=== hoene_frame_sender ===
Fig. 1: hoene_frame_sender, M2 wires
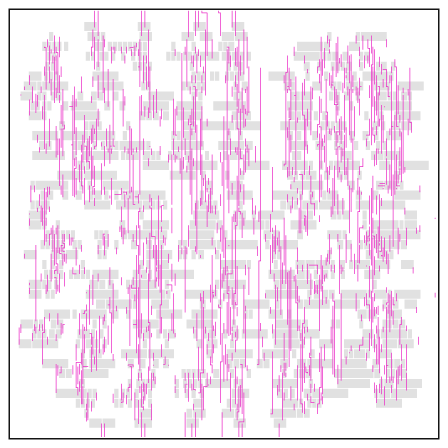

`src/rtl/hoene_frame_sender.sv`:
```
// hoene_frame_sender
//   Host-side transmitter for the LED chain. It takes 30-bit payload words over
//   a valid/ready handshake and builds a 32-bit word from them:
//   {marker, data[29:0], parity}. The word goes out MSB-first (the marker is
//   bit 0 on the line) as a Manchester stream. A frame is closed by a fixed
//   low gap, which makes every receiver drop sync and restart at bit 0.
//
// Ports
//   clk, rst             clock and synchronous active-high reset
//   s_valid/s_ready      word handshake (one-deep holding register)
//   s_marker,s_data,s_last  word fields; s_last closes the frame
//   out_data             registered Manchester line (idle/gap = 0)
//   busy                 state != IDLE
//   frame_done           one-cycle pulse when the post-frame gap completes
//   underrun             one-cycle pulse when a frame runs dry before s_last
module hoene_frame_sender #(
  parameter int unsigned HALF_PERIOD = 4,
  parameter int unsigned GAP_BITS    = 8,
  parameter bit          PARITY_ODD  = 1'b0
) (
  input  logic        clk,
  input  logic        rst,
  input  logic        s_valid,
  output logic        s_ready,
  input  logic        s_marker,
  input  logic [29:0] s_data,
  input  logic        s_last,
  output logic        out_data,
  output logic        busy,
  output logic        frame_done,
  output logic        underrun
);

  typedef enum logic [1:0] {IDLE, SEND, GAP} state_t;

  typedef struct packed {
    logic [31:0] word;   // [31] is the first bit on the line
    logic        last;
  } word_t;

  localparam logic [7:0]  HP_M1  = 8'(HALF_PERIOD - 1);
  // The gap is counted in half-bit periods so a 16-bit counter covers the
  // full GAP_BITS x HALF_PERIOD range; half_cnt supplies the sub-count.
  localparam logic [15:0] GAP_M1 = 16'(2 * GAP_BITS - 1);

  state_t      state_q, state_d;
  word_t       hold_q, cur_q;
  logic        hold_full;
  logic [7:0]  half_cnt;
  logic        phase;      // 0 = first half of the bit, 1 = second half
  logic [4:0]  bit_cnt;
  logic [15:0] gap_cnt;

  logic accept, load, half_end, word_end;
  logic out_d, ur_d, fd_d;

  assign s_ready = !hold_full;
  assign busy    = (state_q != IDLE);
  assign accept  = s_valid && !hold_full;

  assign half_end = (half_cnt == HP_M1);
  assign word_end = half_end && phase && (bit_cnt == 5'd31);

  // Next state and next line level. out_data is registered, so out_d is the
  // level shown during the cycle after this edge.
  always_comb begin
    state_d = state_q;
    load    = 1'b0;
    out_d   = out_data;
    ur_d    = 1'b0;
    fd_d    = 1'b0;
    case (state_q)
      IDLE: begin
        out_d = 1'b0;
        if (hold_full) begin
          load    = 1'b1;
          state_d = SEND;
          out_d   = ~hold_q.word[31];     // first half: 1 -> low, 0 -> high
        end
      end
      SEND: begin
        if (half_end) begin
          if (!phase) begin
            out_d = cur_q.word[31];       // second half carries the bit value
          end else if (bit_cnt != 5'd31) begin
            out_d = ~cur_q.word[30];      // first half of the following bit
          end else if (cur_q.last) begin
            state_d = GAP;
            out_d   = 1'b0;
          end else if (hold_full) begin
            // Chain straight into the queued word: no idle cycles.
            load  = 1'b1;
            out_d = ~hold_q.word[31];
          end else begin
            ur_d    = 1'b1;
            state_d = GAP;
            out_d   = 1'b0;
          end
        end
      end
      GAP: begin
        out_d = 1'b0;
        if (half_end && (gap_cnt == GAP_M1)) begin
          state_d = IDLE;
          fd_d    = 1'b1;
        end
      end
      default: begin
        state_d = IDLE;
        out_d   = 1'b0;
      end
    endcase
  end

  always_ff @(posedge clk) begin
    if (rst) begin
      state_q    <= IDLE;
      hold_q     <= '0;
      hold_full  <= 1'b0;
      cur_q      <= '0;
      half_cnt   <= '0;
      phase      <= 1'b0;
      bit_cnt    <= '0;
      gap_cnt    <= '0;
      out_data   <= 1'b0;
      underrun   <= 1'b0;
      frame_done <= 1'b0;
    end else begin
      state_q    <= state_d;
      out_data   <= out_d;
      underrun   <= ur_d;
      frame_done <= fd_d;

      // An accept in the same cycle as a load refills the slot just vacated.
      if (accept) begin
        hold_q.word <= {s_marker, s_data, (^{s_marker, s_data}) ^ PARITY_ODD};
        hold_q.last <= s_last;
        hold_full   <= 1'b1;
      end else if (load) begin
        hold_full <= 1'b0;
      end

      if (load) begin
        cur_q    <= hold_q;
        half_cnt <= '0;
        phase    <= 1'b0;
        bit_cnt  <= '0;
      end else begin
        case (state_q)
          SEND: begin
            if (half_end) begin
              half_cnt <= '0;
              phase    <= ~phase;
              if (phase) begin
                bit_cnt    <= bit_cnt + 5'd1;
                cur_q.word <= {cur_q.word[30:0], 1'b0};
              end
              if (word_end) gap_cnt <= '0;
            end else begin
              half_cnt <= half_cnt + 8'd1;
            end
          end
          GAP: begin
            if (half_end) begin
              half_cnt <= '0;
              gap_cnt  <= gap_cnt + 16'd1;
            end else begin
              half_cnt <= half_cnt + 8'd1;
            end
          end
          default: ;
        endcase
      end
    end
  end

endmodule

```
`config.mk`:
```
export PLATFORM = sky130hd
export DESIGN_NAME = hoene_frame_sender
export DESIGN_NICKNAME = d
export VERILOG_FILES = /design/src/rtl/hoene_frame_sender.sv
export SDC_FILE = /design/constraint.sdc
export NUM_CORES = 1
export LEC_CHECK = 0
export ABC_AREA = 1
export CAP_MARGIN = 5
export CELL_PAD_IN_SITES_DETAIL_PLACEMENT = 0
export CELL_PAD_IN_SITES_GLOBAL_PLACEMENT = 1
export CORE_MARGIN = 2
export CORE_UTILIZATION = 40
export DETAILED_ROUTE_END_ITERATION = 10
export GPL_TIMING_DRIVEN = 1
export PLACE_DENSITY_LB_ADDON = 0.1
export SLEW_MARGIN = 20
export SYNTH_ARGS = -nofsm -noshare
export SYNTH_HDL_FRONTEND = slang
export SYNTH_SLANG_ARGS = --single-unit
```
`constraint.sdc`:
```
create_clock -name clk -period 5.4 [get_ports clk]
set_input_delay 1.08 -clock clk [delete_from_list [all_inputs] [get_ports clk]]
set_output_delay 1.08 -clock clk [all_outputs]
set_load 0.1 [all_outputs]
```
=== inst_fetch ===
<file path="config.mk">
export PLATFORM = sky130hd
export DESIGN_NAME = inst_fetch
export DESIGN_NICKNAME = d
export VERILOG_FILES = /design/src/rtl/inst_fetch.sv
export SDC_FILE = /design/constraint.sdc
export NUM_CORES = 1
export LEC_CHECK = 0
export ABC_CLOCK_PERIOD_IN_PS = 2400
export CAP_MARGIN = 20
export CORE_UTILIZATION = 40
export DETAILED_ROUTE_END_ITERATION = 16
export PLACE_DENSITY = 0.71
export RECOVER_POWER = 100
export SLEW_MARGIN = 20
export SYNTH_ARGS = -nofsm -noshare
export SYNTH_HDL_FRONTEND = slang
export SYNTH_SLANG_ARGS = --single-unit
</file>
<file path="constraint.sdc">
create_clock -name i_clk -period 2.4 [get_ports i_clk]
set_input_delay 0.48 -clock i_clk [delete_from_list [all_inputs] [get_ports i_clk]]
set_output_delay 0.48 -clock i_clk [all_outputs]
set_load 0.01 [all_outputs]
</file>
<file path="src/rtl/inst_fetch.sv">
// Instruction fetch/issue sequencer: fetches 16-bit words over a REQ/ACK
// handshake, issues them to the decoder and advances the PC on accept.
module inst_fetch #(
  parameter int              PC_W     = 8,
  parameter logic [PC_W-1:0] RESET_PC = '0
) (
  input  logic            i_clk,
  input  logic            i_rst_n,
  output logic            o_imem_req,
  output logic [PC_W-1:0] o_imem_addr,
  input  logic            i_imem_ack,
  input  logic [15:0]     i_imem_data,
  output logic [15:0]     o_inst,
  output logic            o_inst_valid,
  input  logic            i_stall,
  input  logic            i_bs,
  input  logic [5:0]      i_off,
  input  logic            i_halt,
  output logic [PC_W-1:0] o_pc,
  output logic            o_halted,
  output logic [15:0]     o_retired
);

  typedef enum logic [1:0] {
    S_START,
    S_FETCH,
    S_ISSUE,
    S_HALT
  } state_t;

  state_t          r_state;
  state_t          w_state_nxt;
  logic [PC_W-1:0] r_pc;
  logic [PC_W-1:0] w_pc_nxt;
  logic [15:0]     r_inst;
  logic [15:0]     w_inst_nxt;
  logic            r_valid;
  logic            w_valid_nxt;
  logic            r_req;
  logic            w_req_nxt;
  logic            r_halted;
  logic            w_halted_nxt;
  logic [15:0]     r_retired;
  logic [15:0]     w_retired_nxt;

  logic [PC_W-1:0] w_off_ext;
  logic [PC_W-1:0] w_pc_seq;
  logic [PC_W-1:0] w_pc_br;
  logic [15:0]     w_retired_inc;

  // Branch target is relative to the instruction after the current one.
  assign w_off_ext     = PC_W'($signed(i_off));
  assign w_pc_seq      = r_pc + PC_W'(1);
  assign w_pc_br       = w_pc_seq + w_off_ext;
  assign w_retired_inc = (r_retired == 16'hFFFF) ? r_retired : r_retired + 16'd1;

  always_ff @(posedge i_clk) begin
    if (!i_rst_n) begin
      r_state   <= S_START;
      r_pc      <= RESET_PC;
      r_inst    <= 16'h0000;
      r_valid   <= 1'b0;
      r_req     <= 1'b0;
      r_halted  <= 1'b0;
      r_retired <= 16'h0000;
    end else begin
      r_state   <= w_state_nxt;
      r_pc      <= w_pc_nxt;
      r_inst    <= w_inst_nxt;
      r_valid   <= w_valid_nxt;
      r_req     <= w_req_nxt;
      r_halted  <= w_halted_nxt;
      r_retired <= w_retired_nxt;
    end
  end

  // Outputs are registered, so each one is computed for the state being entered.
  always_comb begin
    w_state_nxt   = r_state;
    w_pc_nxt      = r_pc;
    w_inst_nxt    = r_inst;
    w_valid_nxt   = r_valid;
    w_req_nxt     = r_req;
    w_halted_nxt  = r_halted;
    w_retired_nxt = r_retired;

    case (r_state)
      S_START: begin
        w_state_nxt = S_FETCH;
        w_req_nxt   = 1'b1;
      end

      S_FETCH: begin
        if (i_imem_ack) begin
          w_inst_nxt  = i_imem_data;
          w_valid_nxt = 1'b1;
          w_req_nxt   = 1'b0;
          w_state_nxt = S_ISSUE;
        end
      end

      S_ISSUE: begin
        if (!i_stall) begin
          w_retired_nxt = w_retired_inc;
          w_valid_nxt   = 1'b0;
          if (i_halt) begin
            w_state_nxt  = S_HALT;
            w_halted_nxt = 1'b1;
            w_inst_nxt   = 16'h0000;
          end else if (i_bs) begin
            w_pc_nxt    = w_pc_br;
            w_req_nxt   = 1'b1;
            w_state_nxt = S_FETCH;
          end else begin
            w_pc_nxt    = w_pc_seq;
            w_req_nxt   = 1'b1;
            w_state_nxt = S_FETCH;
          end
        end
      end

      S_HALT: begin
        w_req_nxt    = 1'b0;
        w_valid_nxt  = 1'b0;
        w_inst_nxt   = 16'h0000;
        w_halted_nxt = 1'b1;
      end

      default: begin
        w_state_nxt = S_START;
      end
    endcase
  end

  assign o_imem_req   = r_req;
  assign o_imem_addr  = r_pc;
  assign o_inst       = r_inst;
  assign o_inst_valid = r_valid;
  assign o_pc         = r_pc;
  assign o_halted     = r_halted;
  assign o_retired    = r_retired;

endmodule

</file>
=== cp0_exc_ctrl ===
===== src/rtl/cp0_pkg.sv =====
// Shared constants for the CP0 exception controller: register numbers,
// ExcCode values, FSM state encoding and SR/Cause field positions.
package cp0_pkg;

  // CP0 register numbers
  localparam logic [4:0] CP0_CNT   = 5'd9;
  localparam logic [4:0] CP0_SR    = 5'd12;
  localparam logic [4:0] CP0_CAUSE = 5'd13;
  localparam logic [4:0] CP0_EPC   = 5'd14;
  localparam logic [4:0] CP0_PRID  = 5'd15;

  // ExcCode values
  localparam logic [4:0] EXC_INT  = 5'd0;
  localparam logic [4:0] EXC_ADEL = 5'd4;
  localparam logic [4:0] EXC_ADES = 5'd5;
  localparam logic [4:0] EXC_RI   = 5'd10;
  localparam logic [4:0] EXC_OV   = 5'd12;

  // Sequencer states
  typedef enum logic [1:0] {
    ST_RUN      = 2'd0,
    ST_FLUSH    = 2'd1,
    ST_REDIRECT = 2'd2
  } state_t;

  // SR / Cause field positions
  localparam int SR_IE_BIT     = 0;
  localparam int SR_EXL_BIT    = 1;
  localparam int SR_IM_LSB     = 10;
  localparam int SR_IM_MSB     = 15;
  localparam int CAUSE_EXC_LSB = 2;
  localparam int CAUSE_EXC_MSB = 6;
  localparam int CAUSE_IP_LSB  = 10;
  localparam int CAUSE_IP_MSB  = 15;
  localparam int CAUSE_BD_BIT  = 31;

  // EPC is always word aligned
  localparam logic [31:0] WORD_MASK = 32'hFFFF_FFFC;

endpackage


===== src/rtl/cp0_regs.sv =====
// SR, Cause and EPC storage with exception-entry/ERET/MTC0 update muxing
// and the combinational CP0 read mux (PRId is a constant).
module cp0_regs
  import cp0_pkg::*;
#(
  parameter logic [31:0] PRID_VAL = 32'h1823_1051
) (
  input  logic        clk,
  input  logic        reset,
  input  logic [5:0]  hw_int,
  input  logic        take,
  input  logic [4:0]  exc_code,
  input  logic        bd,
  input  logic [31:0] pc,
  input  logic        eret_do,
  input  logic        wr_en,
  input  logic [4:0]  addr,
  input  logic [31:0] wdata,
  output logic [5:0]  sr_im,
  output logic        sr_exl,
  output logic        sr_ie,
  output logic [31:0] epc,
  output logic [31:0] rdata
);

  logic [5:0]  sr_im_q, sr_im_d;
  logic        sr_exl_q, sr_exl_d;
  logic        sr_ie_q, sr_ie_d;
  logic        cause_bd_q, cause_bd_d;
  logic [5:0]  cause_ip_q, cause_ip_d;
  logic [4:0]  cause_code_q, cause_code_d;
  logic [31:0] epc_q, epc_d;

  // Next-state: exception entry beats ERET beats MTC0; IP samples lines every cycle
  always_comb begin
    sr_im_d      = sr_im_q;
    sr_exl_d     = sr_exl_q;
    sr_ie_d      = sr_ie_q;
    cause_bd_d   = cause_bd_q;
    cause_ip_d   = hw_int;
    cause_code_d = cause_code_q;
    epc_d        = epc_q;
    if (take) begin
      sr_exl_d     = 1'b1;
      cause_bd_d   = bd;
      cause_code_d = exc_code;
      epc_d        = bd ? ((pc & WORD_MASK) - 32'd4) : (pc & WORD_MASK);
    end else if (eret_do) begin
      sr_exl_d = 1'b0;
    end else if (wr_en) begin
      if (addr == CP0_SR) begin
        sr_im_d  = wdata[SR_IM_MSB:SR_IM_LSB];
        sr_exl_d = wdata[SR_EXL_BIT];
        sr_ie_d  = wdata[SR_IE_BIT];
      end else if (addr == CP0_EPC) begin
        epc_d = wdata & WORD_MASK;
      end
    end
  end

  // Register state with asynchronous reset
  always_ff @(posedge clk or posedge reset) begin
    if (reset) begin
      sr_im_q      <= '0;
      sr_exl_q     <= 1'b0;
      sr_ie_q      <= 1'b0;
      cause_bd_q   <= 1'b0;
      cause_ip_q   <= '0;
      cause_code_q <= '0;
      epc_q        <= '0;
    end else begin
      sr_im_q      <= sr_im_d;
      sr_exl_q     <= sr_exl_d;
      sr_ie_q      <= sr_ie_d;
      cause_bd_q   <= cause_bd_d;
      cause_ip_q   <= cause_ip_d;
      cause_code_q <= cause_code_d;
      epc_q        <= epc_d;
    end
  end

  assign sr_im  = sr_im_q;
  assign sr_exl = sr_exl_q;
  assign sr_ie  = sr_ie_q;
  assign epc    = epc_q;

  // Combinational read mux; unmapped addresses read zero
  always_comb begin
    rdata = '0;
    case (addr)
      CP0_SR: begin
        rdata[SR_IM_MSB:SR_IM_LSB] = sr_im_q;
        rdata[SR_EXL_BIT]          = sr_exl_q;
        rdata[SR_IE_BIT]           = sr_ie_q;
      end
      CP0_CAUSE: begin
        rdata[CAUSE_BD_BIT]                = cause_bd_q;
        rdata[CAUSE_IP_MSB:CAUSE_IP_LSB]   = cause_ip_q;
        rdata[CAUSE_EXC_MSB:CAUSE_EXC_LSB] = cause_code_q;
      end
      CP0_EPC:  rdata = epc_q;
      CP0_PRID: rdata = PRID_VAL;
      default:  rdata = '0;
    endcase
  end

endmodule


===== src/rtl/cp0_exc_ctrl.sv =====
// CP0 exception/interrupt entry and ERET sequencer (RUN -> FLUSH -> REDIRECT).
// Optional build macro CP0_EXC_COUNT_EN adds a taken-exception counter at CP0 address 9.
module cp0_exc_ctrl
  import cp0_pkg::*;
#(
  parameter logic [31:0] HANDLER_PC   = 32'h0000_4180,
  parameter int          FLUSH_CYCLES = 2,
  parameter logic [31:0] PRID_VAL     = 32'h1823_1051
) (
  input  logic        clk,
  input  logic        reset,
  input  logic        exc_m,
  input  logic [4:0]  exc_code_m,
  input  logic        bd_m,
  input  logic [31:0] pc_m,
  input  logic [5:0]  hw_int,
  input  logic        eret_m,
  input  logic        mtc0_we,
  input  logic [4:0]  cp0_addr,
  input  logic [31:0] cp0_wdata,
  output logic [31:0] cp0_rdata,
  output logic [31:0] epc_out,
  output logic        flush,
  output logic        redirect_valid,
  output logic [31:0] redirect_pc,
  output logic        busy
);

  localparam logic [3:0] CNT_INIT = 4'(FLUSH_CYCLES - 1);

  state_t      state_q, state_d;
  logic [3:0]  cnt_q, cnt_d;
  logic [31:0] target_q, target_d;
  logic        eret_redir_q, eret_redir_d;

  logic [5:0]  sr_im;
  logic        sr_exl, sr_ie;
  logic [31:0] epc;
  logic [31:0] regs_rdata;
  logic        run, int_req, take, eret_do, wr_en;
  logic [4:0]  chosen_code;

  // Interrupts outrank synchronous exceptions; nothing is taken while reset is held
  assign run         = (state_q == ST_RUN);
  assign int_req     = (|(hw_int & sr_im)) & sr_ie & ~sr_exl;
  assign take        = ~reset & run & (int_req | exc_m);
  assign chosen_code = int_req ? EXC_INT : exc_code_m;
  assign eret_do     = run & eret_m & sr_exl & ~take;
  assign wr_en       = run & mtc0_we & ~take & ~eret_m;

  cp0_regs #(.PRID_VAL(PRID_VAL)) u_regs (
    .clk      (clk),
    .reset    (reset),
    .hw_int   (hw_int),
    .take     (take),
    .exc_code (chosen_code),
    .bd       (bd_m),
    .pc       (pc_m),
    .eret_do  (eret_do),
    .wr_en    (wr_en),
    .addr     (cp0_addr),
    .wdata    (cp0_wdata),
    .sr_im    (sr_im),
    .sr_exl   (sr_exl),
    .sr_ie    (sr_ie),
    .epc      (epc),
    .rdata    (regs_rdata)
  );

  // Sequencer next-state: entry loads the flush countdown, ERET goes straight to redirect
  always_comb begin
    state_d      = state_q;
    cnt_d        = cnt_q;
    target_d     = target_q;
    eret_redir_d = eret_redir_q;
    case (state_q)
      ST_RUN: begin
        if (take) begin
          target_d     = HANDLER_PC;
          cnt_d        = CNT_INIT;
          eret_redir_d = 1'b0;
          state_d      = ST_FLUSH;
        end else if (eret_do) begin
          target_d     = epc;
          eret_redir_d = 1'b1;
          state_d      = ST_REDIRECT;
        end
      end
      ST_FLUSH: begin
        if (cnt_q == 4'd0) state_d = ST_REDIRECT;
        else               cnt_d   = cnt_q - 4'd1;
      end
      ST_REDIRECT: state_d = ST_RUN;
      default:     state_d = ST_RUN;
    endcase
  end

  // Sequencer registers; reset abandons any pending redirect
  always_ff @(posedge clk or posedge reset) begin
    if (reset) begin
      state_q      <= ST_RUN;
      cnt_q        <= '0;
      target_q     <= '0;
      eret_redir_q <= 1'b0;
    end else begin
      state_q      <= state_d;
      cnt_q        <= cnt_d;
      target_q     <= target_d;
      eret_redir_q <= eret_redir_d;
    end
  end

  assign busy           = ~run;
  assign redirect_valid = (state_q == ST_REDIRECT);
  assign redirect_pc    = target_q;
  assign flush          = take | (state_q == ST_FLUSH) | ((state_q == ST_REDIRECT) & eret_redir_q);
  assign epc_out        = epc;

`ifdef CP0_EXC_COUNT_EN
  logic [31:0] exc_cnt_q, exc_cnt_d;

  // Taken-exception counter; a take in the same cycle beats an MTC0 load
  always_comb begin
    exc_cnt_d = exc_cnt_q;
    if (take)                               exc_cnt_d = exc_cnt_q + 32'd1;
    else if (wr_en && cp0_addr == CP0_CNT)  exc_cnt_d = cp0_wdata;
  end

  // Counter register
  always_ff @(posedge clk or posedge reset) begin
    if (reset) exc_cnt_q <= '0;
    else       exc_cnt_q <= exc_cnt_d;
  end

  assign cp0_rdata = (cp0_addr == CP0_CNT) ? exc_cnt_q : regs_rdata;
`else
  assign cp0_rdata = regs_rdata;
`endif

endmodule


===== config.mk =====
export PLATFORM = sky130hd
export DESIGN_NAME = cp0_exc_ctrl
export DESIGN_NICKNAME = d
export VERILOG_FILES = /design/src/rtl/cp0_pkg.sv /design/src/rtl/cp0_regs.sv /design/src/rtl/cp0_exc_ctrl.sv
export SDC_FILE = /design/constraint.sdc
export NUM_CORES = 1
export LEC_CHECK = 0
export CAP_MARGIN = 10
export CORE_ASPECT_RATIO = 0.9
export CORE_MARGIN = 4
export CORE_UTILIZATION = 44
export DETAILED_ROUTE_END_ITERATION = 16
export PLACE_DENSITY = 0.91
export SYNTH_ARGS = -nofsm -noshare
export SYNTH_HDL_FRONTEND = slang
export SYNTH_SLANG_ARGS = --single-unit

===== constraint.sdc =====
create_clock -name clk -period 5.2 [get_ports clk]
set_clock_uncertainty 0.05 [all_clocks]
set_input_delay 1.04 -clock clk [delete_from_list [all_inputs] [get_ports clk]]
set_output_delay 1.04 -clock clk [all_outputs]
set_load 0.02 [all_outputs]

Fig. 2: inst_fetch, signal wires by layer
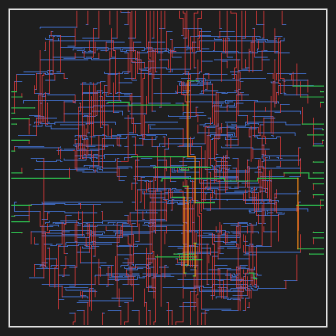
| color | layer | wire length |
|---|---|---|
| red | met2 | 2700 um |
| green | met3 | 244 um |
| blue | met1 | 2670 um |
| orange | met4 | 97.0 um |

==> run summary, inst_fetch <==
Entry: Yosys synthesis followed by OpenROAD place and route.

Synth:
- In this run, synthesis inferred 0 flip-flops with an integrated enable.
- nor2_1 is the most common cell in the netlist.
- The run puts the synthesized netlist net count at roughly 330.
- The run gives the multiplexer fraction of the synthesized cell area as 1.78%.
- The run gives the fraction of post-synthesis cell area in the top cell type by area as between 30% and 40%.
- The run gives the share of synthesized area occupied by flip-flops and latches as roughly 38%.
- The run gives the xor-xnor portion of the synthesized cell area as around 8%.
- The run puts the complex-gate fraction of the synthesized area at roughly 17%.

Final layout:
- The run puts the combinational fraction of the cell area at between 40% and 50%.
- The run gives the final non-filler cell area as between 0.003 and 0.004 sq mm.

Detailed routing:
- The run puts the wire length on met2 at ~2700 um.
- The detailed router reported a total wirelength of 5710 um.
- The run puts the routed length on met1 at between 2000 and 3000 um.

Global route:
- The run gives the number of antenna violations at the first check in global routing as 0.
- The run puts the overall track demand over capacity in global routing at 19.1%.
- The run gives the via count of the first global-routing pass as roughly 2200.

STA:
- The run puts the total negative slack at -0.00425 ns.
- The run puts the least setup slack across all paths after layout at -0.00425 ns.
- The run puts the fmax at 416 MHz.
- The run puts the setup-violating endpoint count in the final report at 1.

Worst setup path:
- The run gives the destination of the critical timing path as o_imem_addr[7].

Status:
- The flow ran to the end, but the final reports show violations.
- The checks that failed: negative setup slack.

Floorplanning:
- In this run the standard cell core region covers approximately 0.0056 sq mm.
- The chip occupies about 0.0063 sq mm.

Min path:
- The run gives the launch point of the worst hold path as o_halted.
- Hold analysis lists the worst path endpoint as o_halted.

CTS:
- The run gives the cell resize tally after clock tree synthesis as 1.

Pwr:
- The analysis attributes to net switching a power of about 520 uW.
- The run puts the sequential logic power at around 830 uW.
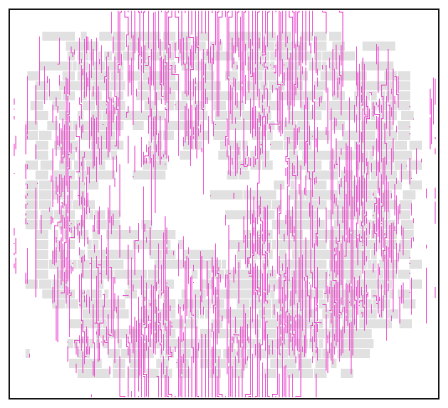
Fig. 3. M2 wires (cp0_exc_ctrl).
nets with wire on the layer: 665
wire length on this layer: 7880 um

==> run summary, cp0_exc_ctrl <==
Entry: Yosys synthesis followed by OpenROAD place and route.

Status:
- The flow ran to the end, and the final reports show no timing, DRC or antenna violations.

Synth:
- The run gives the adder-cell share of the synthesized area as less than 1%.
- After Yosys synthesis, XOR and XNOR cells account for 5.36% of the synthesized area.

STA:
- The run gives the shortest period the worst path allows as about 4.4 ns.
- The run puts the max-slew violation count at 0.
- The run puts the fmax at around 220 MHz.

Worst setup path:
- The run puts the required arrival time at the worst endpoint at roughly 4.1 ns.
- The kind of cell with the highest combined delay along the critical path is buffers and inverters.

Final layout:
- The run gives the final non-filler cell area as a little under 0.007 sq mm.
- In this run the layout overhead on the synthesized area is reported as 46.3%.

Floorplanning:
- The run puts the overall die height at between 100 and 150 um.
- The run puts the number of tap cells added at floorplan at about 130.
- The run puts the total die size at around 0.013 sq mm.

CTS:
- The run gives the TritonCTS sink count as a little under 90.
- The run puts the clock-pin slew of the registers on the worst-case setup and hold paths at ~0.060 ns.

Detailed routing:
- The run gives the average wire per standard cell as between 15 and 20 um.
- The run puts the residual DRC count at 0.

Placed design:
- The run gives the instance area at placement as roughly 0.0066 sq mm.

Pwr:
- The run gives the power consumed by the clock network as about 650 uW.
Fig. 4: hoene_frame_sender, track usage over the die
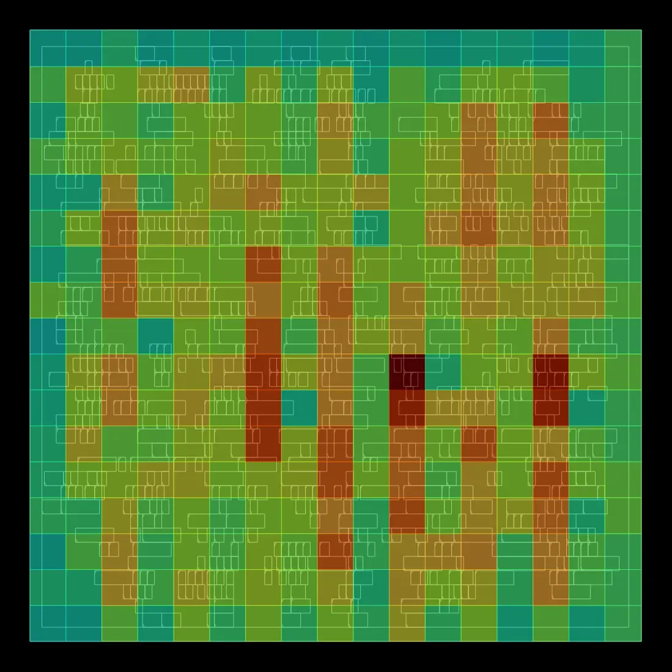
grt met1 use: 20.3%
met3 demand-to-capacity share in global routing: 4.09%
overall fraction of global-route tracks in use: 16.7%
post-DR wirelength/cell: 11.3 um

Notes on Fig. 1 above:
main direction: vertical
wire length on this layer: 5320 um
longest straight run: 52.9 um
nets with wire on the layer: 636
share of all routed wire: 48%

==> run summary, hoene_frame_sender <==
Entry: Yosys synthesis followed by OpenROAD place and route.

Status:
- The flow ran to the end, and the final reports show no timing, DRC or antenna violations.

Final layout:
- Per the cell usage report, the commonest logic cells after layout are 311 x nand2_1, 102 x dfxtp_1, 61 x a21oi_1.
- Per the run report, area growth between synthesis and finish was 14.5%.
- Per the area breakdown, the dominant cell category is multi-input combinational cells.
- The run puts the flop count at a little over 100.

Placed design:
- The run gives the detailed placement HPWL as 7710 um.
- The run gives the cell count after placement as about 960.

Synth:
- The run puts the share of flip-flops with an asynchronous set or reset at 0%.
- The run puts the average cell area after synthesis at 6.64 sq um.
- The largest total area in the synthesized netlist belongs to dfxtp_1.
- The synthesis run shows multiplexers occupying 0% of the cell area.
- Summing every instance area after synthesis gives 0.00515 sq mm.

STA:
- The run gives the setup-violating endpoint count in the final report as 0.
- Of the available clock period, the critical path in the final layout requires a little over 60%.
- In this run the tightest slew margin relative to its limit is approximately a third.
- Across all hold checks on the routed design, the worst slack comes to 0.451 ns.
- The run puts the shortest period the worst path allows at 3.29 ns.

Floorplanning:
- around 40 I/O pins were placed.
- The run gives the fraction of the core area occupied by cells at floorplan as 40.9%.

Min path:
- The run puts the count of cells along the worst hold path at 2.

Detailed routing:
- The run gives the sum of routed wire length over all layers as approximately 11000 um.
- The run puts the residual DRC count at 0.

CTS:
- Per the CTS log, the buffer count on the longest clock path is 2.
- The run puts the TritonCTS sink count at 102.

Pwr:
- The clock network is responsible for about a third of the overall power.
- The run puts the net switching power at between 600 and 700 uW.

Worst setup path:
- The worst setup path is captured at an output pin.
- The run gives the cell family contributing the most delay on the critical path as buffers and inverters.

==> screenshots <==
Clock distribution.
Scale bar: 20 um.
panel A
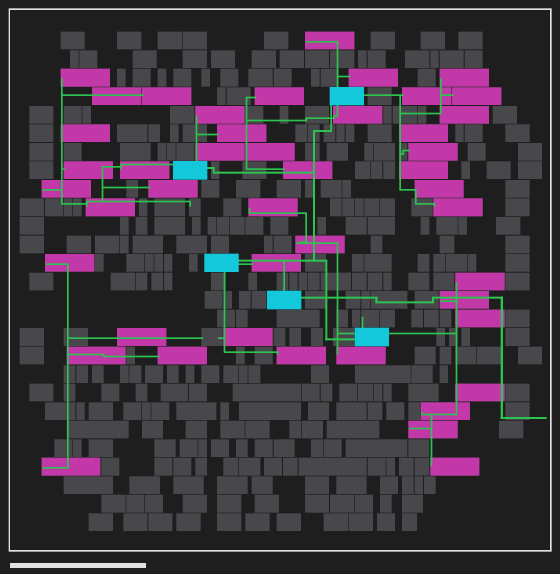
panel B
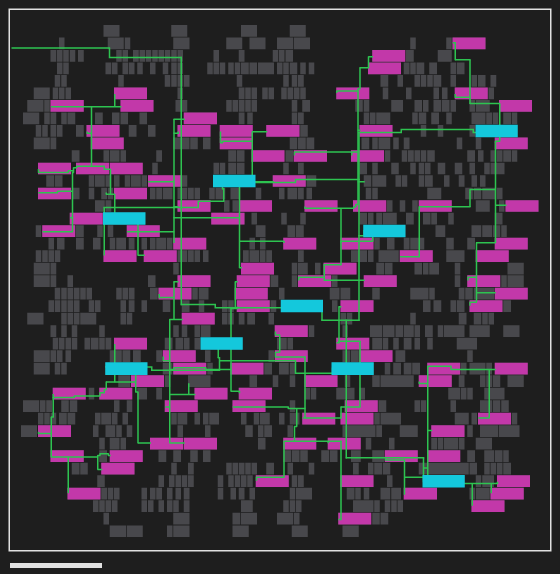
panel C
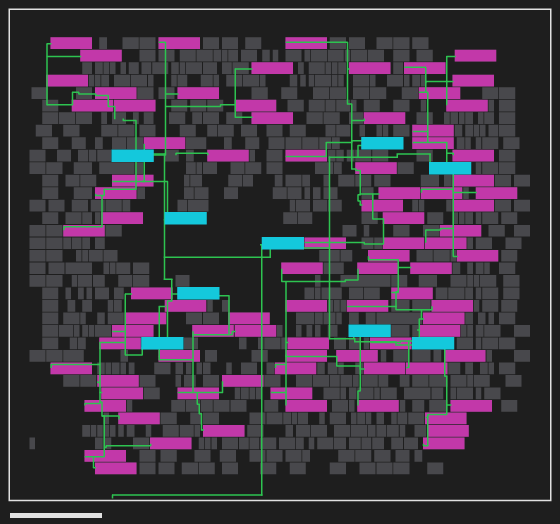
panel C: cp0_exc_ctrl
panel B: hoene_frame_sender
panel A: inst_fetch
Of these, fewest sequential cells: panel A
Of these, smallest die: panel A

Key to panel C:
[magenta] flip-flops | count: 87
[green] clock wires | length: 1070 um
[cyan] cells driving clock nets | count: 9
routed clock nets: 10


=== mem_port_arbiter ===
Fig. 5: mem_port_arbiter, M2 wires
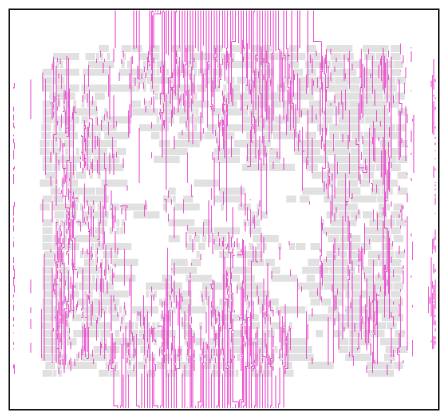

===== config.mk =====
export PLATFORM = sky130hd
export DESIGN_NAME = mem_port_arbiter
export DESIGN_NICKNAME = d
export VERILOG_FILES = /design/src/rtl/mem_port_arbiter_pkg.sv /design/src/rtl/mem_port_arbiter.sv
export SDC_FILE = /design/constraint.sdc
export NUM_CORES = 1
export LEC_CHECK = 0
export ABC_AREA = 1
export CORE_AREA = 10 10 137 127
export DETAILED_ROUTE_END_ITERATION = 6
export DIE_AREA = 0 0 147 137
export PLACE_DENSITY = 0.78
export RECOVER_POWER = 25
export SETUP_SLACK_MARGIN = 0.05
export SLEW_MARGIN = 10
export SYNTH_ARGS = -nofsm -noshare
export SYNTH_HDL_FRONTEND = slang
export SYNTH_SLANG_ARGS = --single-unit

===== constraint.sdc =====
create_clock -name clk -period 7.3 [get_ports clk]
set_clock_uncertainty 0.2 [all_clocks]
set_input_delay 2.19 -clock clk [delete_from_list [all_inputs] [get_ports clk]]
set_output_delay 2.19 -clock clk [all_outputs]
set_load 0.02 [all_outputs]

===== src/rtl/mem_port_arbiter_pkg.sv =====
// Shared definitions for the single-port memory arbiter and the memory behind it:
// arbiter FSM states, load codes, store codes and a data-request helper.
package riscv_mem_pkg;

  typedef enum logic [1:0] {
    IDLE    = 2'b00,
    GRANT_I = 2'b01,
    GRANT_D = 2'b10,
    RESP    = 2'b11
  } arb_state_t;

  localparam logic [2:0] LD_OFF = 3'b000;
  localparam logic [2:0] LW     = 3'b001;
  localparam logic [2:0] LH     = 3'b010;
  localparam logic [2:0] LHU    = 3'b011;
  localparam logic [2:0] LB     = 3'b100;
  localparam logic [2:0] LBU    = 3'b101;

  localparam logic [1:0] ST_OFF = 2'b00;
  localparam logic [1:0] SW     = 2'b01;
  localparam logic [1:0] SH     = 2'b10;
  localparam logic [1:0] SB     = 2'b11;

  // A data request is any load or store code other than "off".
  function automatic logic is_data_req(input logic [2:0] rd, input logic [1:0] wr);
    return (rd != LD_OFF) || (wr != ST_OFF);
  endfunction

endpackage


===== src/rtl/mem_port_arbiter.sv =====
// Arbitrates one memory port between instruction fetch and data load/store.
// Each transaction takes a one-cycle GRANT followed by a one-cycle RESP that
// carries the valid pulse; simultaneous requests alternate via last_grant.
module mem_port_arbiter
  import riscv_mem_pkg::*;
(
  input  logic        clk,
  input  logic        rst,
  input  logic        if_req,
  input  logic [31:0] if_addr,
  output logic [31:0] if_rdata,
  output logic        if_valid,
  input  logic [2:0]  d_read,
  input  logic [1:0]  d_write,
  input  logic [31:0] d_addr,
  input  logic [31:0] d_wdata,
  output logic [31:0] d_rdata,
  output logic        d_valid,
  output logic        stall,
  output logic [2:0]  mem_read,
  output logic [1:0]  mem_write,
  output logic [31:0] mem_addr,
  output logic [31:0] mem_wdata,
  input  logic [31:0] mem_rdata
);

  arb_state_t  r_state;
  logic        r_last_grant_d;   // 1: data was served last, 0: fetch was served last
  logic        r_if_valid;
  logic        r_d_valid;
  logic [31:0] r_if_rdata;
  logic [31:0] r_d_rdata;
  logic [2:0]  r_mem_read;
  logic [1:0]  r_mem_write;
  logic [31:0] r_mem_addr;
  logic [31:0] r_mem_wdata;

  logic w_d_req;
  logic w_served_i;
  logic w_served_d;
  logic w_if_pend;
  logic w_d_pend;
  logic w_pick_d;
  logic w_pick_i;

  // In RESP the requester just served is masked so a held request is not re-granted.
  assign w_d_req    = is_data_req(d_read, d_write);
  assign w_served_i = (r_state == RESP) && !r_last_grant_d;
  assign w_served_d = (r_state == RESP) &&  r_last_grant_d;
  assign w_if_pend  = if_req  && !w_served_i;
  assign w_d_pend   = w_d_req && !w_served_d;
  // Round-robin pick: on a tie, grant whoever was not served last.
  assign w_pick_d   = w_d_pend && (!w_if_pend || !r_last_grant_d);
  assign w_pick_i   = w_if_pend && !w_pick_d;

  // Arbiter FSM with registered memory-port controls, valids and read data.
  always_ff @(posedge clk or posedge rst) begin
    if (rst) begin
      r_state        <= IDLE;
      r_last_grant_d <= 1'b0;
      r_if_valid     <= 1'b0;
      r_d_valid      <= 1'b0;
      r_if_rdata     <= 32'h0000_0000;
      r_d_rdata      <= 32'h0000_0000;
      r_mem_read     <= LD_OFF;
      r_mem_write    <= ST_OFF;
      r_mem_addr     <= 32'h0000_0000;
      r_mem_wdata    <= 32'h0000_0000;
    end else begin
      r_if_valid  <= 1'b0;
      r_d_valid   <= 1'b0;
      r_mem_read  <= LD_OFF;
      r_mem_write <= ST_OFF;
      case (r_state)
        IDLE, RESP: begin
          if (w_pick_d) begin
            r_state    <= GRANT_D;
            r_mem_addr <= d_addr;
            if (d_write != ST_OFF) begin
              // A store wins over any load code presented with it.
              r_mem_write <= d_write;
              r_mem_wdata <= d_wdata;
            end else begin
              r_mem_read <= d_read;
            end
          end else if (w_pick_i) begin
            r_state    <= GRANT_I;
            r_mem_read <= LW;
            r_mem_addr <= if_addr;
          end else begin
            r_state <= IDLE;
          end
        end
        GRANT_I: begin
          r_if_rdata     <= mem_rdata;
          r_if_valid     <= 1'b1;
          r_last_grant_d <= 1'b0;
          r_state        <= RESP;
        end
        GRANT_D: begin
          if (r_mem_write == ST_OFF) begin
            r_d_rdata <= mem_rdata;
          end else begin
            r_d_rdata <= r_d_rdata;
          end
          r_d_valid      <= 1'b1;
          r_last_grant_d <= 1'b1;
          r_state        <= RESP;
        end
        default: begin
          r_state <= IDLE;
        end
      endcase
    end
  end

  assign if_rdata  = r_if_rdata;
  assign if_valid  = r_if_valid;
  assign d_rdata   = r_d_rdata;
  assign d_valid   = r_d_valid;
  assign mem_read  = r_mem_read;
  assign mem_write = r_mem_write;
  assign mem_addr  = r_mem_addr;
  assign mem_wdata = r_mem_wdata;
  assign stall     = (if_req && !r_if_valid) || (w_d_req && !r_d_valid);

endmodule


=== io_handshake_unit ===
$ cat src/rtl/io_pkg.sv
// Shared definitions for the I/O handshake unit: FSM state encoding and the
// writeback-mux select value that routes in_data into the register file.
package io_pkg;

  typedef enum logic [2:0] {
    IDLE     = 3'd0,
    WAIT_IN  = 3'd1,
    WAIT_OUT = 3'd2,
    DONE     = 3'd3,
    COOL     = 3'd4
  } io_state_e;

  // MemToReg value that selects in_data as the writeback source.
  localparam logic [1:0] MEMTOREG_IN = 2'b11;

endpackage

$ cat src/rtl/button_conditioner.sv
// Operator button front end: 2-flop synchroniser, optional debounce filter,
// and a registered rising-edge pulse. Optional macro: IO_DEBOUNCE_EN.
module button_conditioner #(
  parameter int unsigned DEBOUNCE_CYCLES = 500000
) (
  input  logic clock,
  input  logic reset_n,
  input  logic button,
  output logic btn_rise
);

  logic [1:0] sync_q;
  logic       level;
  logic       prev_q;
  logic       rise_q;

  // Bring the asynchronous button into the clock domain.
  always_ff @(posedge clock) begin
    if (!reset_n) sync_q <= '0;
    else          sync_q <= {sync_q[0], button};
  end

`ifdef IO_DEBOUNCE_EN
  localparam int unsigned CNT_W = (DEBOUNCE_CYCLES > 1) ? $clog2(DEBOUNCE_CYCLES) : 1;

  logic [CNT_W-1:0] cnt_q;
  logic             filt_q;

  // Accept a level change only after it has persisted for DEBOUNCE_CYCLES cycles.
  always_ff @(posedge clock) begin
    if (!reset_n) begin
      cnt_q  <= '0;
      filt_q <= 1'b0;
    end else if (sync_q[1] != filt_q) begin
      if (cnt_q == CNT_W'(DEBOUNCE_CYCLES - 1)) begin
        filt_q <= sync_q[1];
        cnt_q  <= '0;
      end else begin
        cnt_q <= cnt_q + CNT_W'(1);
      end
    end else begin
      cnt_q <= '0;
    end
  end

  assign level = filt_q;
`else
  assign level = sync_q[1];
`endif

  // One-cycle pulse on a low-to-high transition of the conditioned level.
  always_ff @(posedge clock) begin
    if (!reset_n) begin
      prev_q <= 1'b0;
      rise_q <= 1'b0;
    end else begin
      prev_q <= level;
      rise_q <= level & ~prev_q;
    end
  end

  assign btn_rise = rise_q;

endmodule

$ cat src/rtl/io_handshake_unit.sv
// Device-side responder for stalled input/output instructions. Waits for an
// operator button press, captures switches or latches the display, then
// pulses resume to release the core. Optional macro: IO_DEBOUNCE_EN
// (inserts a debounce filter in the button path).
module io_handshake_unit
  import io_pkg::*;
#(
  parameter int unsigned DATA_W          = 32,
  parameter int unsigned SW_W            = 16,
  parameter int unsigned DEBOUNCE_CYCLES = 500000
) (
  input  logic              clock,
  input  logic              reset_n,
  input  logic              inputInst,
  input  logic              outputInst,
  input  logic [DATA_W-1:0] out_data,
  input  logic [SW_W-1:0]   switches,
  input  logic              button,
  output logic [DATA_W-1:0] in_data,
  output logic              resume,
  output logic [DATA_W-1:0] display,
  output logic              waiting_input,
  output logic              waiting_output
);

  io_state_e         state_q;
  logic [DATA_W-1:0] in_q;
  logic [DATA_W-1:0] disp_q;
  logic [DATA_W-1:0] sw_ext;
  logic              btn_rise;

  button_conditioner #(
    .DEBOUNCE_CYCLES(DEBOUNCE_CYCLES)
  ) u_btn (
    .clock   (clock),
    .reset_n (reset_n),
    .button  (button),
    .btn_rise(btn_rise)
  );

  // Switches are zero-extended, or truncated when wider than the datapath.
  if (SW_W >= DATA_W) begin : g_sw_trunc
    assign sw_ext = switches[DATA_W-1:0];
  end else begin : g_sw_zext
    assign sw_ext = {{(DATA_W - SW_W){1'b0}}, switches};
  end

  // Handshake FSM plus the captured input and display registers.
  // A dropped request level (flush) abandons the wait with no update;
  // COOL gives the core one cycle to fetch past the old I/O instruction.
  always_ff @(posedge clock) begin
    if (!reset_n) begin
      state_q <= IDLE;
      in_q    <= '0;
      disp_q  <= '0;
    end else begin
      case (state_q)
        IDLE: begin
          if (inputInst)       state_q <= WAIT_IN;
          else if (outputInst) state_q <= WAIT_OUT;
        end
        WAIT_IN: begin
          if (!inputInst) begin
            state_q <= IDLE;
          end else if (btn_rise) begin
            in_q    <= sw_ext;
            state_q <= DONE;
          end
        end
        WAIT_OUT: begin
          if (!outputInst) begin
            state_q <= IDLE;
          end else if (btn_rise) begin
            disp_q  <= out_data;
            state_q <= DONE;
          end
        end
        DONE:    state_q <= COOL;
        COOL:    state_q <= IDLE;
        default: state_q <= IDLE;
      endcase
    end
  end

  assign in_data        = in_q;
  assign display        = disp_q;
  assign resume         = (state_q == DONE);
  assign waiting_input  = (state_q == WAIT_IN);
  assign waiting_output = (state_q == WAIT_OUT);

endmodule

$ cat config.mk
export PLATFORM = sky130hd
export DESIGN_NAME = io_handshake_unit
export DESIGN_NICKNAME = d
export VERILOG_FILES = /design/src/rtl/io_pkg.sv /design/src/rtl/button_conditioner.sv /design/src/rtl/io_handshake_unit.sv
export SDC_FILE = /design/constraint.sdc
export NUM_CORES = 1
export LEC_CHECK = 0
export CAP_MARGIN = 5
export CELL_PAD_IN_SITES_DETAIL_PLACEMENT = 0
export CELL_PAD_IN_SITES_GLOBAL_PLACEMENT = 2
export CORE_MARGIN = 1
export CORE_UTILIZATION = 24
export DETAILED_ROUTE_END_ITERATION = 10
export GPL_ROUTABILITY_DRIVEN = 0
export GPL_TIMING_DRIVEN = 0
export PLACE_DENSITY_LB_ADDON = 0.1
export SLEW_MARGIN = 25
export SYNTH_ARGS = -nofsm -noshare
export SYNTH_HDL_FRONTEND = slang
export SYNTH_SLANG_ARGS = --single-unit
$ cat constraint.sdc
create_clock -name clock -period 2 [get_ports clock]
set_clock_uncertainty 0.05 [all_clocks]
set_input_delay 0.2 -clock clock [delete_from_list [all_inputs] [get_ports clock]]
set_output_delay 0.2 -clock clock [all_outputs]
set_load 0.005 [all_outputs]
=== period_pattern_gen ===
## config.mk

```make
export PLATFORM = sky130hd
export DESIGN_NAME = period_pattern_gen
export DESIGN_NICKNAME = d
export VERILOG_FILES = /design/src/rtl/period_pkg.sv /design/src/rtl/pattern_regfile.sv /design/src/rtl/period_pattern_gen.sv
export SDC_FILE = /design/constraint.sdc
export NUM_CORES = 1
export LEC_CHECK = 0
export CAP_MARGIN = 20
export CORE_UTILIZATION = 45
export DETAILED_ROUTE_END_ITERATION = 16
export DONT_BUFFER_PORTS = 1
export MAX_ROUTING_LAYER = met4
export RECOVER_POWER = 100
export SLEW_MARGIN = 20
export SYNTH_ARGS = -nofsm -noshare
export SYNTH_HDL_FRONTEND = slang
export SYNTH_HIERARCHICAL = 1
export SYNTH_SLANG_ARGS = --single-unit
```

## constraint.sdc

```tcl
create_clock -name clk -period 2.4 [get_ports clk]
set_clock_uncertainty 0.1 [all_clocks]
set_input_delay 0.24 -clock clk [delete_from_list [all_inputs] [get_ports clk]]
set_output_delay 0.24 -clock clk [all_outputs]
set_load 0.01 [all_outputs]
```

## src/rtl/period_pkg.sv

```systemverilog
// Shared types and constants for the period-4 pattern generator.
package period_pkg;
  typedef enum logic [1:0] {
    ST_IDLE  = 2'd0,
    ST_PRIME = 2'd1,
    ST_RUN   = 2'd2
  } state_t;

  localparam int         PAT_DEPTH = 4;
  localparam int         PRIME_LEN = 4;
  localparam logic [7:0] ERR_MASK  = 8'h01;
endpackage

```

## src/rtl/pattern_regfile.sv

```systemverilog
// 4x8 pattern store: one synchronous write port, one combinational read port.
module pattern_regfile
  import period_pkg::*;
(
  input  logic       clk,
  input  logic       rst,
  input  logic       we,
  input  logic [1:0] waddr,
  input  logic [7:0] wdata,
  input  logic [1:0] raddr,
  output logic [7:0] rdata
);
  logic [7:0] mem_q [PAT_DEPTH];
  logic [7:0] mem_d [PAT_DEPTH];

  always_comb begin
    mem_d = mem_q;
    if (we) mem_d[waddr] = wdata;
  end

  always_ff @(posedge clk) begin
    if (rst) begin
      for (int i = 0; i < PAT_DEPTH; i++) mem_q[i] <= '0;
    end else begin
      mem_q <= mem_d;
    end
  end

  assign rdata = mem_q[raddr];
endmodule

```

## src/rtl/period_pattern_gen.sv

```systemverilog
// Burst generator replaying a 4-byte pattern, with error injection and a
// registered period-4 "expected match" flag for downstream checkers.
module period_pattern_gen
  import period_pkg::*;
(
  input  logic        clk,
  input  logic        rst,
  input  logic        cfg_we,
  input  logic [1:0]  cfg_addr,
  input  logic [7:0]  cfg_data,
  input  logic        start,
  input  logic        stop,
  input  logic [15:0] burst_len,
  input  logic        err_inject,
  output logic [7:0]  data_out,
  output logic        data_valid,
  output logic        exp_sign,
  output logic        busy,
  output logic        done
);
  state_t                 state_q, state_d;
  logic [1:0]             idx_q, idx_d;
  logic [15:0]            cnt_q, cnt_d;
  logic [15:0]            len_q, len_d;
  logic [PRIME_LEN-1:0]   hist_q, hist_d;
  logic [7:0]             data_out_q, data_out_d;
  logic                   valid_q, valid_d;
  logic                   exp_q, exp_d;
  logic                   busy_q, busy_d;
  logic                   done_q, done_d;
  logic [1:0]             rd_addr;
  logic [7:0]             rd_data;
  logic                   last_word;

  // Pattern is frozen while a burst runs so the period-4 relation holds.
  pattern_regfile u_regfile (
    .clk   (clk),
    .rst   (rst),
    .we    (cfg_we & ~busy_q),
    .waddr (cfg_addr),
    .wdata (cfg_data),
    .raddr (rd_addr),
    .rdata (rd_data)
  );

  always_comb begin
    state_d    = state_q;
    idx_d      = idx_q;
    cnt_d      = cnt_q;
    len_d      = len_q;
    hist_d     = hist_q;
    data_out_d = '0;
    valid_d    = 1'b0;
    exp_d      = 1'b0;
    busy_d     = 1'b0;
    done_d     = 1'b0;
    rd_addr    = (state_q == ST_IDLE) ? 2'd0 : idx_q;
    last_word  = (len_q != 16'd0) && (cnt_q == len_q);

    case (state_q)
      ST_IDLE: begin
        if (start) begin
          len_d      = burst_len;
          idx_d      = 2'd1;
          cnt_d      = 16'd1;
          hist_d     = '0;
          state_d    = ST_PRIME;
          data_out_d = rd_data;
          valid_d    = 1'b1;
          busy_d     = 1'b1;
        end
      end
      default: begin
        // A natural end wins over a coincident stop so done still pulses.
        if (last_word) begin
          state_d = ST_IDLE;
          idx_d   = 2'd0;
          done_d  = 1'b1;
        end else if (stop) begin
          state_d = ST_IDLE;
          idx_d   = 2'd0;
        end else begin
          data_out_d = err_inject ? (rd_data ^ ERR_MASK) : rd_data;
          valid_d    = 1'b1;
          busy_d     = 1'b1;
          exp_d      = (state_q == ST_RUN) && !err_inject && !hist_q[PRIME_LEN-1];
          hist_d     = {hist_q[PRIME_LEN-2:0], err_inject};
          idx_d      = idx_q + 2'd1;
          if (cnt_q != 16'hFFFF) cnt_d = cnt_q + 16'd1;
          if ((state_q == ST_PRIME) && (cnt_d == 16'(PRIME_LEN))) state_d = ST_RUN;
        end
      end
    endcase
  end

  always_ff @(posedge clk) begin
    if (rst) begin
      state_q    <= ST_IDLE;
      idx_q      <= '0;
      cnt_q      <= '0;
      len_q      <= '0;
      hist_q     <= '0;
      data_out_q <= '0;
      valid_q    <= 1'b0;
      exp_q      <= 1'b0;
      busy_q     <= 1'b0;
      done_q     <= 1'b0;
    end else begin
      state_q    <= state_d;
      idx_q      <= idx_d;
      cnt_q      <= cnt_d;
      len_q      <= len_d;
      hist_q     <= hist_d;
      data_out_q <= data_out_d;
      valid_q    <= valid_d;
      exp_q      <= exp_d;
      busy_q     <= busy_d;
      done_q     <= done_d;
    end
  end

  assign data_out   = data_out_q;
  assign data_valid = valid_q;
  assign exp_sign   = exp_q;
  assign busy       = busy_q;
  assign done       = done_q;
endmodule

```

=== adder ===
## src/rtl/adder.sv

```systemverilog
`default_nettype none
// +----------------------------------------------------------------------------+
// | Module   : adder                                                           |
// | Purpose  : Registered signed two-operand adder with carry/overflow flags,  |
// |            optional saturation and a configurable output pipeline.         |
// | Revision : 1.0  initial release                                            |
// +----------------------------------------------------------------------------+
module adder #(
  parameter int WIDTH    = 8,
  parameter int LATENCY  = 1,
  parameter int SATURATE = 0
) (
  input  logic             clk,
  input  logic             rst,
  input  logic [WIDTH-1:0] in1,
  input  logic [WIDTH-1:0] in2,
  output logic [WIDTH-1:0] sum,
  output logic             carry,
  output logic             overflow
);

  localparam int              C_SW      = WIDTH + 2;
  localparam logic [WIDTH-1:0] C_MAX_POS = {1'b0, {(WIDTH-1){1'b1}}};
  localparam logic [WIDTH-1:0] C_MIN_NEG = {1'b1, {(WIDTH-1){1'b0}}};

  logic [WIDTH:0]   w_raw;
  logic [WIDTH-1:0] w_wrap;
  logic [WIDTH-1:0] w_sum;
  logic             w_ovf;
  logic [C_SW-1:0]  w_stage;

  always_comb begin
    w_raw  = {1'b0, in1} + {1'b0, in2};
    w_wrap = w_raw[WIDTH-1:0];
    w_ovf  = (in1[WIDTH-1] == in2[WIDTH-1]) && (w_wrap[WIDTH-1] != in1[WIDTH-1]);
    w_sum  = w_wrap;
    // On overflow both operands share a sign, so in1's sign picks the rail.
    if ((SATURATE != 0) && w_ovf) begin
      w_sum = in1[WIDTH-1] ? C_MIN_NEG : C_MAX_POS;
    end
    w_stage = {w_sum, w_raw[WIDTH], w_ovf};
  end

  // Stage 0 captures the arithmetic; later stages are pure delay.
  logic [C_SW-1:0] r_pipe [LATENCY];

  always_ff @(posedge clk or posedge rst) begin
    if (rst) begin
      for (int i = 0; i < LATENCY; i++) begin
        r_pipe[i] <= '0;
      end
    end else begin
      r_pipe[0] <= w_stage;
      for (int i = 1; i < LATENCY; i++) begin
        r_pipe[i] <= r_pipe[i-1];
      end
    end
  end

  assign {sum, carry, overflow} = r_pipe[LATENCY-1];

endmodule
`default_nettype wire

```

## config.mk

```make
export PLATFORM = sky130hd
export DESIGN_NAME = adder
export DESIGN_NICKNAME = d
export VERILOG_FILES = /design/src/rtl/adder.sv
export SDC_FILE = /design/constraint.sdc
export NUM_CORES = 1
export LEC_CHECK = 0
export ABC_CLOCK_PERIOD_IN_PS = 800
export CAP_MARGIN = 20
export CORE_MARGIN = 10
export CORE_UTILIZATION = 30
export DETAILED_ROUTE_END_ITERATION = 16
export PLACE_DENSITY = 0.75
export SLEW_MARGIN = 10
export SYNTH_ARGS = -nofsm -noshare
export SYNTH_HDL_FRONTEND = slang
export SYNTH_SLANG_ARGS = --single-unit
```

## constraint.sdc

```tcl
create_clock -name clk -period 0.8 [get_ports clk]
set_clock_uncertainty 0.15 [all_clocks]
set_input_delay 0.16 -clock clk [delete_from_list [all_inputs] [get_ports clk]]
set_output_delay 0.16 -clock clk [all_outputs]
set_load 0.01 [all_outputs]
```


==> screenshots <==
Signal wires on met3.
shot_01.png
Scale bar: 50 um.
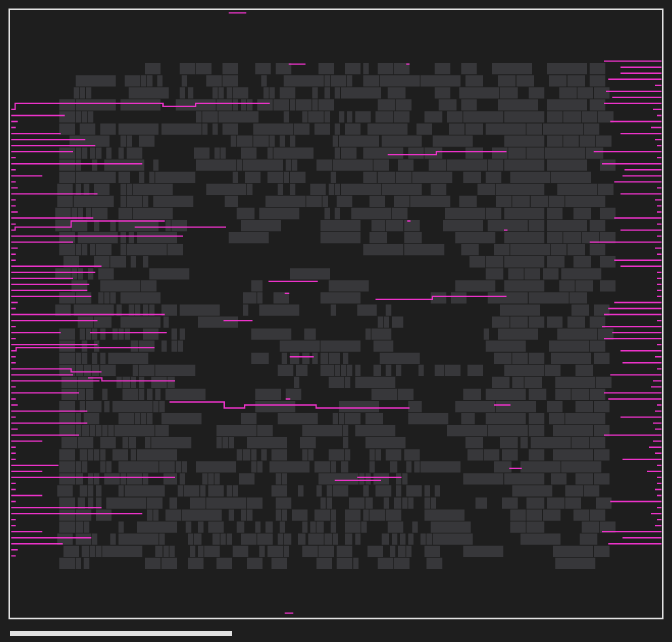
shot_02.png
Scale bar: 20 um.
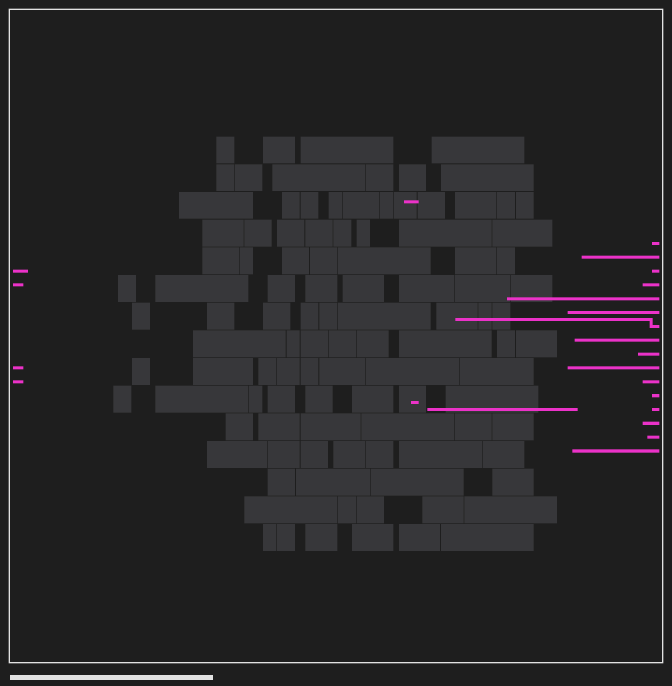
shot_03.png
Scale bar: 20 um.
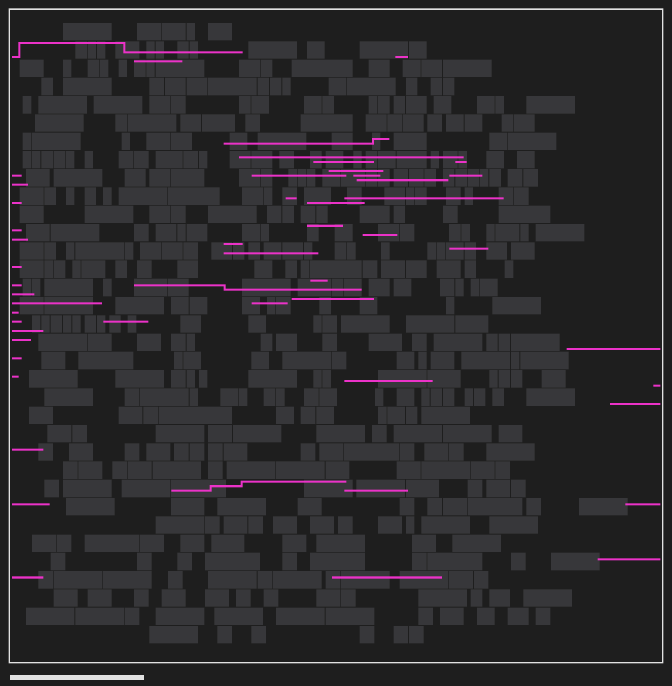
shot_04.png
Scale bar: 20 um.
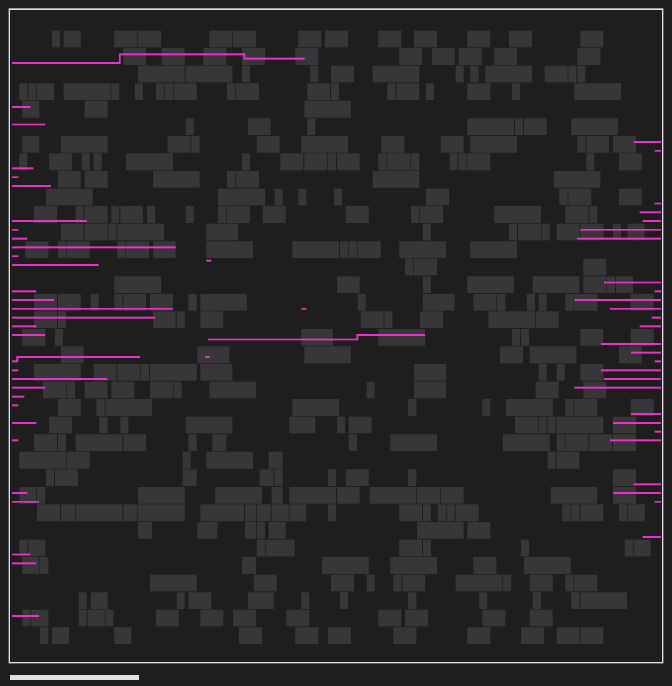
shot_04.png -> io_handshake_unit
shot_03.png -> period_pattern_gen
shot_01.png -> mem_port_arbiter
shot_02.png -> adder
- smallest die: shot_02.png

Fig. 6: period_pattern_gen, signal wires by layer
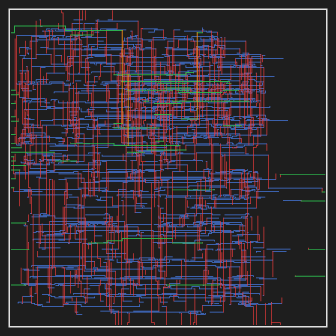
| color | layer | wire length |
|---|---|---|
| red | met2 | 4180 um |
| blue | met1 | 4950 um |
| green | met3 | 434 um |
| orange | met4 | 76.8 um |

==> run summary, period_pattern_gen <==
Entry: Yosys synthesis followed by OpenROAD place and route.

Final layout:
- The run puts the number of nets in the layout at just over 500.
- In the final layout, excluding clock inverters the inverter count is 2.
- The run puts the total of plain and repair buffers excluding clock buffers at roughly 46.

STA:
- The run puts the total negative slack at 0 ns.
- The run gives the headroom to the max-slew limit as between 50% and 60%.
- The run puts the final hold violation count at 0.
- The run puts the post-route clock period utilization at a little over nine tenths.
- The run puts the max-slew violation count at 0.
- Setup repair after global routing left no endpoint under its margin.
- The run puts the least setup slack across all paths after layout at around 0.14 ns.

Pwr:
- The run gives the main power-consuming group as sequential cells.
- The run gives the ratio of total power to cell area as between 600 and 700 mW/mm^2.
- Per the OpenROAD power report, leakage power amounts to around 0.0018 uW.

Detailed routing:
- Per the detailed-route log, wirelength across all metal layers totals a little under 10000 um.

Floorplanning:
- The run gives the number of rows in the core area as 34.
- The run gives the fraction of the core area occupied by cells at floorplan as a little under half.
- The run puts the overall die height at 97.1 um.

Status:
- The flow ran to the end, and the final reports show no timing, DRC or antenna violations.

Min path:
- The run puts the count of cells along the worst hold path at 2.

CTS:
- As reported, the later end of the worst-skew pair has a clock insertion delay of about 0.36 ns.

Placed design:
- The run puts the count of buffers from port buffering at 0.

Synth:
- The run gives the count of cell types in the netlist as between 50 and 60.

Worst setup path:
- The worst setup path is launched from a flip-flop.
Fig. 7: io_handshake_unit, track usage over the die
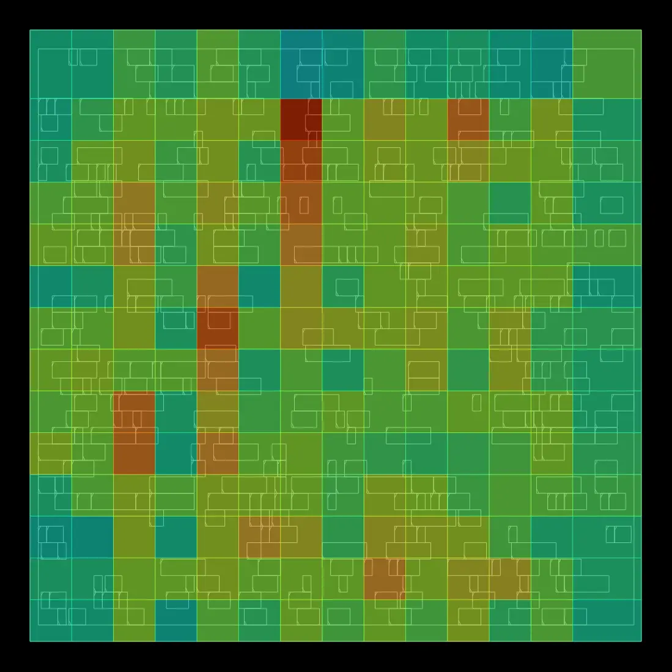
met2 usage: 19.2%
met3 demand-to-capacity share in global routing: 3.68%
global routing's busiest layer: met2
grt met1 use: 14.3%
final design utilization: 39.4%

Fig. 8: io_handshake_unit, M2 wires
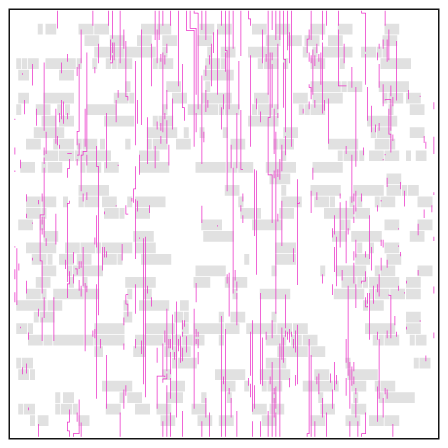
share of all routed wire: 46%
wire length on this layer: 2730 um
main direction: vertical
nets with wire on the layer: 340
longest straight run: 42.8 um

==> run summary, io_handshake_unit <==
Entry: Yosys synthesis followed by OpenROAD place and route.

Pwr:
- Of all power groups, the one with the highest power is sequential cells.
- The run puts the total chip power at around 2000 uW.
- The run gives the sequential logic power as between 1000 and 1500 uW.
- The run gives the leakage power figure as around 0.0014 uW.
- The run gives the net switching power as 455 uW.
- The run gives the ratio of total power to cell area as between 500 and 600 mW/mm^2.

Final layout:
- Ranking logic cells in the layout by count gives the top entries 102 x clkdlybuf4s50_1, 97 x nand2_1, 55 x dfxtp_1.
- The run gives the ratio of cells with drive above 1 in the final layout as slightly above 8%.
- The run puts the number of flip-flops in the largest register at 32.
- The run puts the number of signal-net inverters in the final layout at 0.
- The run gives the area used by multi-input combinational logic as between 0.001 and 0.0015 sq mm.

Detailed routing:
- The routed layout reports a DRC error count of 0.
- For this block, the initial DRC count from the detailed router was 30.
- Nets still carrying antenna violations after routing amount to 0.
- The run puts the vias per cell at about 3.9.

Synth:
- The share of the Yosys chip area taken by registers is between 40% and 50%.
- Among all cell types in the netlist, the one instantiated most often is nand2_1.
- The run gives the main flop type as dfxtp_1.
- Sorting the synthesized cells by how often they occur yields 97 x nand2_1, 55 x dfxtp_1, 48 x mux2i_1.
- The run puts the xor-xnor portion of the synthesized cell area at 0%.
- After Yosys synthesis, and, or, nand and nor cells account for 20.9% of the synthesized area.
- The run gives the multiplexer fraction of the synthesized cell area as between 20% and 30%.
- The gate-level netlist out of Yosys references 22 unique cell types.
- The run puts the complex-gate fraction of the synthesized area at 0.531%.

STA:
- For the final routed database, the setup TNS stands at 0 ns.

Placed design:
- The count of buffers added on input and output ports is 102.

CTS:
- The run gives the clock tree root buffer cell as clkbuf_8.
- Buffers added to address setup during post-CTS repair amount to 0.

Status:
- The flow ran to the end, and the final reports show no timing, DRC or antenna violations.
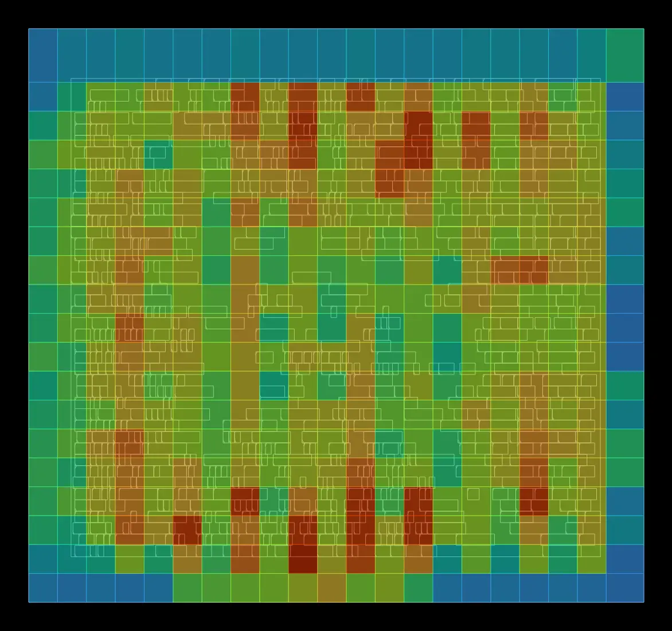
Fig. 9. Track usage over the die (mem_port_arbiter).
final design utilization: 63.2%
met3 demand-to-capacity share in global routing: 7.76%
grt met1 use: 20.6%
overall fraction of global-route tracks in use: 17.7%

About Fig. 5:
wire length on this layer: 8600 um
longest straight run: 49.8 um
nets with wire on the layer: 798
share of all routed wire: 48%

==> run summary, mem_port_arbiter <==
Entry: Yosys synthesis followed by OpenROAD place and route.

Status:
- The flow ran to the end, but the final reports show violations.
- The final reports fail on max-capacitance violations, max-slew violations.

Placed design:
- The run puts the instance area at placement at about 0.0085 sq mm.
- The run gives the cell count after placement as around 1000.

Detailed routing:
- The run gives the top routing layer in use as met4.
- The run puts the residual DRC count at 0.
- The run puts the total number of vias at between 4000 and 5000.

Worst setup path:
- The run puts the depth of the most critical reg-to-reg path at 7.
- The run puts the register-to-register path setup slack at 3.98 ns.
- According to the timing report, the critical path is launched from d_read[1].
- The run gives the destination of the critical timing path as stall.
- For the worst reg-to-reg path, the endpoint reported by OpenROAD is mem_addr[11].
- Listed in order, past its start point the critical path passes clkdlybuf4s50_1, nor2_1, nand3_2, inv_1, o22ai_1, clkdlybuf4s50_1.

Global route:
- The run puts the first-pass GRT wire length at 27600 um.

Pwr:
- The run puts the part of the power in registers at approximately 29%.
- The run gives the fraction of power spent switching nets as 40.9%.

CTS:
- The CTS report gives the tree buffer count as 17.
- TritonCTS built the clock tree.
- The run gives the post-CTS setup-driven buffer insertion count as 0.

Synth:
- The run puts the fraction of post-synthesis cell area in the top cell type by area at 60.7%.
- In the synthesized netlist the async set-or-reset flop fraction comes to 100%.
- The cell-mix breakdown from Yosys lists the simple-gate area share as between 20% and 30%.
- Among all flip-flop cells after synthesis, the most frequent one is dfrtp_1.

Final layout:
- The run puts the clock tree cell share of total cell area at under 10%.

Flow run:
- The run gives the number of max-cap violations as 1.

STA:
- The run gives the max-slew violation count as 89.

Min path:
- The path class of the tightest hold or removal check is reg -> reg.
Fig. 10: adder, clock distribution
Scale bar: 20 um.
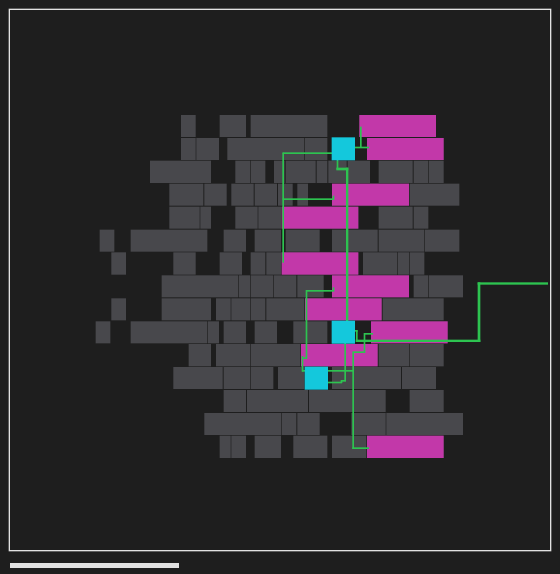
[cyan] cells driving clock nets | count: 3
[green] clock wires | length: 135 um
[magenta] flip-flops | count: 10
routed clock nets: 4

==> run summary, adder <==
Entry: Yosys synthesis followed by OpenROAD place and route.

Status:
- The flow ran to the end, but the final reports show violations.
- The final reports fail on negative hold slack, negative setup slack.

Detailed routing:
- The run gives the number of nets with antenna violations after detailed routing as 0.
- Per the detail_route log, the uppermost layer with routed signals is met4.

CTS:
- The run puts the post-CTS setup-driven buffer insertion count at 4.
- After clock tree synthesis, the clock-pin slew on the worst setup and hold paths is 0.06 ns.
- The run puts the TritonCTS sink count at 10.

Floorplanning:
- The flow inserted 25 tap cells.

STA:
- The run gives the final hold violation count as 1.
- The run puts the least setup slack across all paths after layout at -0.574 ns.
- The run gives the post-route clock period utilization as 172%.
- The run puts the worst hold slack across all endpoints at -0.0372 ns.
- The run puts the slew of the pin with the lowest slew margin at ~0.23 ns.
- The run puts the setup-violating endpoint count in the final report at 19.

Final layout:
- The run gives the non-filler instance count after layout as roughly 130.
- The run gives the area used by multi-input combinational logic as around 500 sq um.

Global route:
- The run gives the overall track demand over capacity in global routing as a little under a tenth.

Placed design:
- The run gives the setup slack after placement as -1.28 ns.

Synth:
- The run gives the complex-gate fraction of the synthesized area as between 10% and 20%.

=== lane_merge_rr ===
Fig. 11: lane_merge_rr, track usage over the die
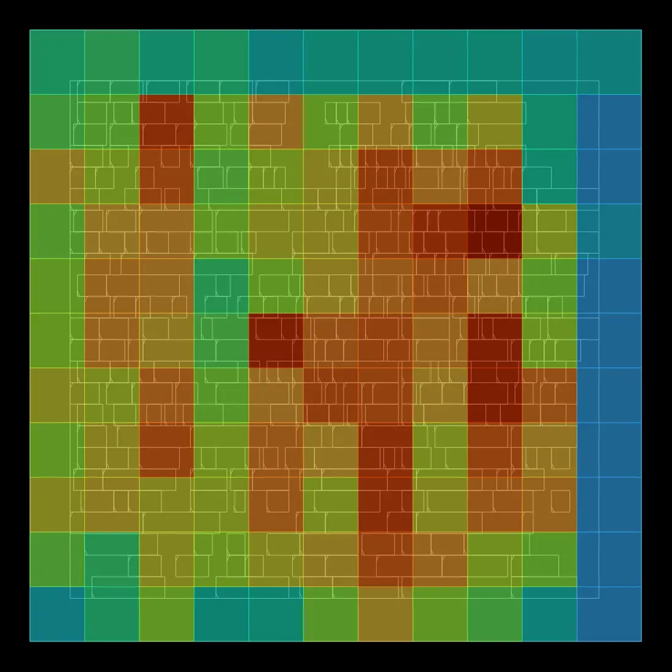

<file path="config.mk">
export PLATFORM = sky130hd
export DESIGN_NAME = lane_merge_rr
export DESIGN_NICKNAME = d
export VERILOG_FILES = /design/src/rtl/tpu_pkg.sv /design/src/rtl/lane_merge_rr_arbiter.sv /design/src/rtl/lane_merge_rr.sv
export SDC_FILE = /design/constraint.sdc
export NUM_CORES = 1
export LEC_CHECK = 0
export CORE_MARGIN = 5
export CORE_UTILIZATION = 59
export CTS_CLUSTER_DIAMETER = 30
export DETAILED_ROUTE_END_ITERATION = 6
export DONT_BUFFER_PORTS = 1
export GPL_TIMING_DRIVEN = 0
export PLACE_DENSITY = 0.75
export SKIP_CTS_REPAIR_TIMING = 1
export SYNTH_ARGS = -nofsm -noshare
export SYNTH_HDL_FRONTEND = slang
export SYNTH_HIERARCHICAL = 1
export SYNTH_SLANG_ARGS = --single-unit
</file>
<file path="constraint.sdc">
create_clock -name clk -period 4.5 [get_ports clk]
set_clock_uncertainty 0.05 [all_clocks]
set_input_delay 0.9 -clock clk [delete_from_list [all_inputs] [get_ports clk]]
set_output_delay 0.9 -clock clk [all_outputs]
set_load 0.05 [all_outputs]
</file>
<file path="src/rtl/tpu_pkg.sv">
// Shared types and helpers for the systolic-array drain-side blocks.
package tpu_pkg;

    localparam int LANE_W    = 8;
    localparam int DEFAULT_N = 8;

    typedef logic [LANE_W-1:0] lane_t;

    // Width of a lane index for an n-lane block (at least one bit).
    function automatic int lane_idx_w(input int n);
        return (n <= 2) ? 1 : $clog2(n);
    endfunction

    localparam int LANE_IDX_W = lane_idx_w(DEFAULT_N);

endpackage : tpu_pkg

</file>
<file path="src/rtl/lane_merge_rr_arbiter.sv">
// Combinational round-robin arbiter: searches req upward from ptr with wrap
// and grants the first requester. The pointer register lives in the parent.
module rr_arbiter
    import tpu_pkg::*;
#(
    parameter int N = 8
) (
    input  logic [N-1:0]               req,
    input  logic [lane_idx_w(N)-1:0]   ptr,
    input  logic                       enable,
    output logic [N-1:0]               gnt,
    output logic [lane_idx_w(N)-1:0]   gnt_idx,
    output logic                       gnt_any
);

    localparam int IW = lane_idx_w(N);

    int          cand;
    logic [IW-1:0] cand_idx;

    // Walk lanes ptr, ptr+1, ... with explicit modulo-N wrap; first hit wins.
    always_comb begin
        gnt      = '0;
        gnt_idx  = '0;
        gnt_any  = 1'b0;
        cand     = 0;
        cand_idx = '0;
        for (int off = 0; off < N; off++) begin
            cand     = (int'(ptr) + off) % N;
            cand_idx = IW'(cand);
            if (!gnt_any && req[cand_idx]) begin
                gnt_any = 1'b1;
                gnt_idx = cand_idx;
                if (enable) begin
                    gnt[cand_idx] = 1'b1;
                end
            end
        end
    end

endmodule : rr_arbiter

</file>
<file path="src/rtl/lane_merge_rr.sv">
// N-to-1 lane merge with fair round-robin arbitration into a single
// registered valid/ready stream tagged with the source lane index.
module lane_merge_rr
    import tpu_pkg::*;
#(
    parameter int N = 8,
    parameter int W = 8
) (
    input  logic                     clk,
    input  logic                     rst,
    input  logic [W-1:0]             in_data [N],
    input  logic [N-1:0]             in_valid,
    output logic [N-1:0]             in_ready,
    output logic [W-1:0]             out_data,
    output logic [lane_idx_w(N)-1:0] out_sel,
    output logic                     out_valid,
    input  logic                     out_ready
);

    localparam int IW = lane_idx_w(N);

    logic [IW-1:0] ptr;
    logic          load_en;
    logic          arb_enable;
    logic [N-1:0]  gnt;
    logic [IW-1:0] gnt_idx;
    logic          gnt_any;

    // The output register can take a new beat when empty or draining this
    // cycle; out_ready reaches in_ready combinationally through this term.
    // Reset also holds every in_ready low.
    assign load_en    = !out_valid || out_ready;
    assign arb_enable = load_en && !rst;

    rr_arbiter #(
        .N (N)
    ) u_arb (
        .req     (in_valid),
        .ptr     (ptr),
        .enable  (arb_enable),
        .gnt     (gnt),
        .gnt_idx (gnt_idx),
        .gnt_any (gnt_any)
    );

    assign in_ready = gnt;

    // Output register and round-robin pointer; the pointer moves just past
    // the granted lane and wraps explicitly so N need not be a power of two.
    always_ff @(posedge clk or posedge rst) begin
        if (rst) begin
            out_valid <= 1'b0;
            out_data  <= '0;
            out_sel   <= '0;
            ptr       <= '0;
        end else if (load_en) begin
            if (gnt_any) begin
                out_valid <= 1'b1;
                out_data  <= in_data[gnt_idx];
                out_sel   <= gnt_idx;
                ptr       <= (gnt_idx == IW'(N - 1)) ? '0 : gnt_idx + IW'(1);
            end else begin
                out_valid <= 1'b0;
            end
        end
    end

endmodule : lane_merge_rr

</file>
=== tx_resp_sched_flat ===
$ cat src/rtl/tx_resp_sched_if.sv
// tx_resp_sched_if: response-source, TX FIFO write and status bundle.
// master drives sources/FIFO_FULL; slave is the scheduler side.
interface tx_resp_sched_if #(
  parameter int DATA_W = 8
);
  logic [DATA_W-1:0]   RD_DATA;
  logic                RD_DATA_VALID;
  logic [2*DATA_W-1:0] ALU_OUT;
  logic                ALU_OUT_VALID;
  logic                FIFO_FULL;
  logic [DATA_W-1:0]   TX_P_DATA;
  logic                TX_DATA_VALID;
  logic                RD_BUSY;
  logic                ALU_BUSY;
  logic                DROP_ERR;

  modport master (
    output RD_DATA, RD_DATA_VALID,
    output ALU_OUT, ALU_OUT_VALID,
    output FIFO_FULL,
    input  TX_P_DATA, TX_DATA_VALID,
    input  RD_BUSY, ALU_BUSY, DROP_ERR
  );

  modport slave (
    input  RD_DATA, RD_DATA_VALID,
    input  ALU_OUT, ALU_OUT_VALID,
    input  FIFO_FULL,
    output TX_P_DATA, TX_DATA_VALID,
    output RD_BUSY, ALU_BUSY, DROP_ERR
  );
endinterface

$ cat src/rtl/tx_resp_sched.sv
// tx_resp_sched: round-robin scheduler of RD (1 byte) / ALU (2 bytes, LSB
// first) responses onto the TX FIFO write port. Ports: CLK, RST, bus.slave.
module tx_resp_sched #(
  parameter int DATA_W = 8
) (
  input  logic           CLK,
  input  logic           RST,
  tx_resp_sched_if.slave bus
);

  typedef enum logic [1:0] {
    IDLE,
    SEND_RD,
    SEND_ALU_LO,
    SEND_ALU_HI
  } state_e;

  state_e              state;
  state_e              state_nxt;
  logic                last_alu;
  logic                last_nxt;
  logic                rd_vld;
  logic [DATA_W-1:0]   rd_q;
  logic                alu_vld;
  logic [2*DATA_W-1:0] alu_q;
  logic                drop_err;
  logic                tx_vld;
  logic [DATA_W-1:0]   tx_dat;
  logic                rd_clr;
  logic                alu_clr;
  logic                rd_load;
  logic                alu_load;
  logic                rd_drop;
  logic                alu_drop;

  // A slot releasing on this edge may take a new strobe.
  assign rd_load  = bus.RD_DATA_VALID & (~rd_vld | rd_clr);
  assign alu_load = bus.ALU_OUT_VALID & (~alu_vld | alu_clr);
  assign rd_drop  = bus.RD_DATA_VALID & rd_vld & ~rd_clr;
  assign alu_drop = bus.ALU_OUT_VALID & alu_vld & ~alu_clr;

  always_comb begin
    state_nxt = state;
    last_nxt  = last_alu;
    tx_vld    = 1'b0;
    tx_dat    = '0;
    rd_clr    = 1'b0;
    alu_clr   = 1'b0;
    case (state)
      IDLE: begin
        case ({rd_vld, alu_vld})
          2'b11: begin
            if (last_alu) begin
              state_nxt = SEND_RD;
              last_nxt  = 1'b0;
            end else begin
              state_nxt = SEND_ALU_LO;
              last_nxt  = 1'b1;
            end
          end
          2'b10: begin
            state_nxt = SEND_RD;
            last_nxt  = 1'b0;
          end
          2'b01: begin
            state_nxt = SEND_ALU_LO;
            last_nxt  = 1'b1;
          end
          default: ;
        endcase
      end
      SEND_RD: begin
        tx_vld = ~bus.FIFO_FULL;
        tx_dat = rd_q;
        if (tx_vld) begin
          state_nxt = IDLE;
          rd_clr    = 1'b1;
        end
      end
      SEND_ALU_LO: begin
        tx_vld = ~bus.FIFO_FULL;
        tx_dat = alu_q[DATA_W-1:0];
        if (tx_vld) begin
          state_nxt = SEND_ALU_HI;
        end
      end
      SEND_ALU_HI: begin
        tx_vld = ~bus.FIFO_FULL;
        tx_dat = alu_q[2*DATA_W-1:DATA_W];
        if (tx_vld) begin
          state_nxt = IDLE;
          alu_clr   = 1'b1;
        end
      end
      default: state_nxt = IDLE;
    endcase
  end

  always_ff @(posedge CLK) begin
    if (RST) begin
      state    <= IDLE;
      last_alu <= 1'b1;
      rd_vld   <= 1'b0;
      rd_q     <= '0;
      alu_vld  <= 1'b0;
      alu_q    <= '0;
      drop_err <= 1'b0;
    end else begin
      state    <= state_nxt;
      last_alu <= last_nxt;
      drop_err <= rd_drop | alu_drop;
      if (rd_load) begin
        rd_vld <= 1'b1;
        rd_q   <= bus.RD_DATA;
      end else if (rd_clr) begin
        rd_vld <= 1'b0;
      end
      if (alu_load) begin
        alu_vld <= 1'b1;
        alu_q   <= bus.ALU_OUT;
      end else if (alu_clr) begin
        alu_vld <= 1'b0;
      end
    end
  end

  assign bus.TX_P_DATA     = tx_dat;
  assign bus.TX_DATA_VALID = tx_vld;
  assign bus.RD_BUSY       = rd_vld;
  assign bus.ALU_BUSY      = alu_vld;
  assign bus.DROP_ERR      = drop_err;

endmodule

$ cat src/flat_wrapper.sv
// flat-port wrapper written by rule: the top's interface ports become plain ports
module tx_resp_sched_flat 
#(
  parameter int DATA_W = 8
)
  (CLK, RST, bus_RD_DATA, bus_RD_DATA_VALID, bus_ALU_OUT, bus_ALU_OUT_VALID, bus_FIFO_FULL, bus_TX_P_DATA, bus_TX_DATA_VALID, bus_RD_BUSY, bus_ALU_BUSY, bus_DROP_ERR);
  tx_resp_sched_if #(.DATA_W(DATA_W)) bus_i ();
  input  logic CLK;
  input  logic RST;
  input wire logic [$bits(bus_i.RD_DATA)-1:0] bus_RD_DATA;
  input wire logic [$bits(bus_i.RD_DATA_VALID)-1:0] bus_RD_DATA_VALID;
  input wire logic [$bits(bus_i.ALU_OUT)-1:0] bus_ALU_OUT;
  input wire logic [$bits(bus_i.ALU_OUT_VALID)-1:0] bus_ALU_OUT_VALID;
  input wire logic [$bits(bus_i.FIFO_FULL)-1:0] bus_FIFO_FULL;
  output wire logic [$bits(bus_i.TX_P_DATA)-1:0] bus_TX_P_DATA;
  output wire logic [$bits(bus_i.TX_DATA_VALID)-1:0] bus_TX_DATA_VALID;
  output wire logic [$bits(bus_i.RD_BUSY)-1:0] bus_RD_BUSY;
  output wire logic [$bits(bus_i.ALU_BUSY)-1:0] bus_ALU_BUSY;
  output wire logic [$bits(bus_i.DROP_ERR)-1:0] bus_DROP_ERR;
  assign bus_i.RD_DATA = bus_RD_DATA;
  assign bus_i.RD_DATA_VALID = bus_RD_DATA_VALID;
  assign bus_i.ALU_OUT = bus_ALU_OUT;
  assign bus_i.ALU_OUT_VALID = bus_ALU_OUT_VALID;
  assign bus_i.FIFO_FULL = bus_FIFO_FULL;
  assign bus_TX_P_DATA = bus_i.TX_P_DATA;
  assign bus_TX_DATA_VALID = bus_i.TX_DATA_VALID;
  assign bus_RD_BUSY = bus_i.RD_BUSY;
  assign bus_ALU_BUSY = bus_i.ALU_BUSY;
  assign bus_DROP_ERR = bus_i.DROP_ERR;
  tx_resp_sched #(.DATA_W(DATA_W)) u_core (.CLK(CLK), .RST(RST), .bus(bus_i));
endmodule
$ cat config.mk
export PLATFORM = sky130hd
export DESIGN_NAME = tx_resp_sched_flat
export DESIGN_NICKNAME = d
export VERILOG_FILES = /design/src/rtl/tx_resp_sched_if.sv /design/src/rtl/tx_resp_sched.sv /design/src/flat_wrapper.sv
export SDC_FILE = /design/constraint.sdc
export NUM_CORES = 1
export LEC_CHECK = 0
export CAP_MARGIN = 0
export CORE_MARGIN = 1.5
export CORE_UTILIZATION = 40
export DETAILED_ROUTE_END_ITERATION = 10
export HOLD_SLACK_MARGIN = 0.03
export PLACE_DENSITY = 0.68
export SYNTH_ARGS = -nofsm -noshare
export SYNTH_HDL_FRONTEND = slang
export SYNTH_SLANG_ARGS = --single-unit
$ cat constraint.sdc
create_clock -name CLK -period 1.8 [get_ports CLK]
set_input_delay 0.36 -clock CLK [delete_from_list [all_inputs] [get_ports CLK]]
set_output_delay 0.36 -clock CLK [all_outputs]
set_load 0.1 [all_outputs]
=== mix_run_ctrl ===
File: config.mk
export PLATFORM = sky130hd
export DESIGN_NAME = mix_run_ctrl
export DESIGN_NICKNAME = d
export VERILOG_FILES = /design/src/rtl/mix_run_ctrl.sv
export SDC_FILE = /design/constraint.sdc
export NUM_CORES = 1
export LEC_CHECK = 0
export ABC_AREA = 1
export CAP_MARGIN = 20
export CORE_MARGIN = 2
export CORE_UTILIZATION = 50
export DETAILED_ROUTE_END_ITERATION = 12
export PLACE_DENSITY_LB_ADDON = 0.15
export SLEW_MARGIN = 20
export SYNTH_ARGS = -nofsm -noshare
export SYNTH_HDL_FRONTEND = slang
export SYNTH_SLANG_ARGS = --single-unit
File: constraint.sdc
create_clock -name clk -period 1.7 [get_ports clk]
set_input_delay 0.255 -clock clk [delete_from_list [all_inputs] [get_ports clk]]
set_output_delay 0.255 -clock clk [all_outputs]
set_load 0.005 [all_outputs]
File: src/rtl/mix_run_ctrl.sv
// mix_run_ctrl -- MIX instruction-cycle sequencer.
//   Steps FETCH -> DECODE -> EXEC -> WAIT -> DONE for each instruction and
//   launches the command units. It stops at an instruction boundary on HLT,
//   on a stop request or in step mode. It restarts on the GO button, which is
//   a cold start at PC 0, or on the continue button, which resumes at the
//   current PC. It owns the HLT-flag clear and counts completed instructions.
//
// Optional feature macro: WATCHDOG_EN. When it is defined, a WAIT that lasts
//   WDOG_CYCLES cycles without cmd_done raises a sticky fault and halts.
//
// Ports:
//   clk, rst_n      clock; synchronous active-low reset
//   go, cont        front-panel button levels; rising edges act in HALTED only
//   stop            stop request pulse, honoured at the next boundary
//   step_mode       halt after every completed instruction
//   hlt             sticky HLT flag, sampled in DONE only
//   mem_ready       fetched instruction word valid
//   cmd_done        completion pulse from the active command unit
//   mem_req         fetch request (held through FETCH)
//   ir_load, exec_start, pc_clr, pc_next, hlt_clr   single-cycle strobes
//   running/halted  sequencer status
//   fault           sticky watchdog fault
//   instr_count     completed instructions since the last GO (wraps)
module mix_run_ctrl #(
  parameter int CNT_W       = 32,
  parameter int WDOG_CYCLES = 4095
) (
  input  logic             clk,
  input  logic             rst_n,
  input  logic             go,
  input  logic             cont,
  input  logic             stop,
  input  logic             step_mode,
  input  logic             hlt,
  input  logic             mem_ready,
  input  logic             cmd_done,
  output logic             mem_req,
  output logic             ir_load,
  output logic             exec_start,
  output logic             pc_clr,
  output logic             pc_next,
  output logic             hlt_clr,
  output logic             running,
  output logic             halted,
  output logic             fault,
  output logic [CNT_W-1:0] instr_count
);

  typedef enum logic [2:0] {
    S_HALTED, S_FETCH, S_DECODE, S_EXEC, S_WAIT, S_DONE
  } state_t;

  state_t           r_state, w_nxt;
  logic             r_go_q, r_cont_q;
  logic             r_stop_pend;
  logic             r_pc_clr, r_hlt_clr;
  logic             r_fault;
  logic [CNT_W-1:0] r_count;
  logic             w_go_rise, w_cont_rise, w_start, w_halt_req, w_wd_expire;

  assign w_go_rise   = go & ~r_go_q;
  assign w_cont_rise = cont & ~r_cont_q;
  assign w_start     = (r_state == S_HALTED) & (w_go_rise | w_cont_rise);
  // stop arriving in the DONE cycle itself still stops at this boundary.
  assign w_halt_req  = hlt | r_stop_pend | stop | step_mode | r_fault;

`ifdef WATCHDOG_EN
  localparam int WD_W = $clog2(WDOG_CYCLES + 1);
  logic [WD_W-1:0] r_wdog;

  // r_wdog equals the number of WAIT cycles already spent before this one;
  // cmd_done on the expiring cycle still completes normally.
  assign w_wd_expire = (r_state == S_WAIT) & ~cmd_done &
                       (r_wdog == WD_W'(WDOG_CYCLES - 1));

  always_ff @(posedge clk) begin
    if (!rst_n)                  r_wdog <= '0;
    else if (r_state == S_EXEC)  r_wdog <= '0;
    else if (r_state == S_WAIT)  r_wdog <= r_wdog + 1'b1;
  end

  always_ff @(posedge clk) begin
    if (!rst_n)           r_fault <= 1'b0;
    else if (w_start)     r_fault <= 1'b0;
    else if (w_wd_expire) r_fault <= 1'b1;
  end
`else
  assign w_wd_expire = 1'b0;
  assign r_fault     = 1'b0;
`endif

  // State register
  always_ff @(posedge clk) begin
    if (!rst_n) r_state <= S_HALTED;
    else        r_state <= w_nxt;
  end

  // Next-state logic
  always_comb begin
    w_nxt = r_state;
    case (r_state)
      S_HALTED: if (w_go_rise | w_cont_rise) w_nxt = S_FETCH;
      S_FETCH:  if (mem_ready) w_nxt = S_DECODE;
      S_DECODE: w_nxt = S_EXEC;
      S_EXEC:   w_nxt = S_WAIT;
      S_WAIT: begin
        if (cmd_done)         w_nxt = S_DONE;
        else if (w_wd_expire) w_nxt = S_HALTED;
      end
      S_DONE:   w_nxt = w_halt_req ? S_HALTED : S_FETCH;
      default:  w_nxt = S_HALTED;
    endcase
  end

  // Button edges, stop latch, restart strobes and the instruction counter.
  // The edge registers load during reset so a button held through reset
  // does not look like a fresh press.
  always_ff @(posedge clk) begin
    if (!rst_n) begin
      r_go_q      <= go;
      r_cont_q    <= cont;
      r_stop_pend <= 1'b0;
      r_pc_clr    <= 1'b0;
      r_hlt_clr   <= 1'b0;
      r_count     <= '0;
    end else begin
      r_go_q    <= go;
      r_cont_q  <= cont;
      r_pc_clr  <= 1'b0;
      r_hlt_clr <= 1'b0;
      if (w_start) begin
        r_hlt_clr   <= 1'b1;
        r_stop_pend <= 1'b0;
        if (w_go_rise) begin
          r_pc_clr <= 1'b1;
          r_count  <= '0;
        end
      end else if (r_state == S_DONE) begin
        r_count     <= r_count + 1'b1;
        r_stop_pend <= 1'b0;
      end else if (r_state != S_HALTED && stop) begin
        r_stop_pend <= 1'b1;
      end
    end
  end

  // Moore output decode
  always_comb begin
    mem_req     = (r_state == S_FETCH);
    ir_load     = (r_state == S_DECODE);
    exec_start  = (r_state == S_EXEC);
    pc_next     = (r_state == S_DONE);
    pc_clr      = r_pc_clr;
    hlt_clr     = r_hlt_clr;
    running     = (r_state != S_HALTED);
    halted      = (r_state == S_HALTED);
    fault       = r_fault;
    instr_count = r_count;
  end

endmodule

=== regfile_reader ===
--- config.mk ---
export PLATFORM = sky130hd
export DESIGN_NAME = regfile_reader
export DESIGN_NICKNAME = d
export VERILOG_FILES = /design/src/rtl/regfile_reader_pkg.sv /design/src/rtl/regfile_out_stage.sv /design/src/rtl/regfile_reader.sv
export SDC_FILE = /design/constraint.sdc
export NUM_CORES = 1
export LEC_CHECK = 0
export CAP_MARGIN = 20
export CORE_UTILIZATION = 45
export DETAILED_ROUTE_END_ITERATION = 7
export HOLD_SLACK_MARGIN = 0.03
export PLACE_DENSITY_LB_ADDON = 0.2
export SLEW_MARGIN = 5
export SYNTH_ARGS = -nofsm -noshare
export SYNTH_HDL_FRONTEND = slang
export SYNTH_SLANG_ARGS = --single-unit
export TNS_END_PERCENT = 50
--- constraint.sdc ---
create_clock -name clk -period 4.5 [get_ports clk]
set_input_delay 0.45 -clock clk [delete_from_list [all_inputs] [get_ports clk]]
set_output_delay 0.45 -clock clk [all_outputs]
set_load 0.02 [all_outputs]
--- src/rtl/regfile_reader_pkg.sv ---
// Shared constants and types for the register file and its read-side sequencer.
package regfile_reader_pkg;

    localparam int DATA_W = 16;
    localparam int ADDR_W = 4;
    localparam int DEPTH  = 2 ** ADDR_W;

    typedef enum logic [2:0] {
        IDLE,
        FETCH,
        SEND_A,
        SEND_B,
        DONE
    } state_t;

    // Requested word count limited to one full pass over the register file.
    function automatic logic [ADDR_W:0] clamp_count(input logic [ADDR_W:0] c);
        return (c > (ADDR_W + 1)'(DEPTH)) ? (ADDR_W + 1)'(DEPTH) : c;
    endfunction

endpackage

--- src/rtl/regfile_out_stage.sv ---
// Two-word holding register filled by one fetch, plus the mux that presents
// either word (and its address) on the streaming output.
module regfile_out_stage
    import regfile_reader_pkg::*;
(
    input  logic              clk,
    input  logic              rst,
    input  logic              capture,
    input  logic              sel_b,
    input  logic [ADDR_W-1:0] ptr,
    input  logic [DATA_W-1:0] rd_data1,
    input  logic [DATA_W-1:0] rd_data2,
    output logic [DATA_W-1:0] out_data,
    output logic [ADDR_W-1:0] out_addr
);

    logic [DATA_W-1:0] word1;
    logic [DATA_W-1:0] word2;

    // Snapshot both read ports at the end of the fetch cycle.
    // NOTE: the holding words are reset as well so out_data is a defined 0 out of
    // reset; all sequential state here uses <= so every flop samples pre-edge values.
    always_ff @(posedge clk or negedge rst) begin
        if (!rst) begin
            word1 <= '0;
            word2 <= '0;
        end else if (capture) begin
            word1 <= rd_data1;
            word2 <= rd_data2;
        end
    end

    // Present the first or second word of the pair with its source address.
    always_comb begin
        out_data = sel_b ? word2 : word1;
        out_addr = sel_b ? ptr + ADDR_W'(1) : ptr;
    end

endmodule

--- src/rtl/regfile_reader.sv ---
// Read-side sequencer: walks an address range two registers per fetch and
// streams the words out on a valid/ready interface with address and last tag.
module regfile_reader
    import regfile_reader_pkg::*;
(
    input  logic              clk,
    input  logic              rst,
    input  logic              start,
    input  logic [ADDR_W-1:0] base_addr,
    input  logic [ADDR_W:0]   count,
    output logic [ADDR_W-1:0] rd_addr1,
    output logic [ADDR_W-1:0] rd_addr2,
    input  logic [DATA_W-1:0] rd_data1,
    input  logic [DATA_W-1:0] rd_data2,
    output logic              out_valid,
    input  logic              out_ready,
    output logic [DATA_W-1:0] out_data,
    output logic [ADDR_W-1:0] out_addr,
    output logic              out_last,
    output logic              busy,
    output logic              done
);

    localparam logic [ADDR_W:0] REM_ONE = (ADDR_W + 1)'(1);
    localparam logic [ADDR_W:0] REM_TWO = (ADDR_W + 1)'(2);

    state_t            state;
    state_t            state_next;
    logic [ADDR_W-1:0] ptr;
    logic [ADDR_W-1:0] ptr_next;
    logic [ADDR_W:0]   rem;
    logic [ADDR_W:0]   rem_next;
    logic              capture;
    logic              sel_b;

    // State, range pointer and read-port addresses; the read addresses are
    // loaded on entry to FETCH so they are already valid during that cycle.
    always_ff @(posedge clk or negedge rst) begin
        if (!rst) begin
            state    <= IDLE;
            ptr      <= '0;
            rem      <= '0;
            rd_addr1 <= '0;
            rd_addr2 <= '0;
        end else begin
            state <= state_next;
            ptr   <= ptr_next;
            rem   <= rem_next;
            if (state_next == FETCH) begin
                rd_addr1 <= ptr_next;
                rd_addr2 <= ptr_next + ADDR_W'(1);
            end
        end
    end

    // Next state, pointer and remaining-word count.
    // NOTE: every output of this block gets a default first so no path infers a latch.
    always_comb begin
        state_next = state;
        ptr_next   = ptr;
        rem_next   = rem;
        unique case (state)
            IDLE, DONE: begin
                state_next = IDLE;
                if (start) begin
                    ptr_next   = base_addr;
                    rem_next   = clamp_count(count);
                    state_next = (count == '0) ? DONE : FETCH;
                end
            end
            FETCH: state_next = SEND_A;
            SEND_A: begin
                if (out_ready) begin
                    rem_next   = rem - REM_ONE;
                    state_next = (rem >= REM_TWO) ? SEND_B : DONE;
                end
            end
            SEND_B: begin
                if (out_ready) begin
                    rem_next   = rem - REM_ONE;
                    ptr_next   = ptr + ADDR_W'(2);
                    state_next = (rem >= REM_TWO) ? FETCH : DONE;
                end
            end
            default: state_next = IDLE;
        endcase
    end

    // Status and handshake outputs decoded from the current state.
    always_comb begin
        busy      = (state == FETCH) || (state == SEND_A) || (state == SEND_B);
        done      = (state == DONE);
        out_valid = (state == SEND_A) || (state == SEND_B);
        out_last  = out_valid && (rem == REM_ONE);
        capture   = (state == FETCH);
        sel_b     = (state == SEND_B);
    end

    regfile_out_stage u_out_stage (
        .clk      (clk),
        .rst      (rst),
        .capture  (capture),
        .sel_b    (sel_b),
        .ptr      (ptr),
        .rd_data1 (rd_data1),
        .rd_data2 (rd_data2),
        .out_data (out_data),
        .out_addr (out_addr)
    );

endmodule

Fig. 12: regfile_reader, signal wires on met3
Scale bar: 20 um.
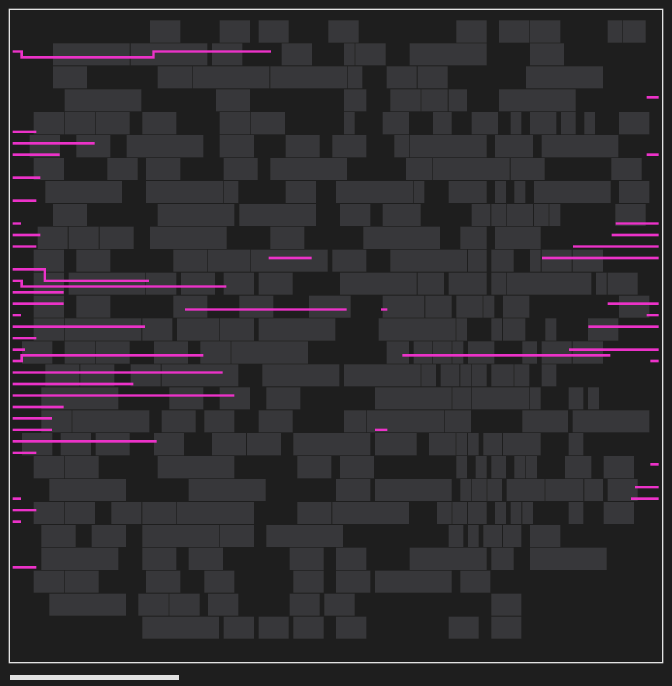
share of all routed wire: 7.7%
longest straight run: 26.0 um
main direction: horizontal
wire length on this layer: 380 um

Fig. 13: regfile_reader, signal wires by layer
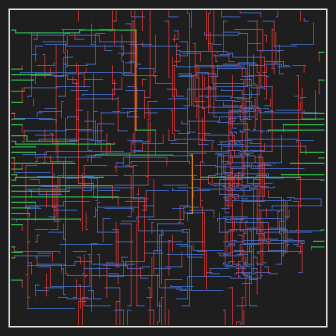
| color | layer | wire length |
|---|---|---|
| green | met3 | 380 um |
| red | met2 | 2250 um |
| blue | met1 | 2250 um |
| orange | met4 | 38.8 um |

==> run summary, regfile_reader <==
Entry: Yosys synthesis followed by OpenROAD place and route.

Final layout:
- After layout, the inverter instance count without clock inverters stands at 8.
- The run gives the combinational fraction of the cell area as 33.5%.
- The run gives the final non-filler cell area as ~0.0035 sq mm.
- Counting only logic cells after layout, the most numerous master is clkdlybuf4s50_1.

Synth:
- The run gives the simple-gate share of the synthesized area as under 10%.
- The run puts the gate count of the mapped netlist at about 210.
- The run gives the average cell area after synthesis as ~12 sq um.
- The run gives the largest area contributor in the synthesized netlist as dfrtp_1.
- The run gives the adder-cell share of the synthesized area as between 3 and 4%.

Detailed routing:
- The run gives the number of search-and-repair iterations in the first detailed-routing pass as 4.
- The run puts the total number of vias at 1807.
- The run puts the residual DRC count at 0.
- Using the TritonRoute via totals, the vias-per-cell ratio works out to 5.09.

CTS:
- The H-tree generated during clock tree synthesis spans 2 levels.
- The clock net in this run drives a total of 52 sinks.
- The run gives the clock tree from TritonCTS as done.
- The clock passes through at most 2 buffers.

STA:
- Setup repair after global routing left no endpoint under its margin.
- The run puts the fmax at around 350 MHz.
- The run puts the setup-violating endpoint count in the final report at 0.
- The run gives the max-slew violation count as 0.

Worst setup path:
- The run puts the critical-path maximum fanout at 16.

Floorplanning:
- The run gives the number of top-level pins as about 77.
- The run gives the overall die height as approximately 77 um.

Status:
- The run finished with clean final reports.

Global route:
- The run gives the layer carrying the most global-route usage as met2.
Fig. 14: tx_resp_sched_flat, clock distribution
Scale bar: 20 um.
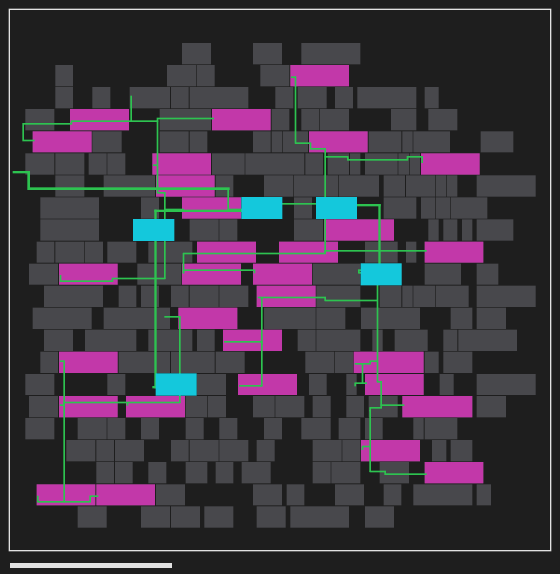
[magenta] flip-flops | count: 30
[cyan] cells driving clock nets | count: 5
[green] clock wires | length: 385 um
routed clock nets: 6

==> run summary, tx_resp_sched_flat <==
Entry: Yosys synthesis followed by OpenROAD place and route.

Status:
- The run finished, with violations left.
- The final reports fail on negative setup slack.

Global route:
- The run gives the number of antenna violations at the first check in global routing as 0.
- The run puts the global-route track usage on met3 at ~4.4%.
- Entering global routing, the biggest net connects 18 pins.

Synth:
- Ranked by total cell area, the synthesized netlist is headed by dfxtp_1 37%, nand2b_1 19%, mux2i_1 15%.
- For this run, the register share of the synthesized area comes to a little under two fifths.
- Counting flops with a built-in enable in the synthesized netlist gives 0.
- After synthesis, the share of flip-flops with an asynchronous set or reset is 0%.
- The run puts the area of the mapped netlist at 0.00162 sq mm.

CTS:
- The run gives the H-tree level count as 2.
- Looking at the clock tree report, the maximum root-to-sink buffer count equals 2.

Final layout:
- The run puts the number of nets in the layout at between 200 and 300.
- The run gives the number of flip-flops in the largest register as 16.
- The run gives the tally of clock buffers in the finished layout as 7.

Detailed routing:
- Across all layers, the routed design uses between 1000 and 1500 vias.

Worst setup path:
- The critical path's slowest stage uses the library cell dfxtp_4.
- The run puts the instance count on the critical path at 4.

Floorplanning:
- The run gives the total die size as around 0.0044 sq mm.

STA:
- After layout, the setup clock skew is reported as about 0.0046 ns.
- The run gives the setup-violating endpoint count in the final report as 5.
- Setup repair after global routing could not meet its margin everywhere.
- The run gives the least setup slack across all paths after layout as -0.0357 ns.
- The run puts the post-route clock period utilization at 102%.
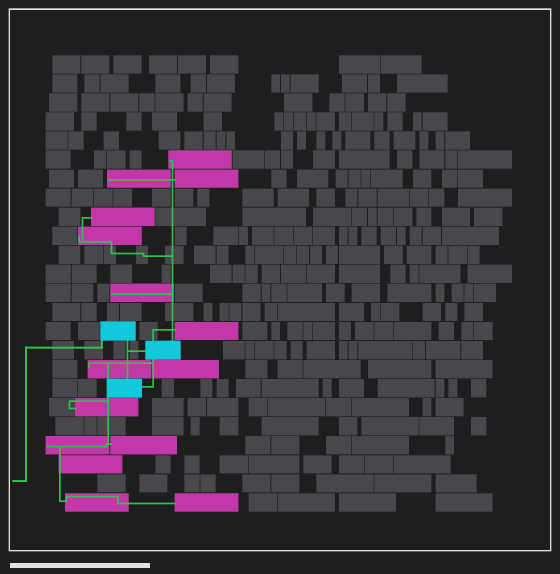
Fig. 15. Clock distribution (lane_merge_rr).
Scale bar: 20 um.
[cyan] cells driving clock nets | count: 3
[green] clock wires | length: 193 um
[magenta] flip-flops | count: 15
routed clock nets: 4

Fig. 16: lane_merge_rr, signal wires by layer
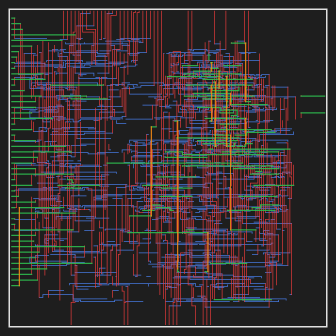
| color | layer | wire length |
|---|---|---|
| orange | met4 | 180 um |
| red | met2 | 4230 um |
| green | met3 | 861 um |
| blue | met1 | 3010 um |

About Fig. 11:
global routing's busiest layer: met2
overall fraction of global-route tracks in use: 24.8%

==> run summary, lane_merge_rr <==
Entry: Yosys synthesis followed by OpenROAD place and route.

Status:
- The flow ran to the end, and the final reports show no timing, DRC or antenna violations.

Synth:
- The run gives the count of yosys warnings during synthesis as 6.
- The run gives the number of storage elements in the synthesis netlist as 15.
- The synthesized netlist devotes between 20 and 30% of its cell area to compound gates.
- The run puts the synthesized netlist net count at approximately 380.
- Counting flops with a built-in enable in the synthesized netlist gives 0.
- The run gives the multiplexer fraction of the synthesized cell area as roughly a third.

Final layout:
- The run gives the count of inserted antenna diode cells as 0.
- In the final layout, the multi-input gates occupy 0.00236 sq mm.

Worst setup path:
- For this design, the slowest cell found on the critical path is nor3_2.
- The run puts the depth of the most critical reg-to-reg path at 19.

Detailed routing:
- The run gives the number of nets with antenna violations after detailed routing as 0.
- The run puts the wire length on met2 at 4230 um.
- Signal nets in the final route climb as high as met4.

STA:
- The worst path uses 99.9% of the clock period.
- For this run, the final setup violation count is recorded as 0.

Global route:
- The run puts the number of antenna violations at the first check in global routing at 0.
- The run gives the fraction of met1 tracks used by global routing as between 30% and 40%.
- Recorded from the global router log, the overflow total was 0.

CTS:
- The run puts the TritonCTS sink count at 15.

Placed design:
- After detailed placement, the design holds a cell count of 347.
Fig. 17: mix_run_ctrl, signal wires by layer
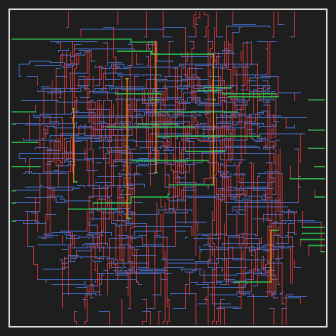
| color | layer | wire length |
|---|---|---|
| orange | met4 | 118 um |
| red | met2 | 2770 um |
| green | met3 | 310 um |
| blue | met1 | 2350 um |

==> run summary, mix_run_ctrl <==
Entry: Yosys synthesis followed by OpenROAD place and route.

Detailed routing:
- After detailed routing, the total wire length is roughly 5500 um.
- The run puts the vias per cell at between 5 and 6.

Worst setup path:
- The run gives the origin of the worst setup path as r_state[1].
- The run puts the required arrival time at the worst endpoint at approximately 1.4 ns.
- The run gives the category of the most critical setup path as reg -> out.
- STA classifies the critical path endpoint as an output pin.
- The run gives the slowest cell on the critical path as clkdlybuf4s50_1.

Final layout:
- The fraction of final cell area spent on non-clock buffers in this run is between 10% and 20%.
- The run gives the flop count as about 40.
- The run gives the number of nets in the layout as 418.
- Per the layout area report, the combinational gate area comes to 0.00121 sq mm.

Global route:
- The run puts the first-pass GRT wire length at around 9000 um.

Synth:
- The run gives the count of yosys warnings during synthesis as 0.
- The run gives the top logic cell family in the synthesized netlist as simple AND/OR/NAND/NOR gates.

Status:
- The run finished with clean final reports.

Floorplanning:
- The flow inserted around 52 tap cells.

## Gallery

Track usage over the die.
(a)
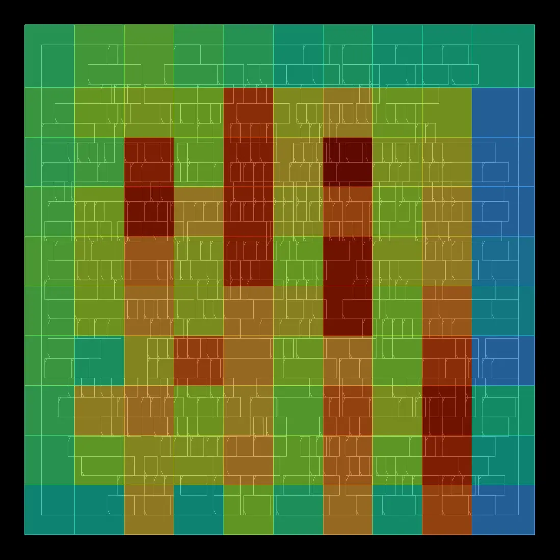
(b)
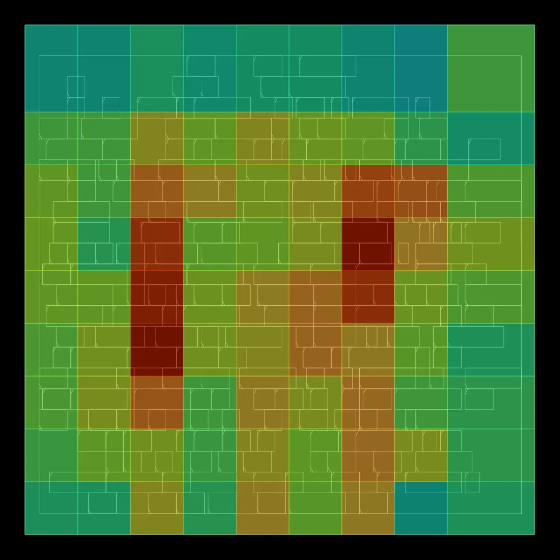
(c)
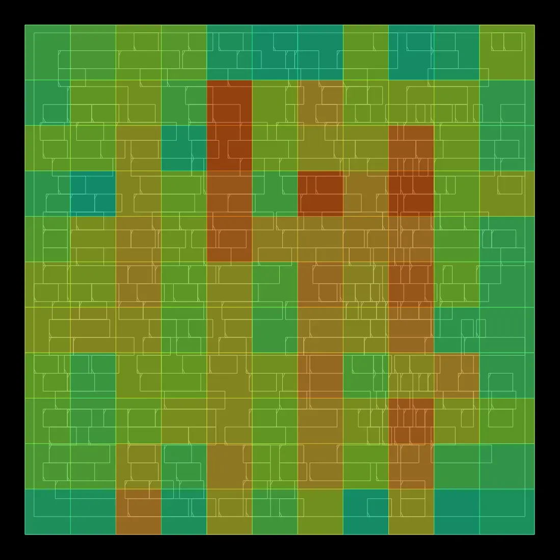
- regfile_reader = (c)
- tx_resp_sched_flat = (b)
- mix_run_ctrl = (a)


=== fft_sdf_stage5 ===
Fig. 18: fft_sdf_stage5, signal wires on met3
Scale bar: 50 um.
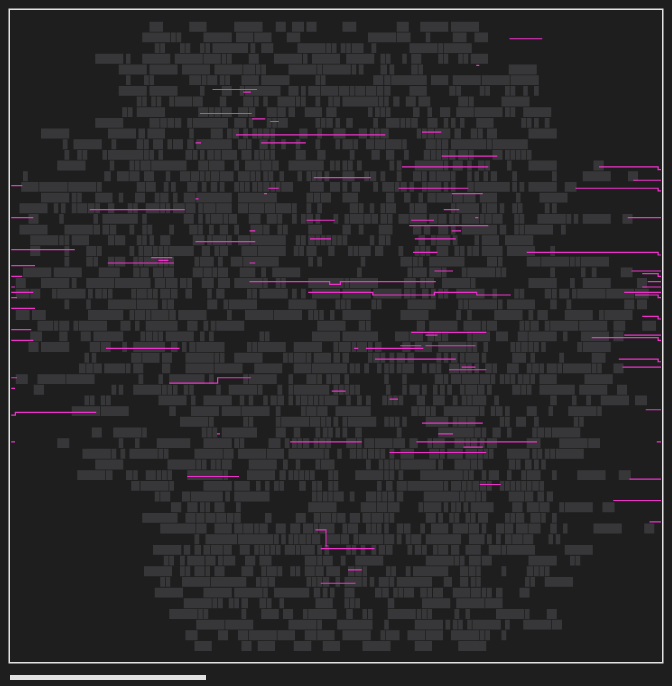
Fig. 19: fft_sdf_stage5, M2 wires
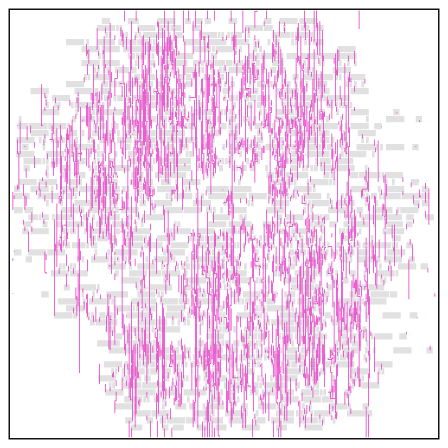
Fig. 20: fft_sdf_stage5, track usage over the die
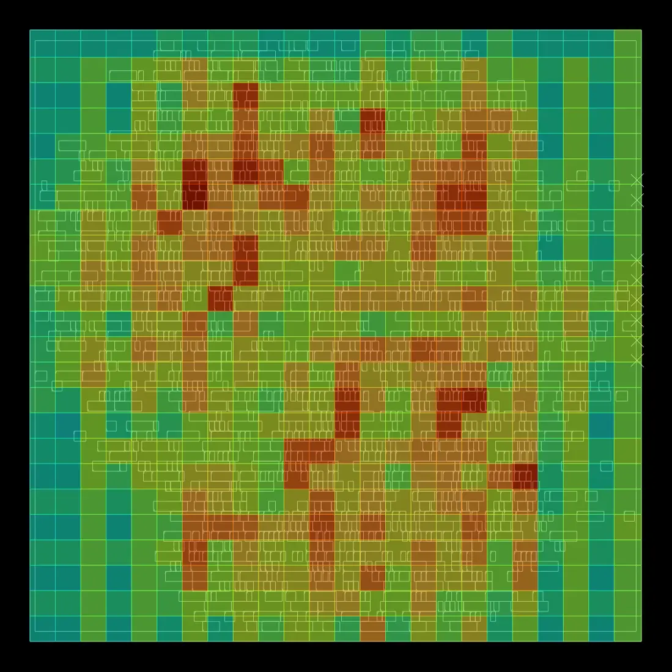
==> src/rtl/fft_sdf_stage5_pkg.sv <==
// Shared definitions for stage 5 of the 128-point radix-2 SDF FFT:
// default data widths, the mux-controller bus, sel phase encodings and
// FFT stage-count constants.
package fft_sdf_stage5_pkg;

  localparam int DATA_W_DEF  = 16;
  localparam int DELAY_DEF   = 4;
  localparam int FFT_POINTS  = 128;
  localparam int FFT_STAGES  = 7;
  localparam int STAGE_INDEX = 5;

  // Phase code driven by the stage-5 mux controller. Code 3 behaves as FLUSH.
  typedef enum logic [1:0] {
    SEL_FILL      = 2'd0,
    SEL_BFLY      = 2'd1,
    SEL_FLUSH     = 2'd2,
    SEL_FLUSH_ALT = 2'd3
  } sel_e;

  // Per-cycle control word seen by the butterfly stage.
  typedef struct packed {
    sel_e sel;
    logic din_valid;
  } mux_control_bus_t;

endpackage

==> src/rtl/sdf_delay_line.sv <==
// Feedback delay line for the SDF stage. Each entry is {tag, re, im}. The line
// shifts once per clock, unconditionally. Entry 0 takes the push data. The
// last entry is the head, i.e. the oldest sample.
module sdf_delay_line
  import fft_sdf_stage5_pkg::*;
#(
  parameter int W     = DATA_W_DEF + 1,
  parameter int DEPTH = DELAY_DEF
) (
  input  logic         clk,
  input  logic         rst,
  input  logic         push_tag,
  input  logic [W-1:0] push_re,
  input  logic [W-1:0] push_im,
  output logic         head_tag,
  output logic [W-1:0] head_re,
  output logic [W-1:0] head_im
);

  logic [DEPTH-1:0] tag_q;
  logic [W-1:0]     re_q [DEPTH];
  logic [W-1:0]     im_q [DEPTH];

  // Shift every entry one place toward the head; reset empties the line.
  always_ff @(posedge clk) begin
    if (rst) begin
      tag_q <= '0;
      for (int i = 0; i < DEPTH; i++) begin
        re_q[i] <= '0;
        im_q[i] <= '0;
      end
    end else begin
      tag_q <= {tag_q[DEPTH-2:0], push_tag};
      re_q[0] <= push_re;
      im_q[0] <= push_im;
      for (int i = 1; i < DEPTH; i++) begin
        re_q[i] <= re_q[i-1];
        im_q[i] <= im_q[i-1];
      end
    end
  end

  assign head_tag = tag_q[DEPTH-1];
  assign head_re  = re_q[DEPTH-1];
  assign head_im  = im_q[DEPTH-1];

endmodule

==> src/rtl/fft_sdf_stage5.sv <==
// Radix-2 SDF butterfly, stage 5 of the 128-point streaming FFT.
// Optional feature macro FFT_STAGE_ROUND_SCALE_EN: when defined, every output
// value is scaled by (v+1)>>>1 (round half up). Delay-line contents stay
// unscaled.
//
// Stream semantics: valid-only, with no backpressure. din_valid qualifies the
// input sample on every clock. dout_valid qualifies the registered output one
// clock later. The consumer must accept every qualified output.
module fft_sdf_stage5
  import fft_sdf_stage5_pkg::*;
#(
  parameter int DATA_W = DATA_W_DEF,
  parameter int DELAY  = DELAY_DEF
) (
  input  logic              clk,
  input  logic              rst,
  input  logic [1:0]        sel,
  input  logic              din_valid,
  input  logic [DATA_W-1:0] din_re,
  input  logic [DATA_W-1:0] din_im,
  output logic              dout_valid,
  output logic [DATA_W:0]   dout_re,
  output logic [DATA_W:0]   dout_im
);

  localparam int OW = DATA_W + 1;

  mux_control_bus_t ctl;
  logic          head_tag;
  logic [OW-1:0] head_re, head_im;
  logic [OW-1:0] din_re_x, din_im_x;
  logic [OW-1:0] sum_re, sum_im, diff_re, diff_im;
  logic          push_tag;
  logic [OW-1:0] push_re, push_im;
  logic          nxt_tag;
  logic [OW-1:0] nxt_re, nxt_im;

  assign ctl.sel       = sel_e'(sel);
  assign ctl.din_valid = din_valid;

  assign din_re_x = {din_re[DATA_W-1], din_re};
  assign din_im_x = {din_im[DATA_W-1], din_im};

  // The butterfly result is kept at DATA_W+1 bits, which is the same as
  // computing at DATA_W+2 bits and then truncating. The head always holds a
  // sign-extended FILL sample, so the true sum and difference fit in
  // DATA_W+1 bits and no wrap can occur.
  assign sum_re  = head_re + din_re_x;
  assign sum_im  = head_im + din_im_x;
  assign diff_re = head_re - din_re_x;
  assign diff_im = head_im - din_im_x;

`ifdef FFT_STAGE_ROUND_SCALE_EN
  function automatic logic [OW-1:0] out_scale(input logic [OW-1:0] v);
    logic [OW:0] t;
    t = {v[OW-1], v} + {{OW{1'b0}}, 1'b1};
    return t[OW:1];
  endfunction
`else
  function automatic logic [OW-1:0] out_scale(input logic [OW-1:0] v);
    return v;
  endfunction
`endif

  // Per-phase selection of the delay-line push and the next output value.
  always_comb begin
    push_tag = 1'b0;
    push_re  = '0;
    push_im  = '0;
    nxt_tag  = head_tag;
    nxt_re   = head_re;
    nxt_im   = head_im;
    case (ctl.sel)
      SEL_FILL: begin
        push_tag = ctl.din_valid;
        push_re  = din_re_x;
        push_im  = din_im_x;
      end
      SEL_BFLY: begin
        push_tag = head_tag & ctl.din_valid;
        push_re  = diff_re;
        push_im  = diff_im;
        nxt_tag  = head_tag & ctl.din_valid;
        nxt_re   = sum_re;
        nxt_im   = sum_im;
      end
      default: begin
        push_tag = 1'b0;
      end
    endcase
  end

  sdf_delay_line #(
    .W     (OW),
    .DEPTH (DELAY)
  ) u_delay (
    .clk      (clk),
    .rst      (rst),
    .push_tag (push_tag),
    .push_re  (push_re),
    .push_im  (push_im),
    .head_tag (head_tag),
    .head_re  (head_re),
    .head_im  (head_im)
  );

  // Output register: one cycle of latency from the sel/din sample.
  always_ff @(posedge clk) begin
    if (rst) begin
      dout_valid <= 1'b0;
      dout_re    <= '0;
      dout_im    <= '0;
    end else begin
      dout_valid <= nxt_tag;
      dout_re    <= out_scale(nxt_re);
      dout_im    <= out_scale(nxt_im);
    end
  end

endmodule

==> config.mk <==
export PLATFORM = sky130hd
export DESIGN_NAME = fft_sdf_stage5
export DESIGN_NICKNAME = d
export VERILOG_FILES = /design/src/rtl/fft_sdf_stage5_pkg.sv /design/src/rtl/sdf_delay_line.sv /design/src/rtl/fft_sdf_stage5.sv
export SDC_FILE = /design/constraint.sdc
export NUM_CORES = 1
export LEC_CHECK = 0
export ABC_AREA = 1
export CAP_MARGIN = 30
export CORE_UTILIZATION = 35
export DETAILED_ROUTE_END_ITERATION = 12
export HOLD_SLACK_MARGIN = 0.08
export SYNTH_ARGS = -nofsm -noshare
export SYNTH_HDL_FRONTEND = slang
export SYNTH_SLANG_ARGS = --single-unit
==> constraint.sdc <==
create_clock -name clk -period 1.85 [get_ports clk]
set_input_delay 0.37 -clock clk [delete_from_list [all_inputs] [get_ports clk]]
set_output_delay 0.37 -clock clk [all_outputs]
set_load 0.05 [all_outputs]
==> run summary <==
Entry: Yosys synthesis followed by OpenROAD place and route.

Status:
- The run finished, with violations left.
- The final reports fail on design-rule violations.

Synth:
- The synthesized netlist occupies a cell area of 0.00943 sq mm.
- A synthesized cell averages between 6 and 7 sq um.
- The run gives the adder-cell share of the synthesized area as 9.34%.
- In this run, the synthesized area fraction spent on and/or/nand/nor cells is recorded as between 20% and 30%.

Worst setup path:
- Per the timing report, the most critical flop-to-flop path finishes at dout_re[10].
- Broken down by cell family, the worst path's largest delay share belongs to buffers and inverters.
- The run gives the kind of launch point of the worst setup path as an input pin.

Pwr:
- IR analysis of the VDD net gives a maximum drop of 487 uV.
- The run gives the fraction of power spent switching nets as around 29%.
- For this design the static power due to leakage is around 0.0067 uW.

Floorplanning:
- The run puts the total die size at 0.0276 sq mm.
- In this run the core area contains 59 standard-cell rows.

Final layout:
- The layout has around 330 inverters outside the clock class.
- In the final layout, the multi-input gates occupy ~0.0054 sq mm.
- The run puts the flop count at approximately 180.

STA:
- The run puts the total negative slack at 0 ns.

Detailed routing:
- The run gives the wire length on met2 as roughly 11000 um.
- The run gives the residual DRC count as 8.

Global route:
- Global routing consumed, on the met1 layer, a little over a quarter of the routing resources.
## Picture notes: Fig. 18
main direction: horizontal
wire length on this layer: 962 um

## Picture notes: Fig. 19
longest straight run: 61.9 um
wire length on this layer: 11100 um
main direction: vertical
share of all routed wire: 44%

## Picture notes: Fig. 20
met3 demand-to-capacity share in global routing: 2.24%
global routing's busiest layer: met2
post-DR wirelength/cell: 12.7 um
final design utilization: 50.0%



## Gallery

Signal wires by layer.
picture 1
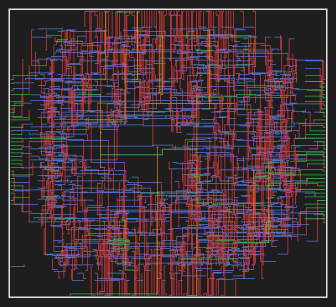
picture 2
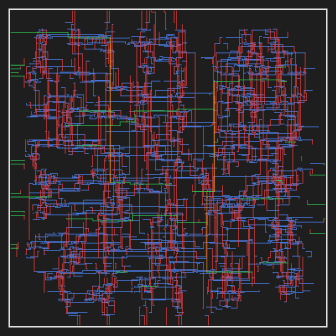
picture 3
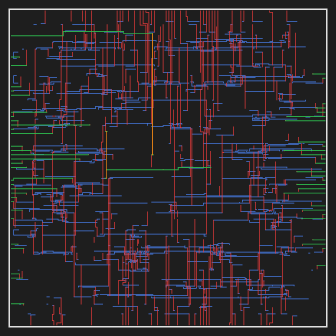
picture 4
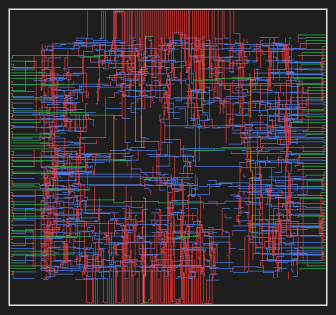
picture 5
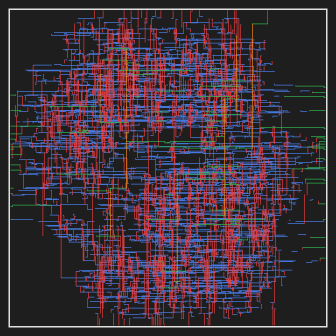
picture 6
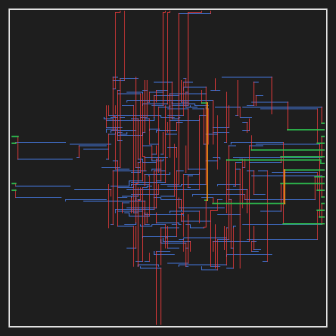
- least wire: picture 6
- most wire: picture 5
mem_port_arbiter -> picture 4
cp0_exc_ctrl -> picture 1
adder -> picture 6
hoene_frame_sender -> picture 2
io_handshake_unit -> picture 3
fft_sdf_stage5 -> picture 5

Key to picture 1:
| color | layer | wire length |
|---|---|---|
| orange | met4 | 373 um |
| green | met3 | 892 um |
| red | met2 | 7880 um |
| blue | met1 | 6150 um |


## Gallery

Track usage over the die.
Plate I
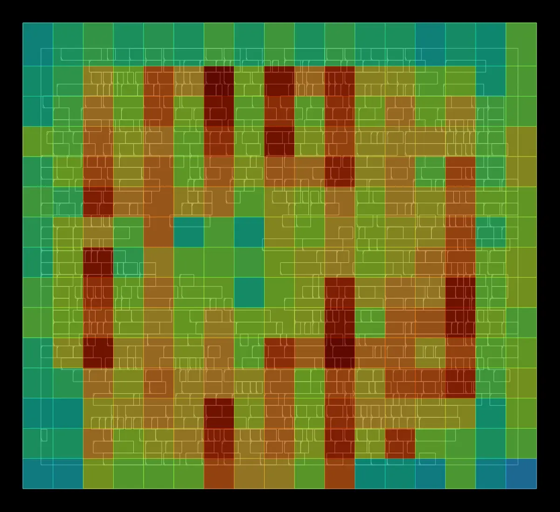
Plate II
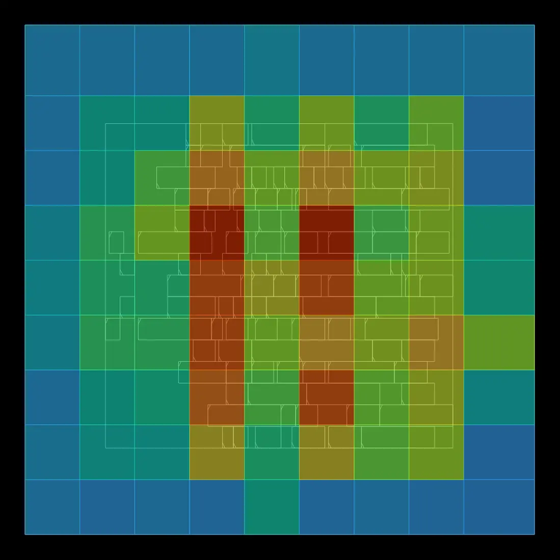
Plate III
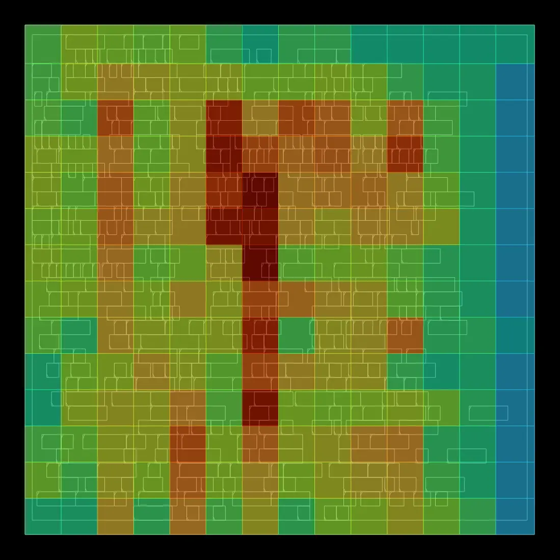
Plate IV
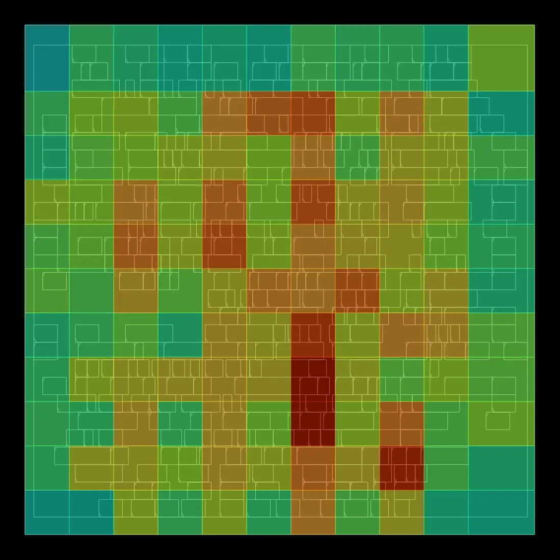
For adder, see Plate II.
For period_pattern_gen, see Plate III.
For cp0_exc_ctrl, see Plate I.
For inst_fetch, see Plate IV.
- lowest track usage: Plate II
- lowest utilization: Plate III

Power is estimated from default activity; no workload was simulated.
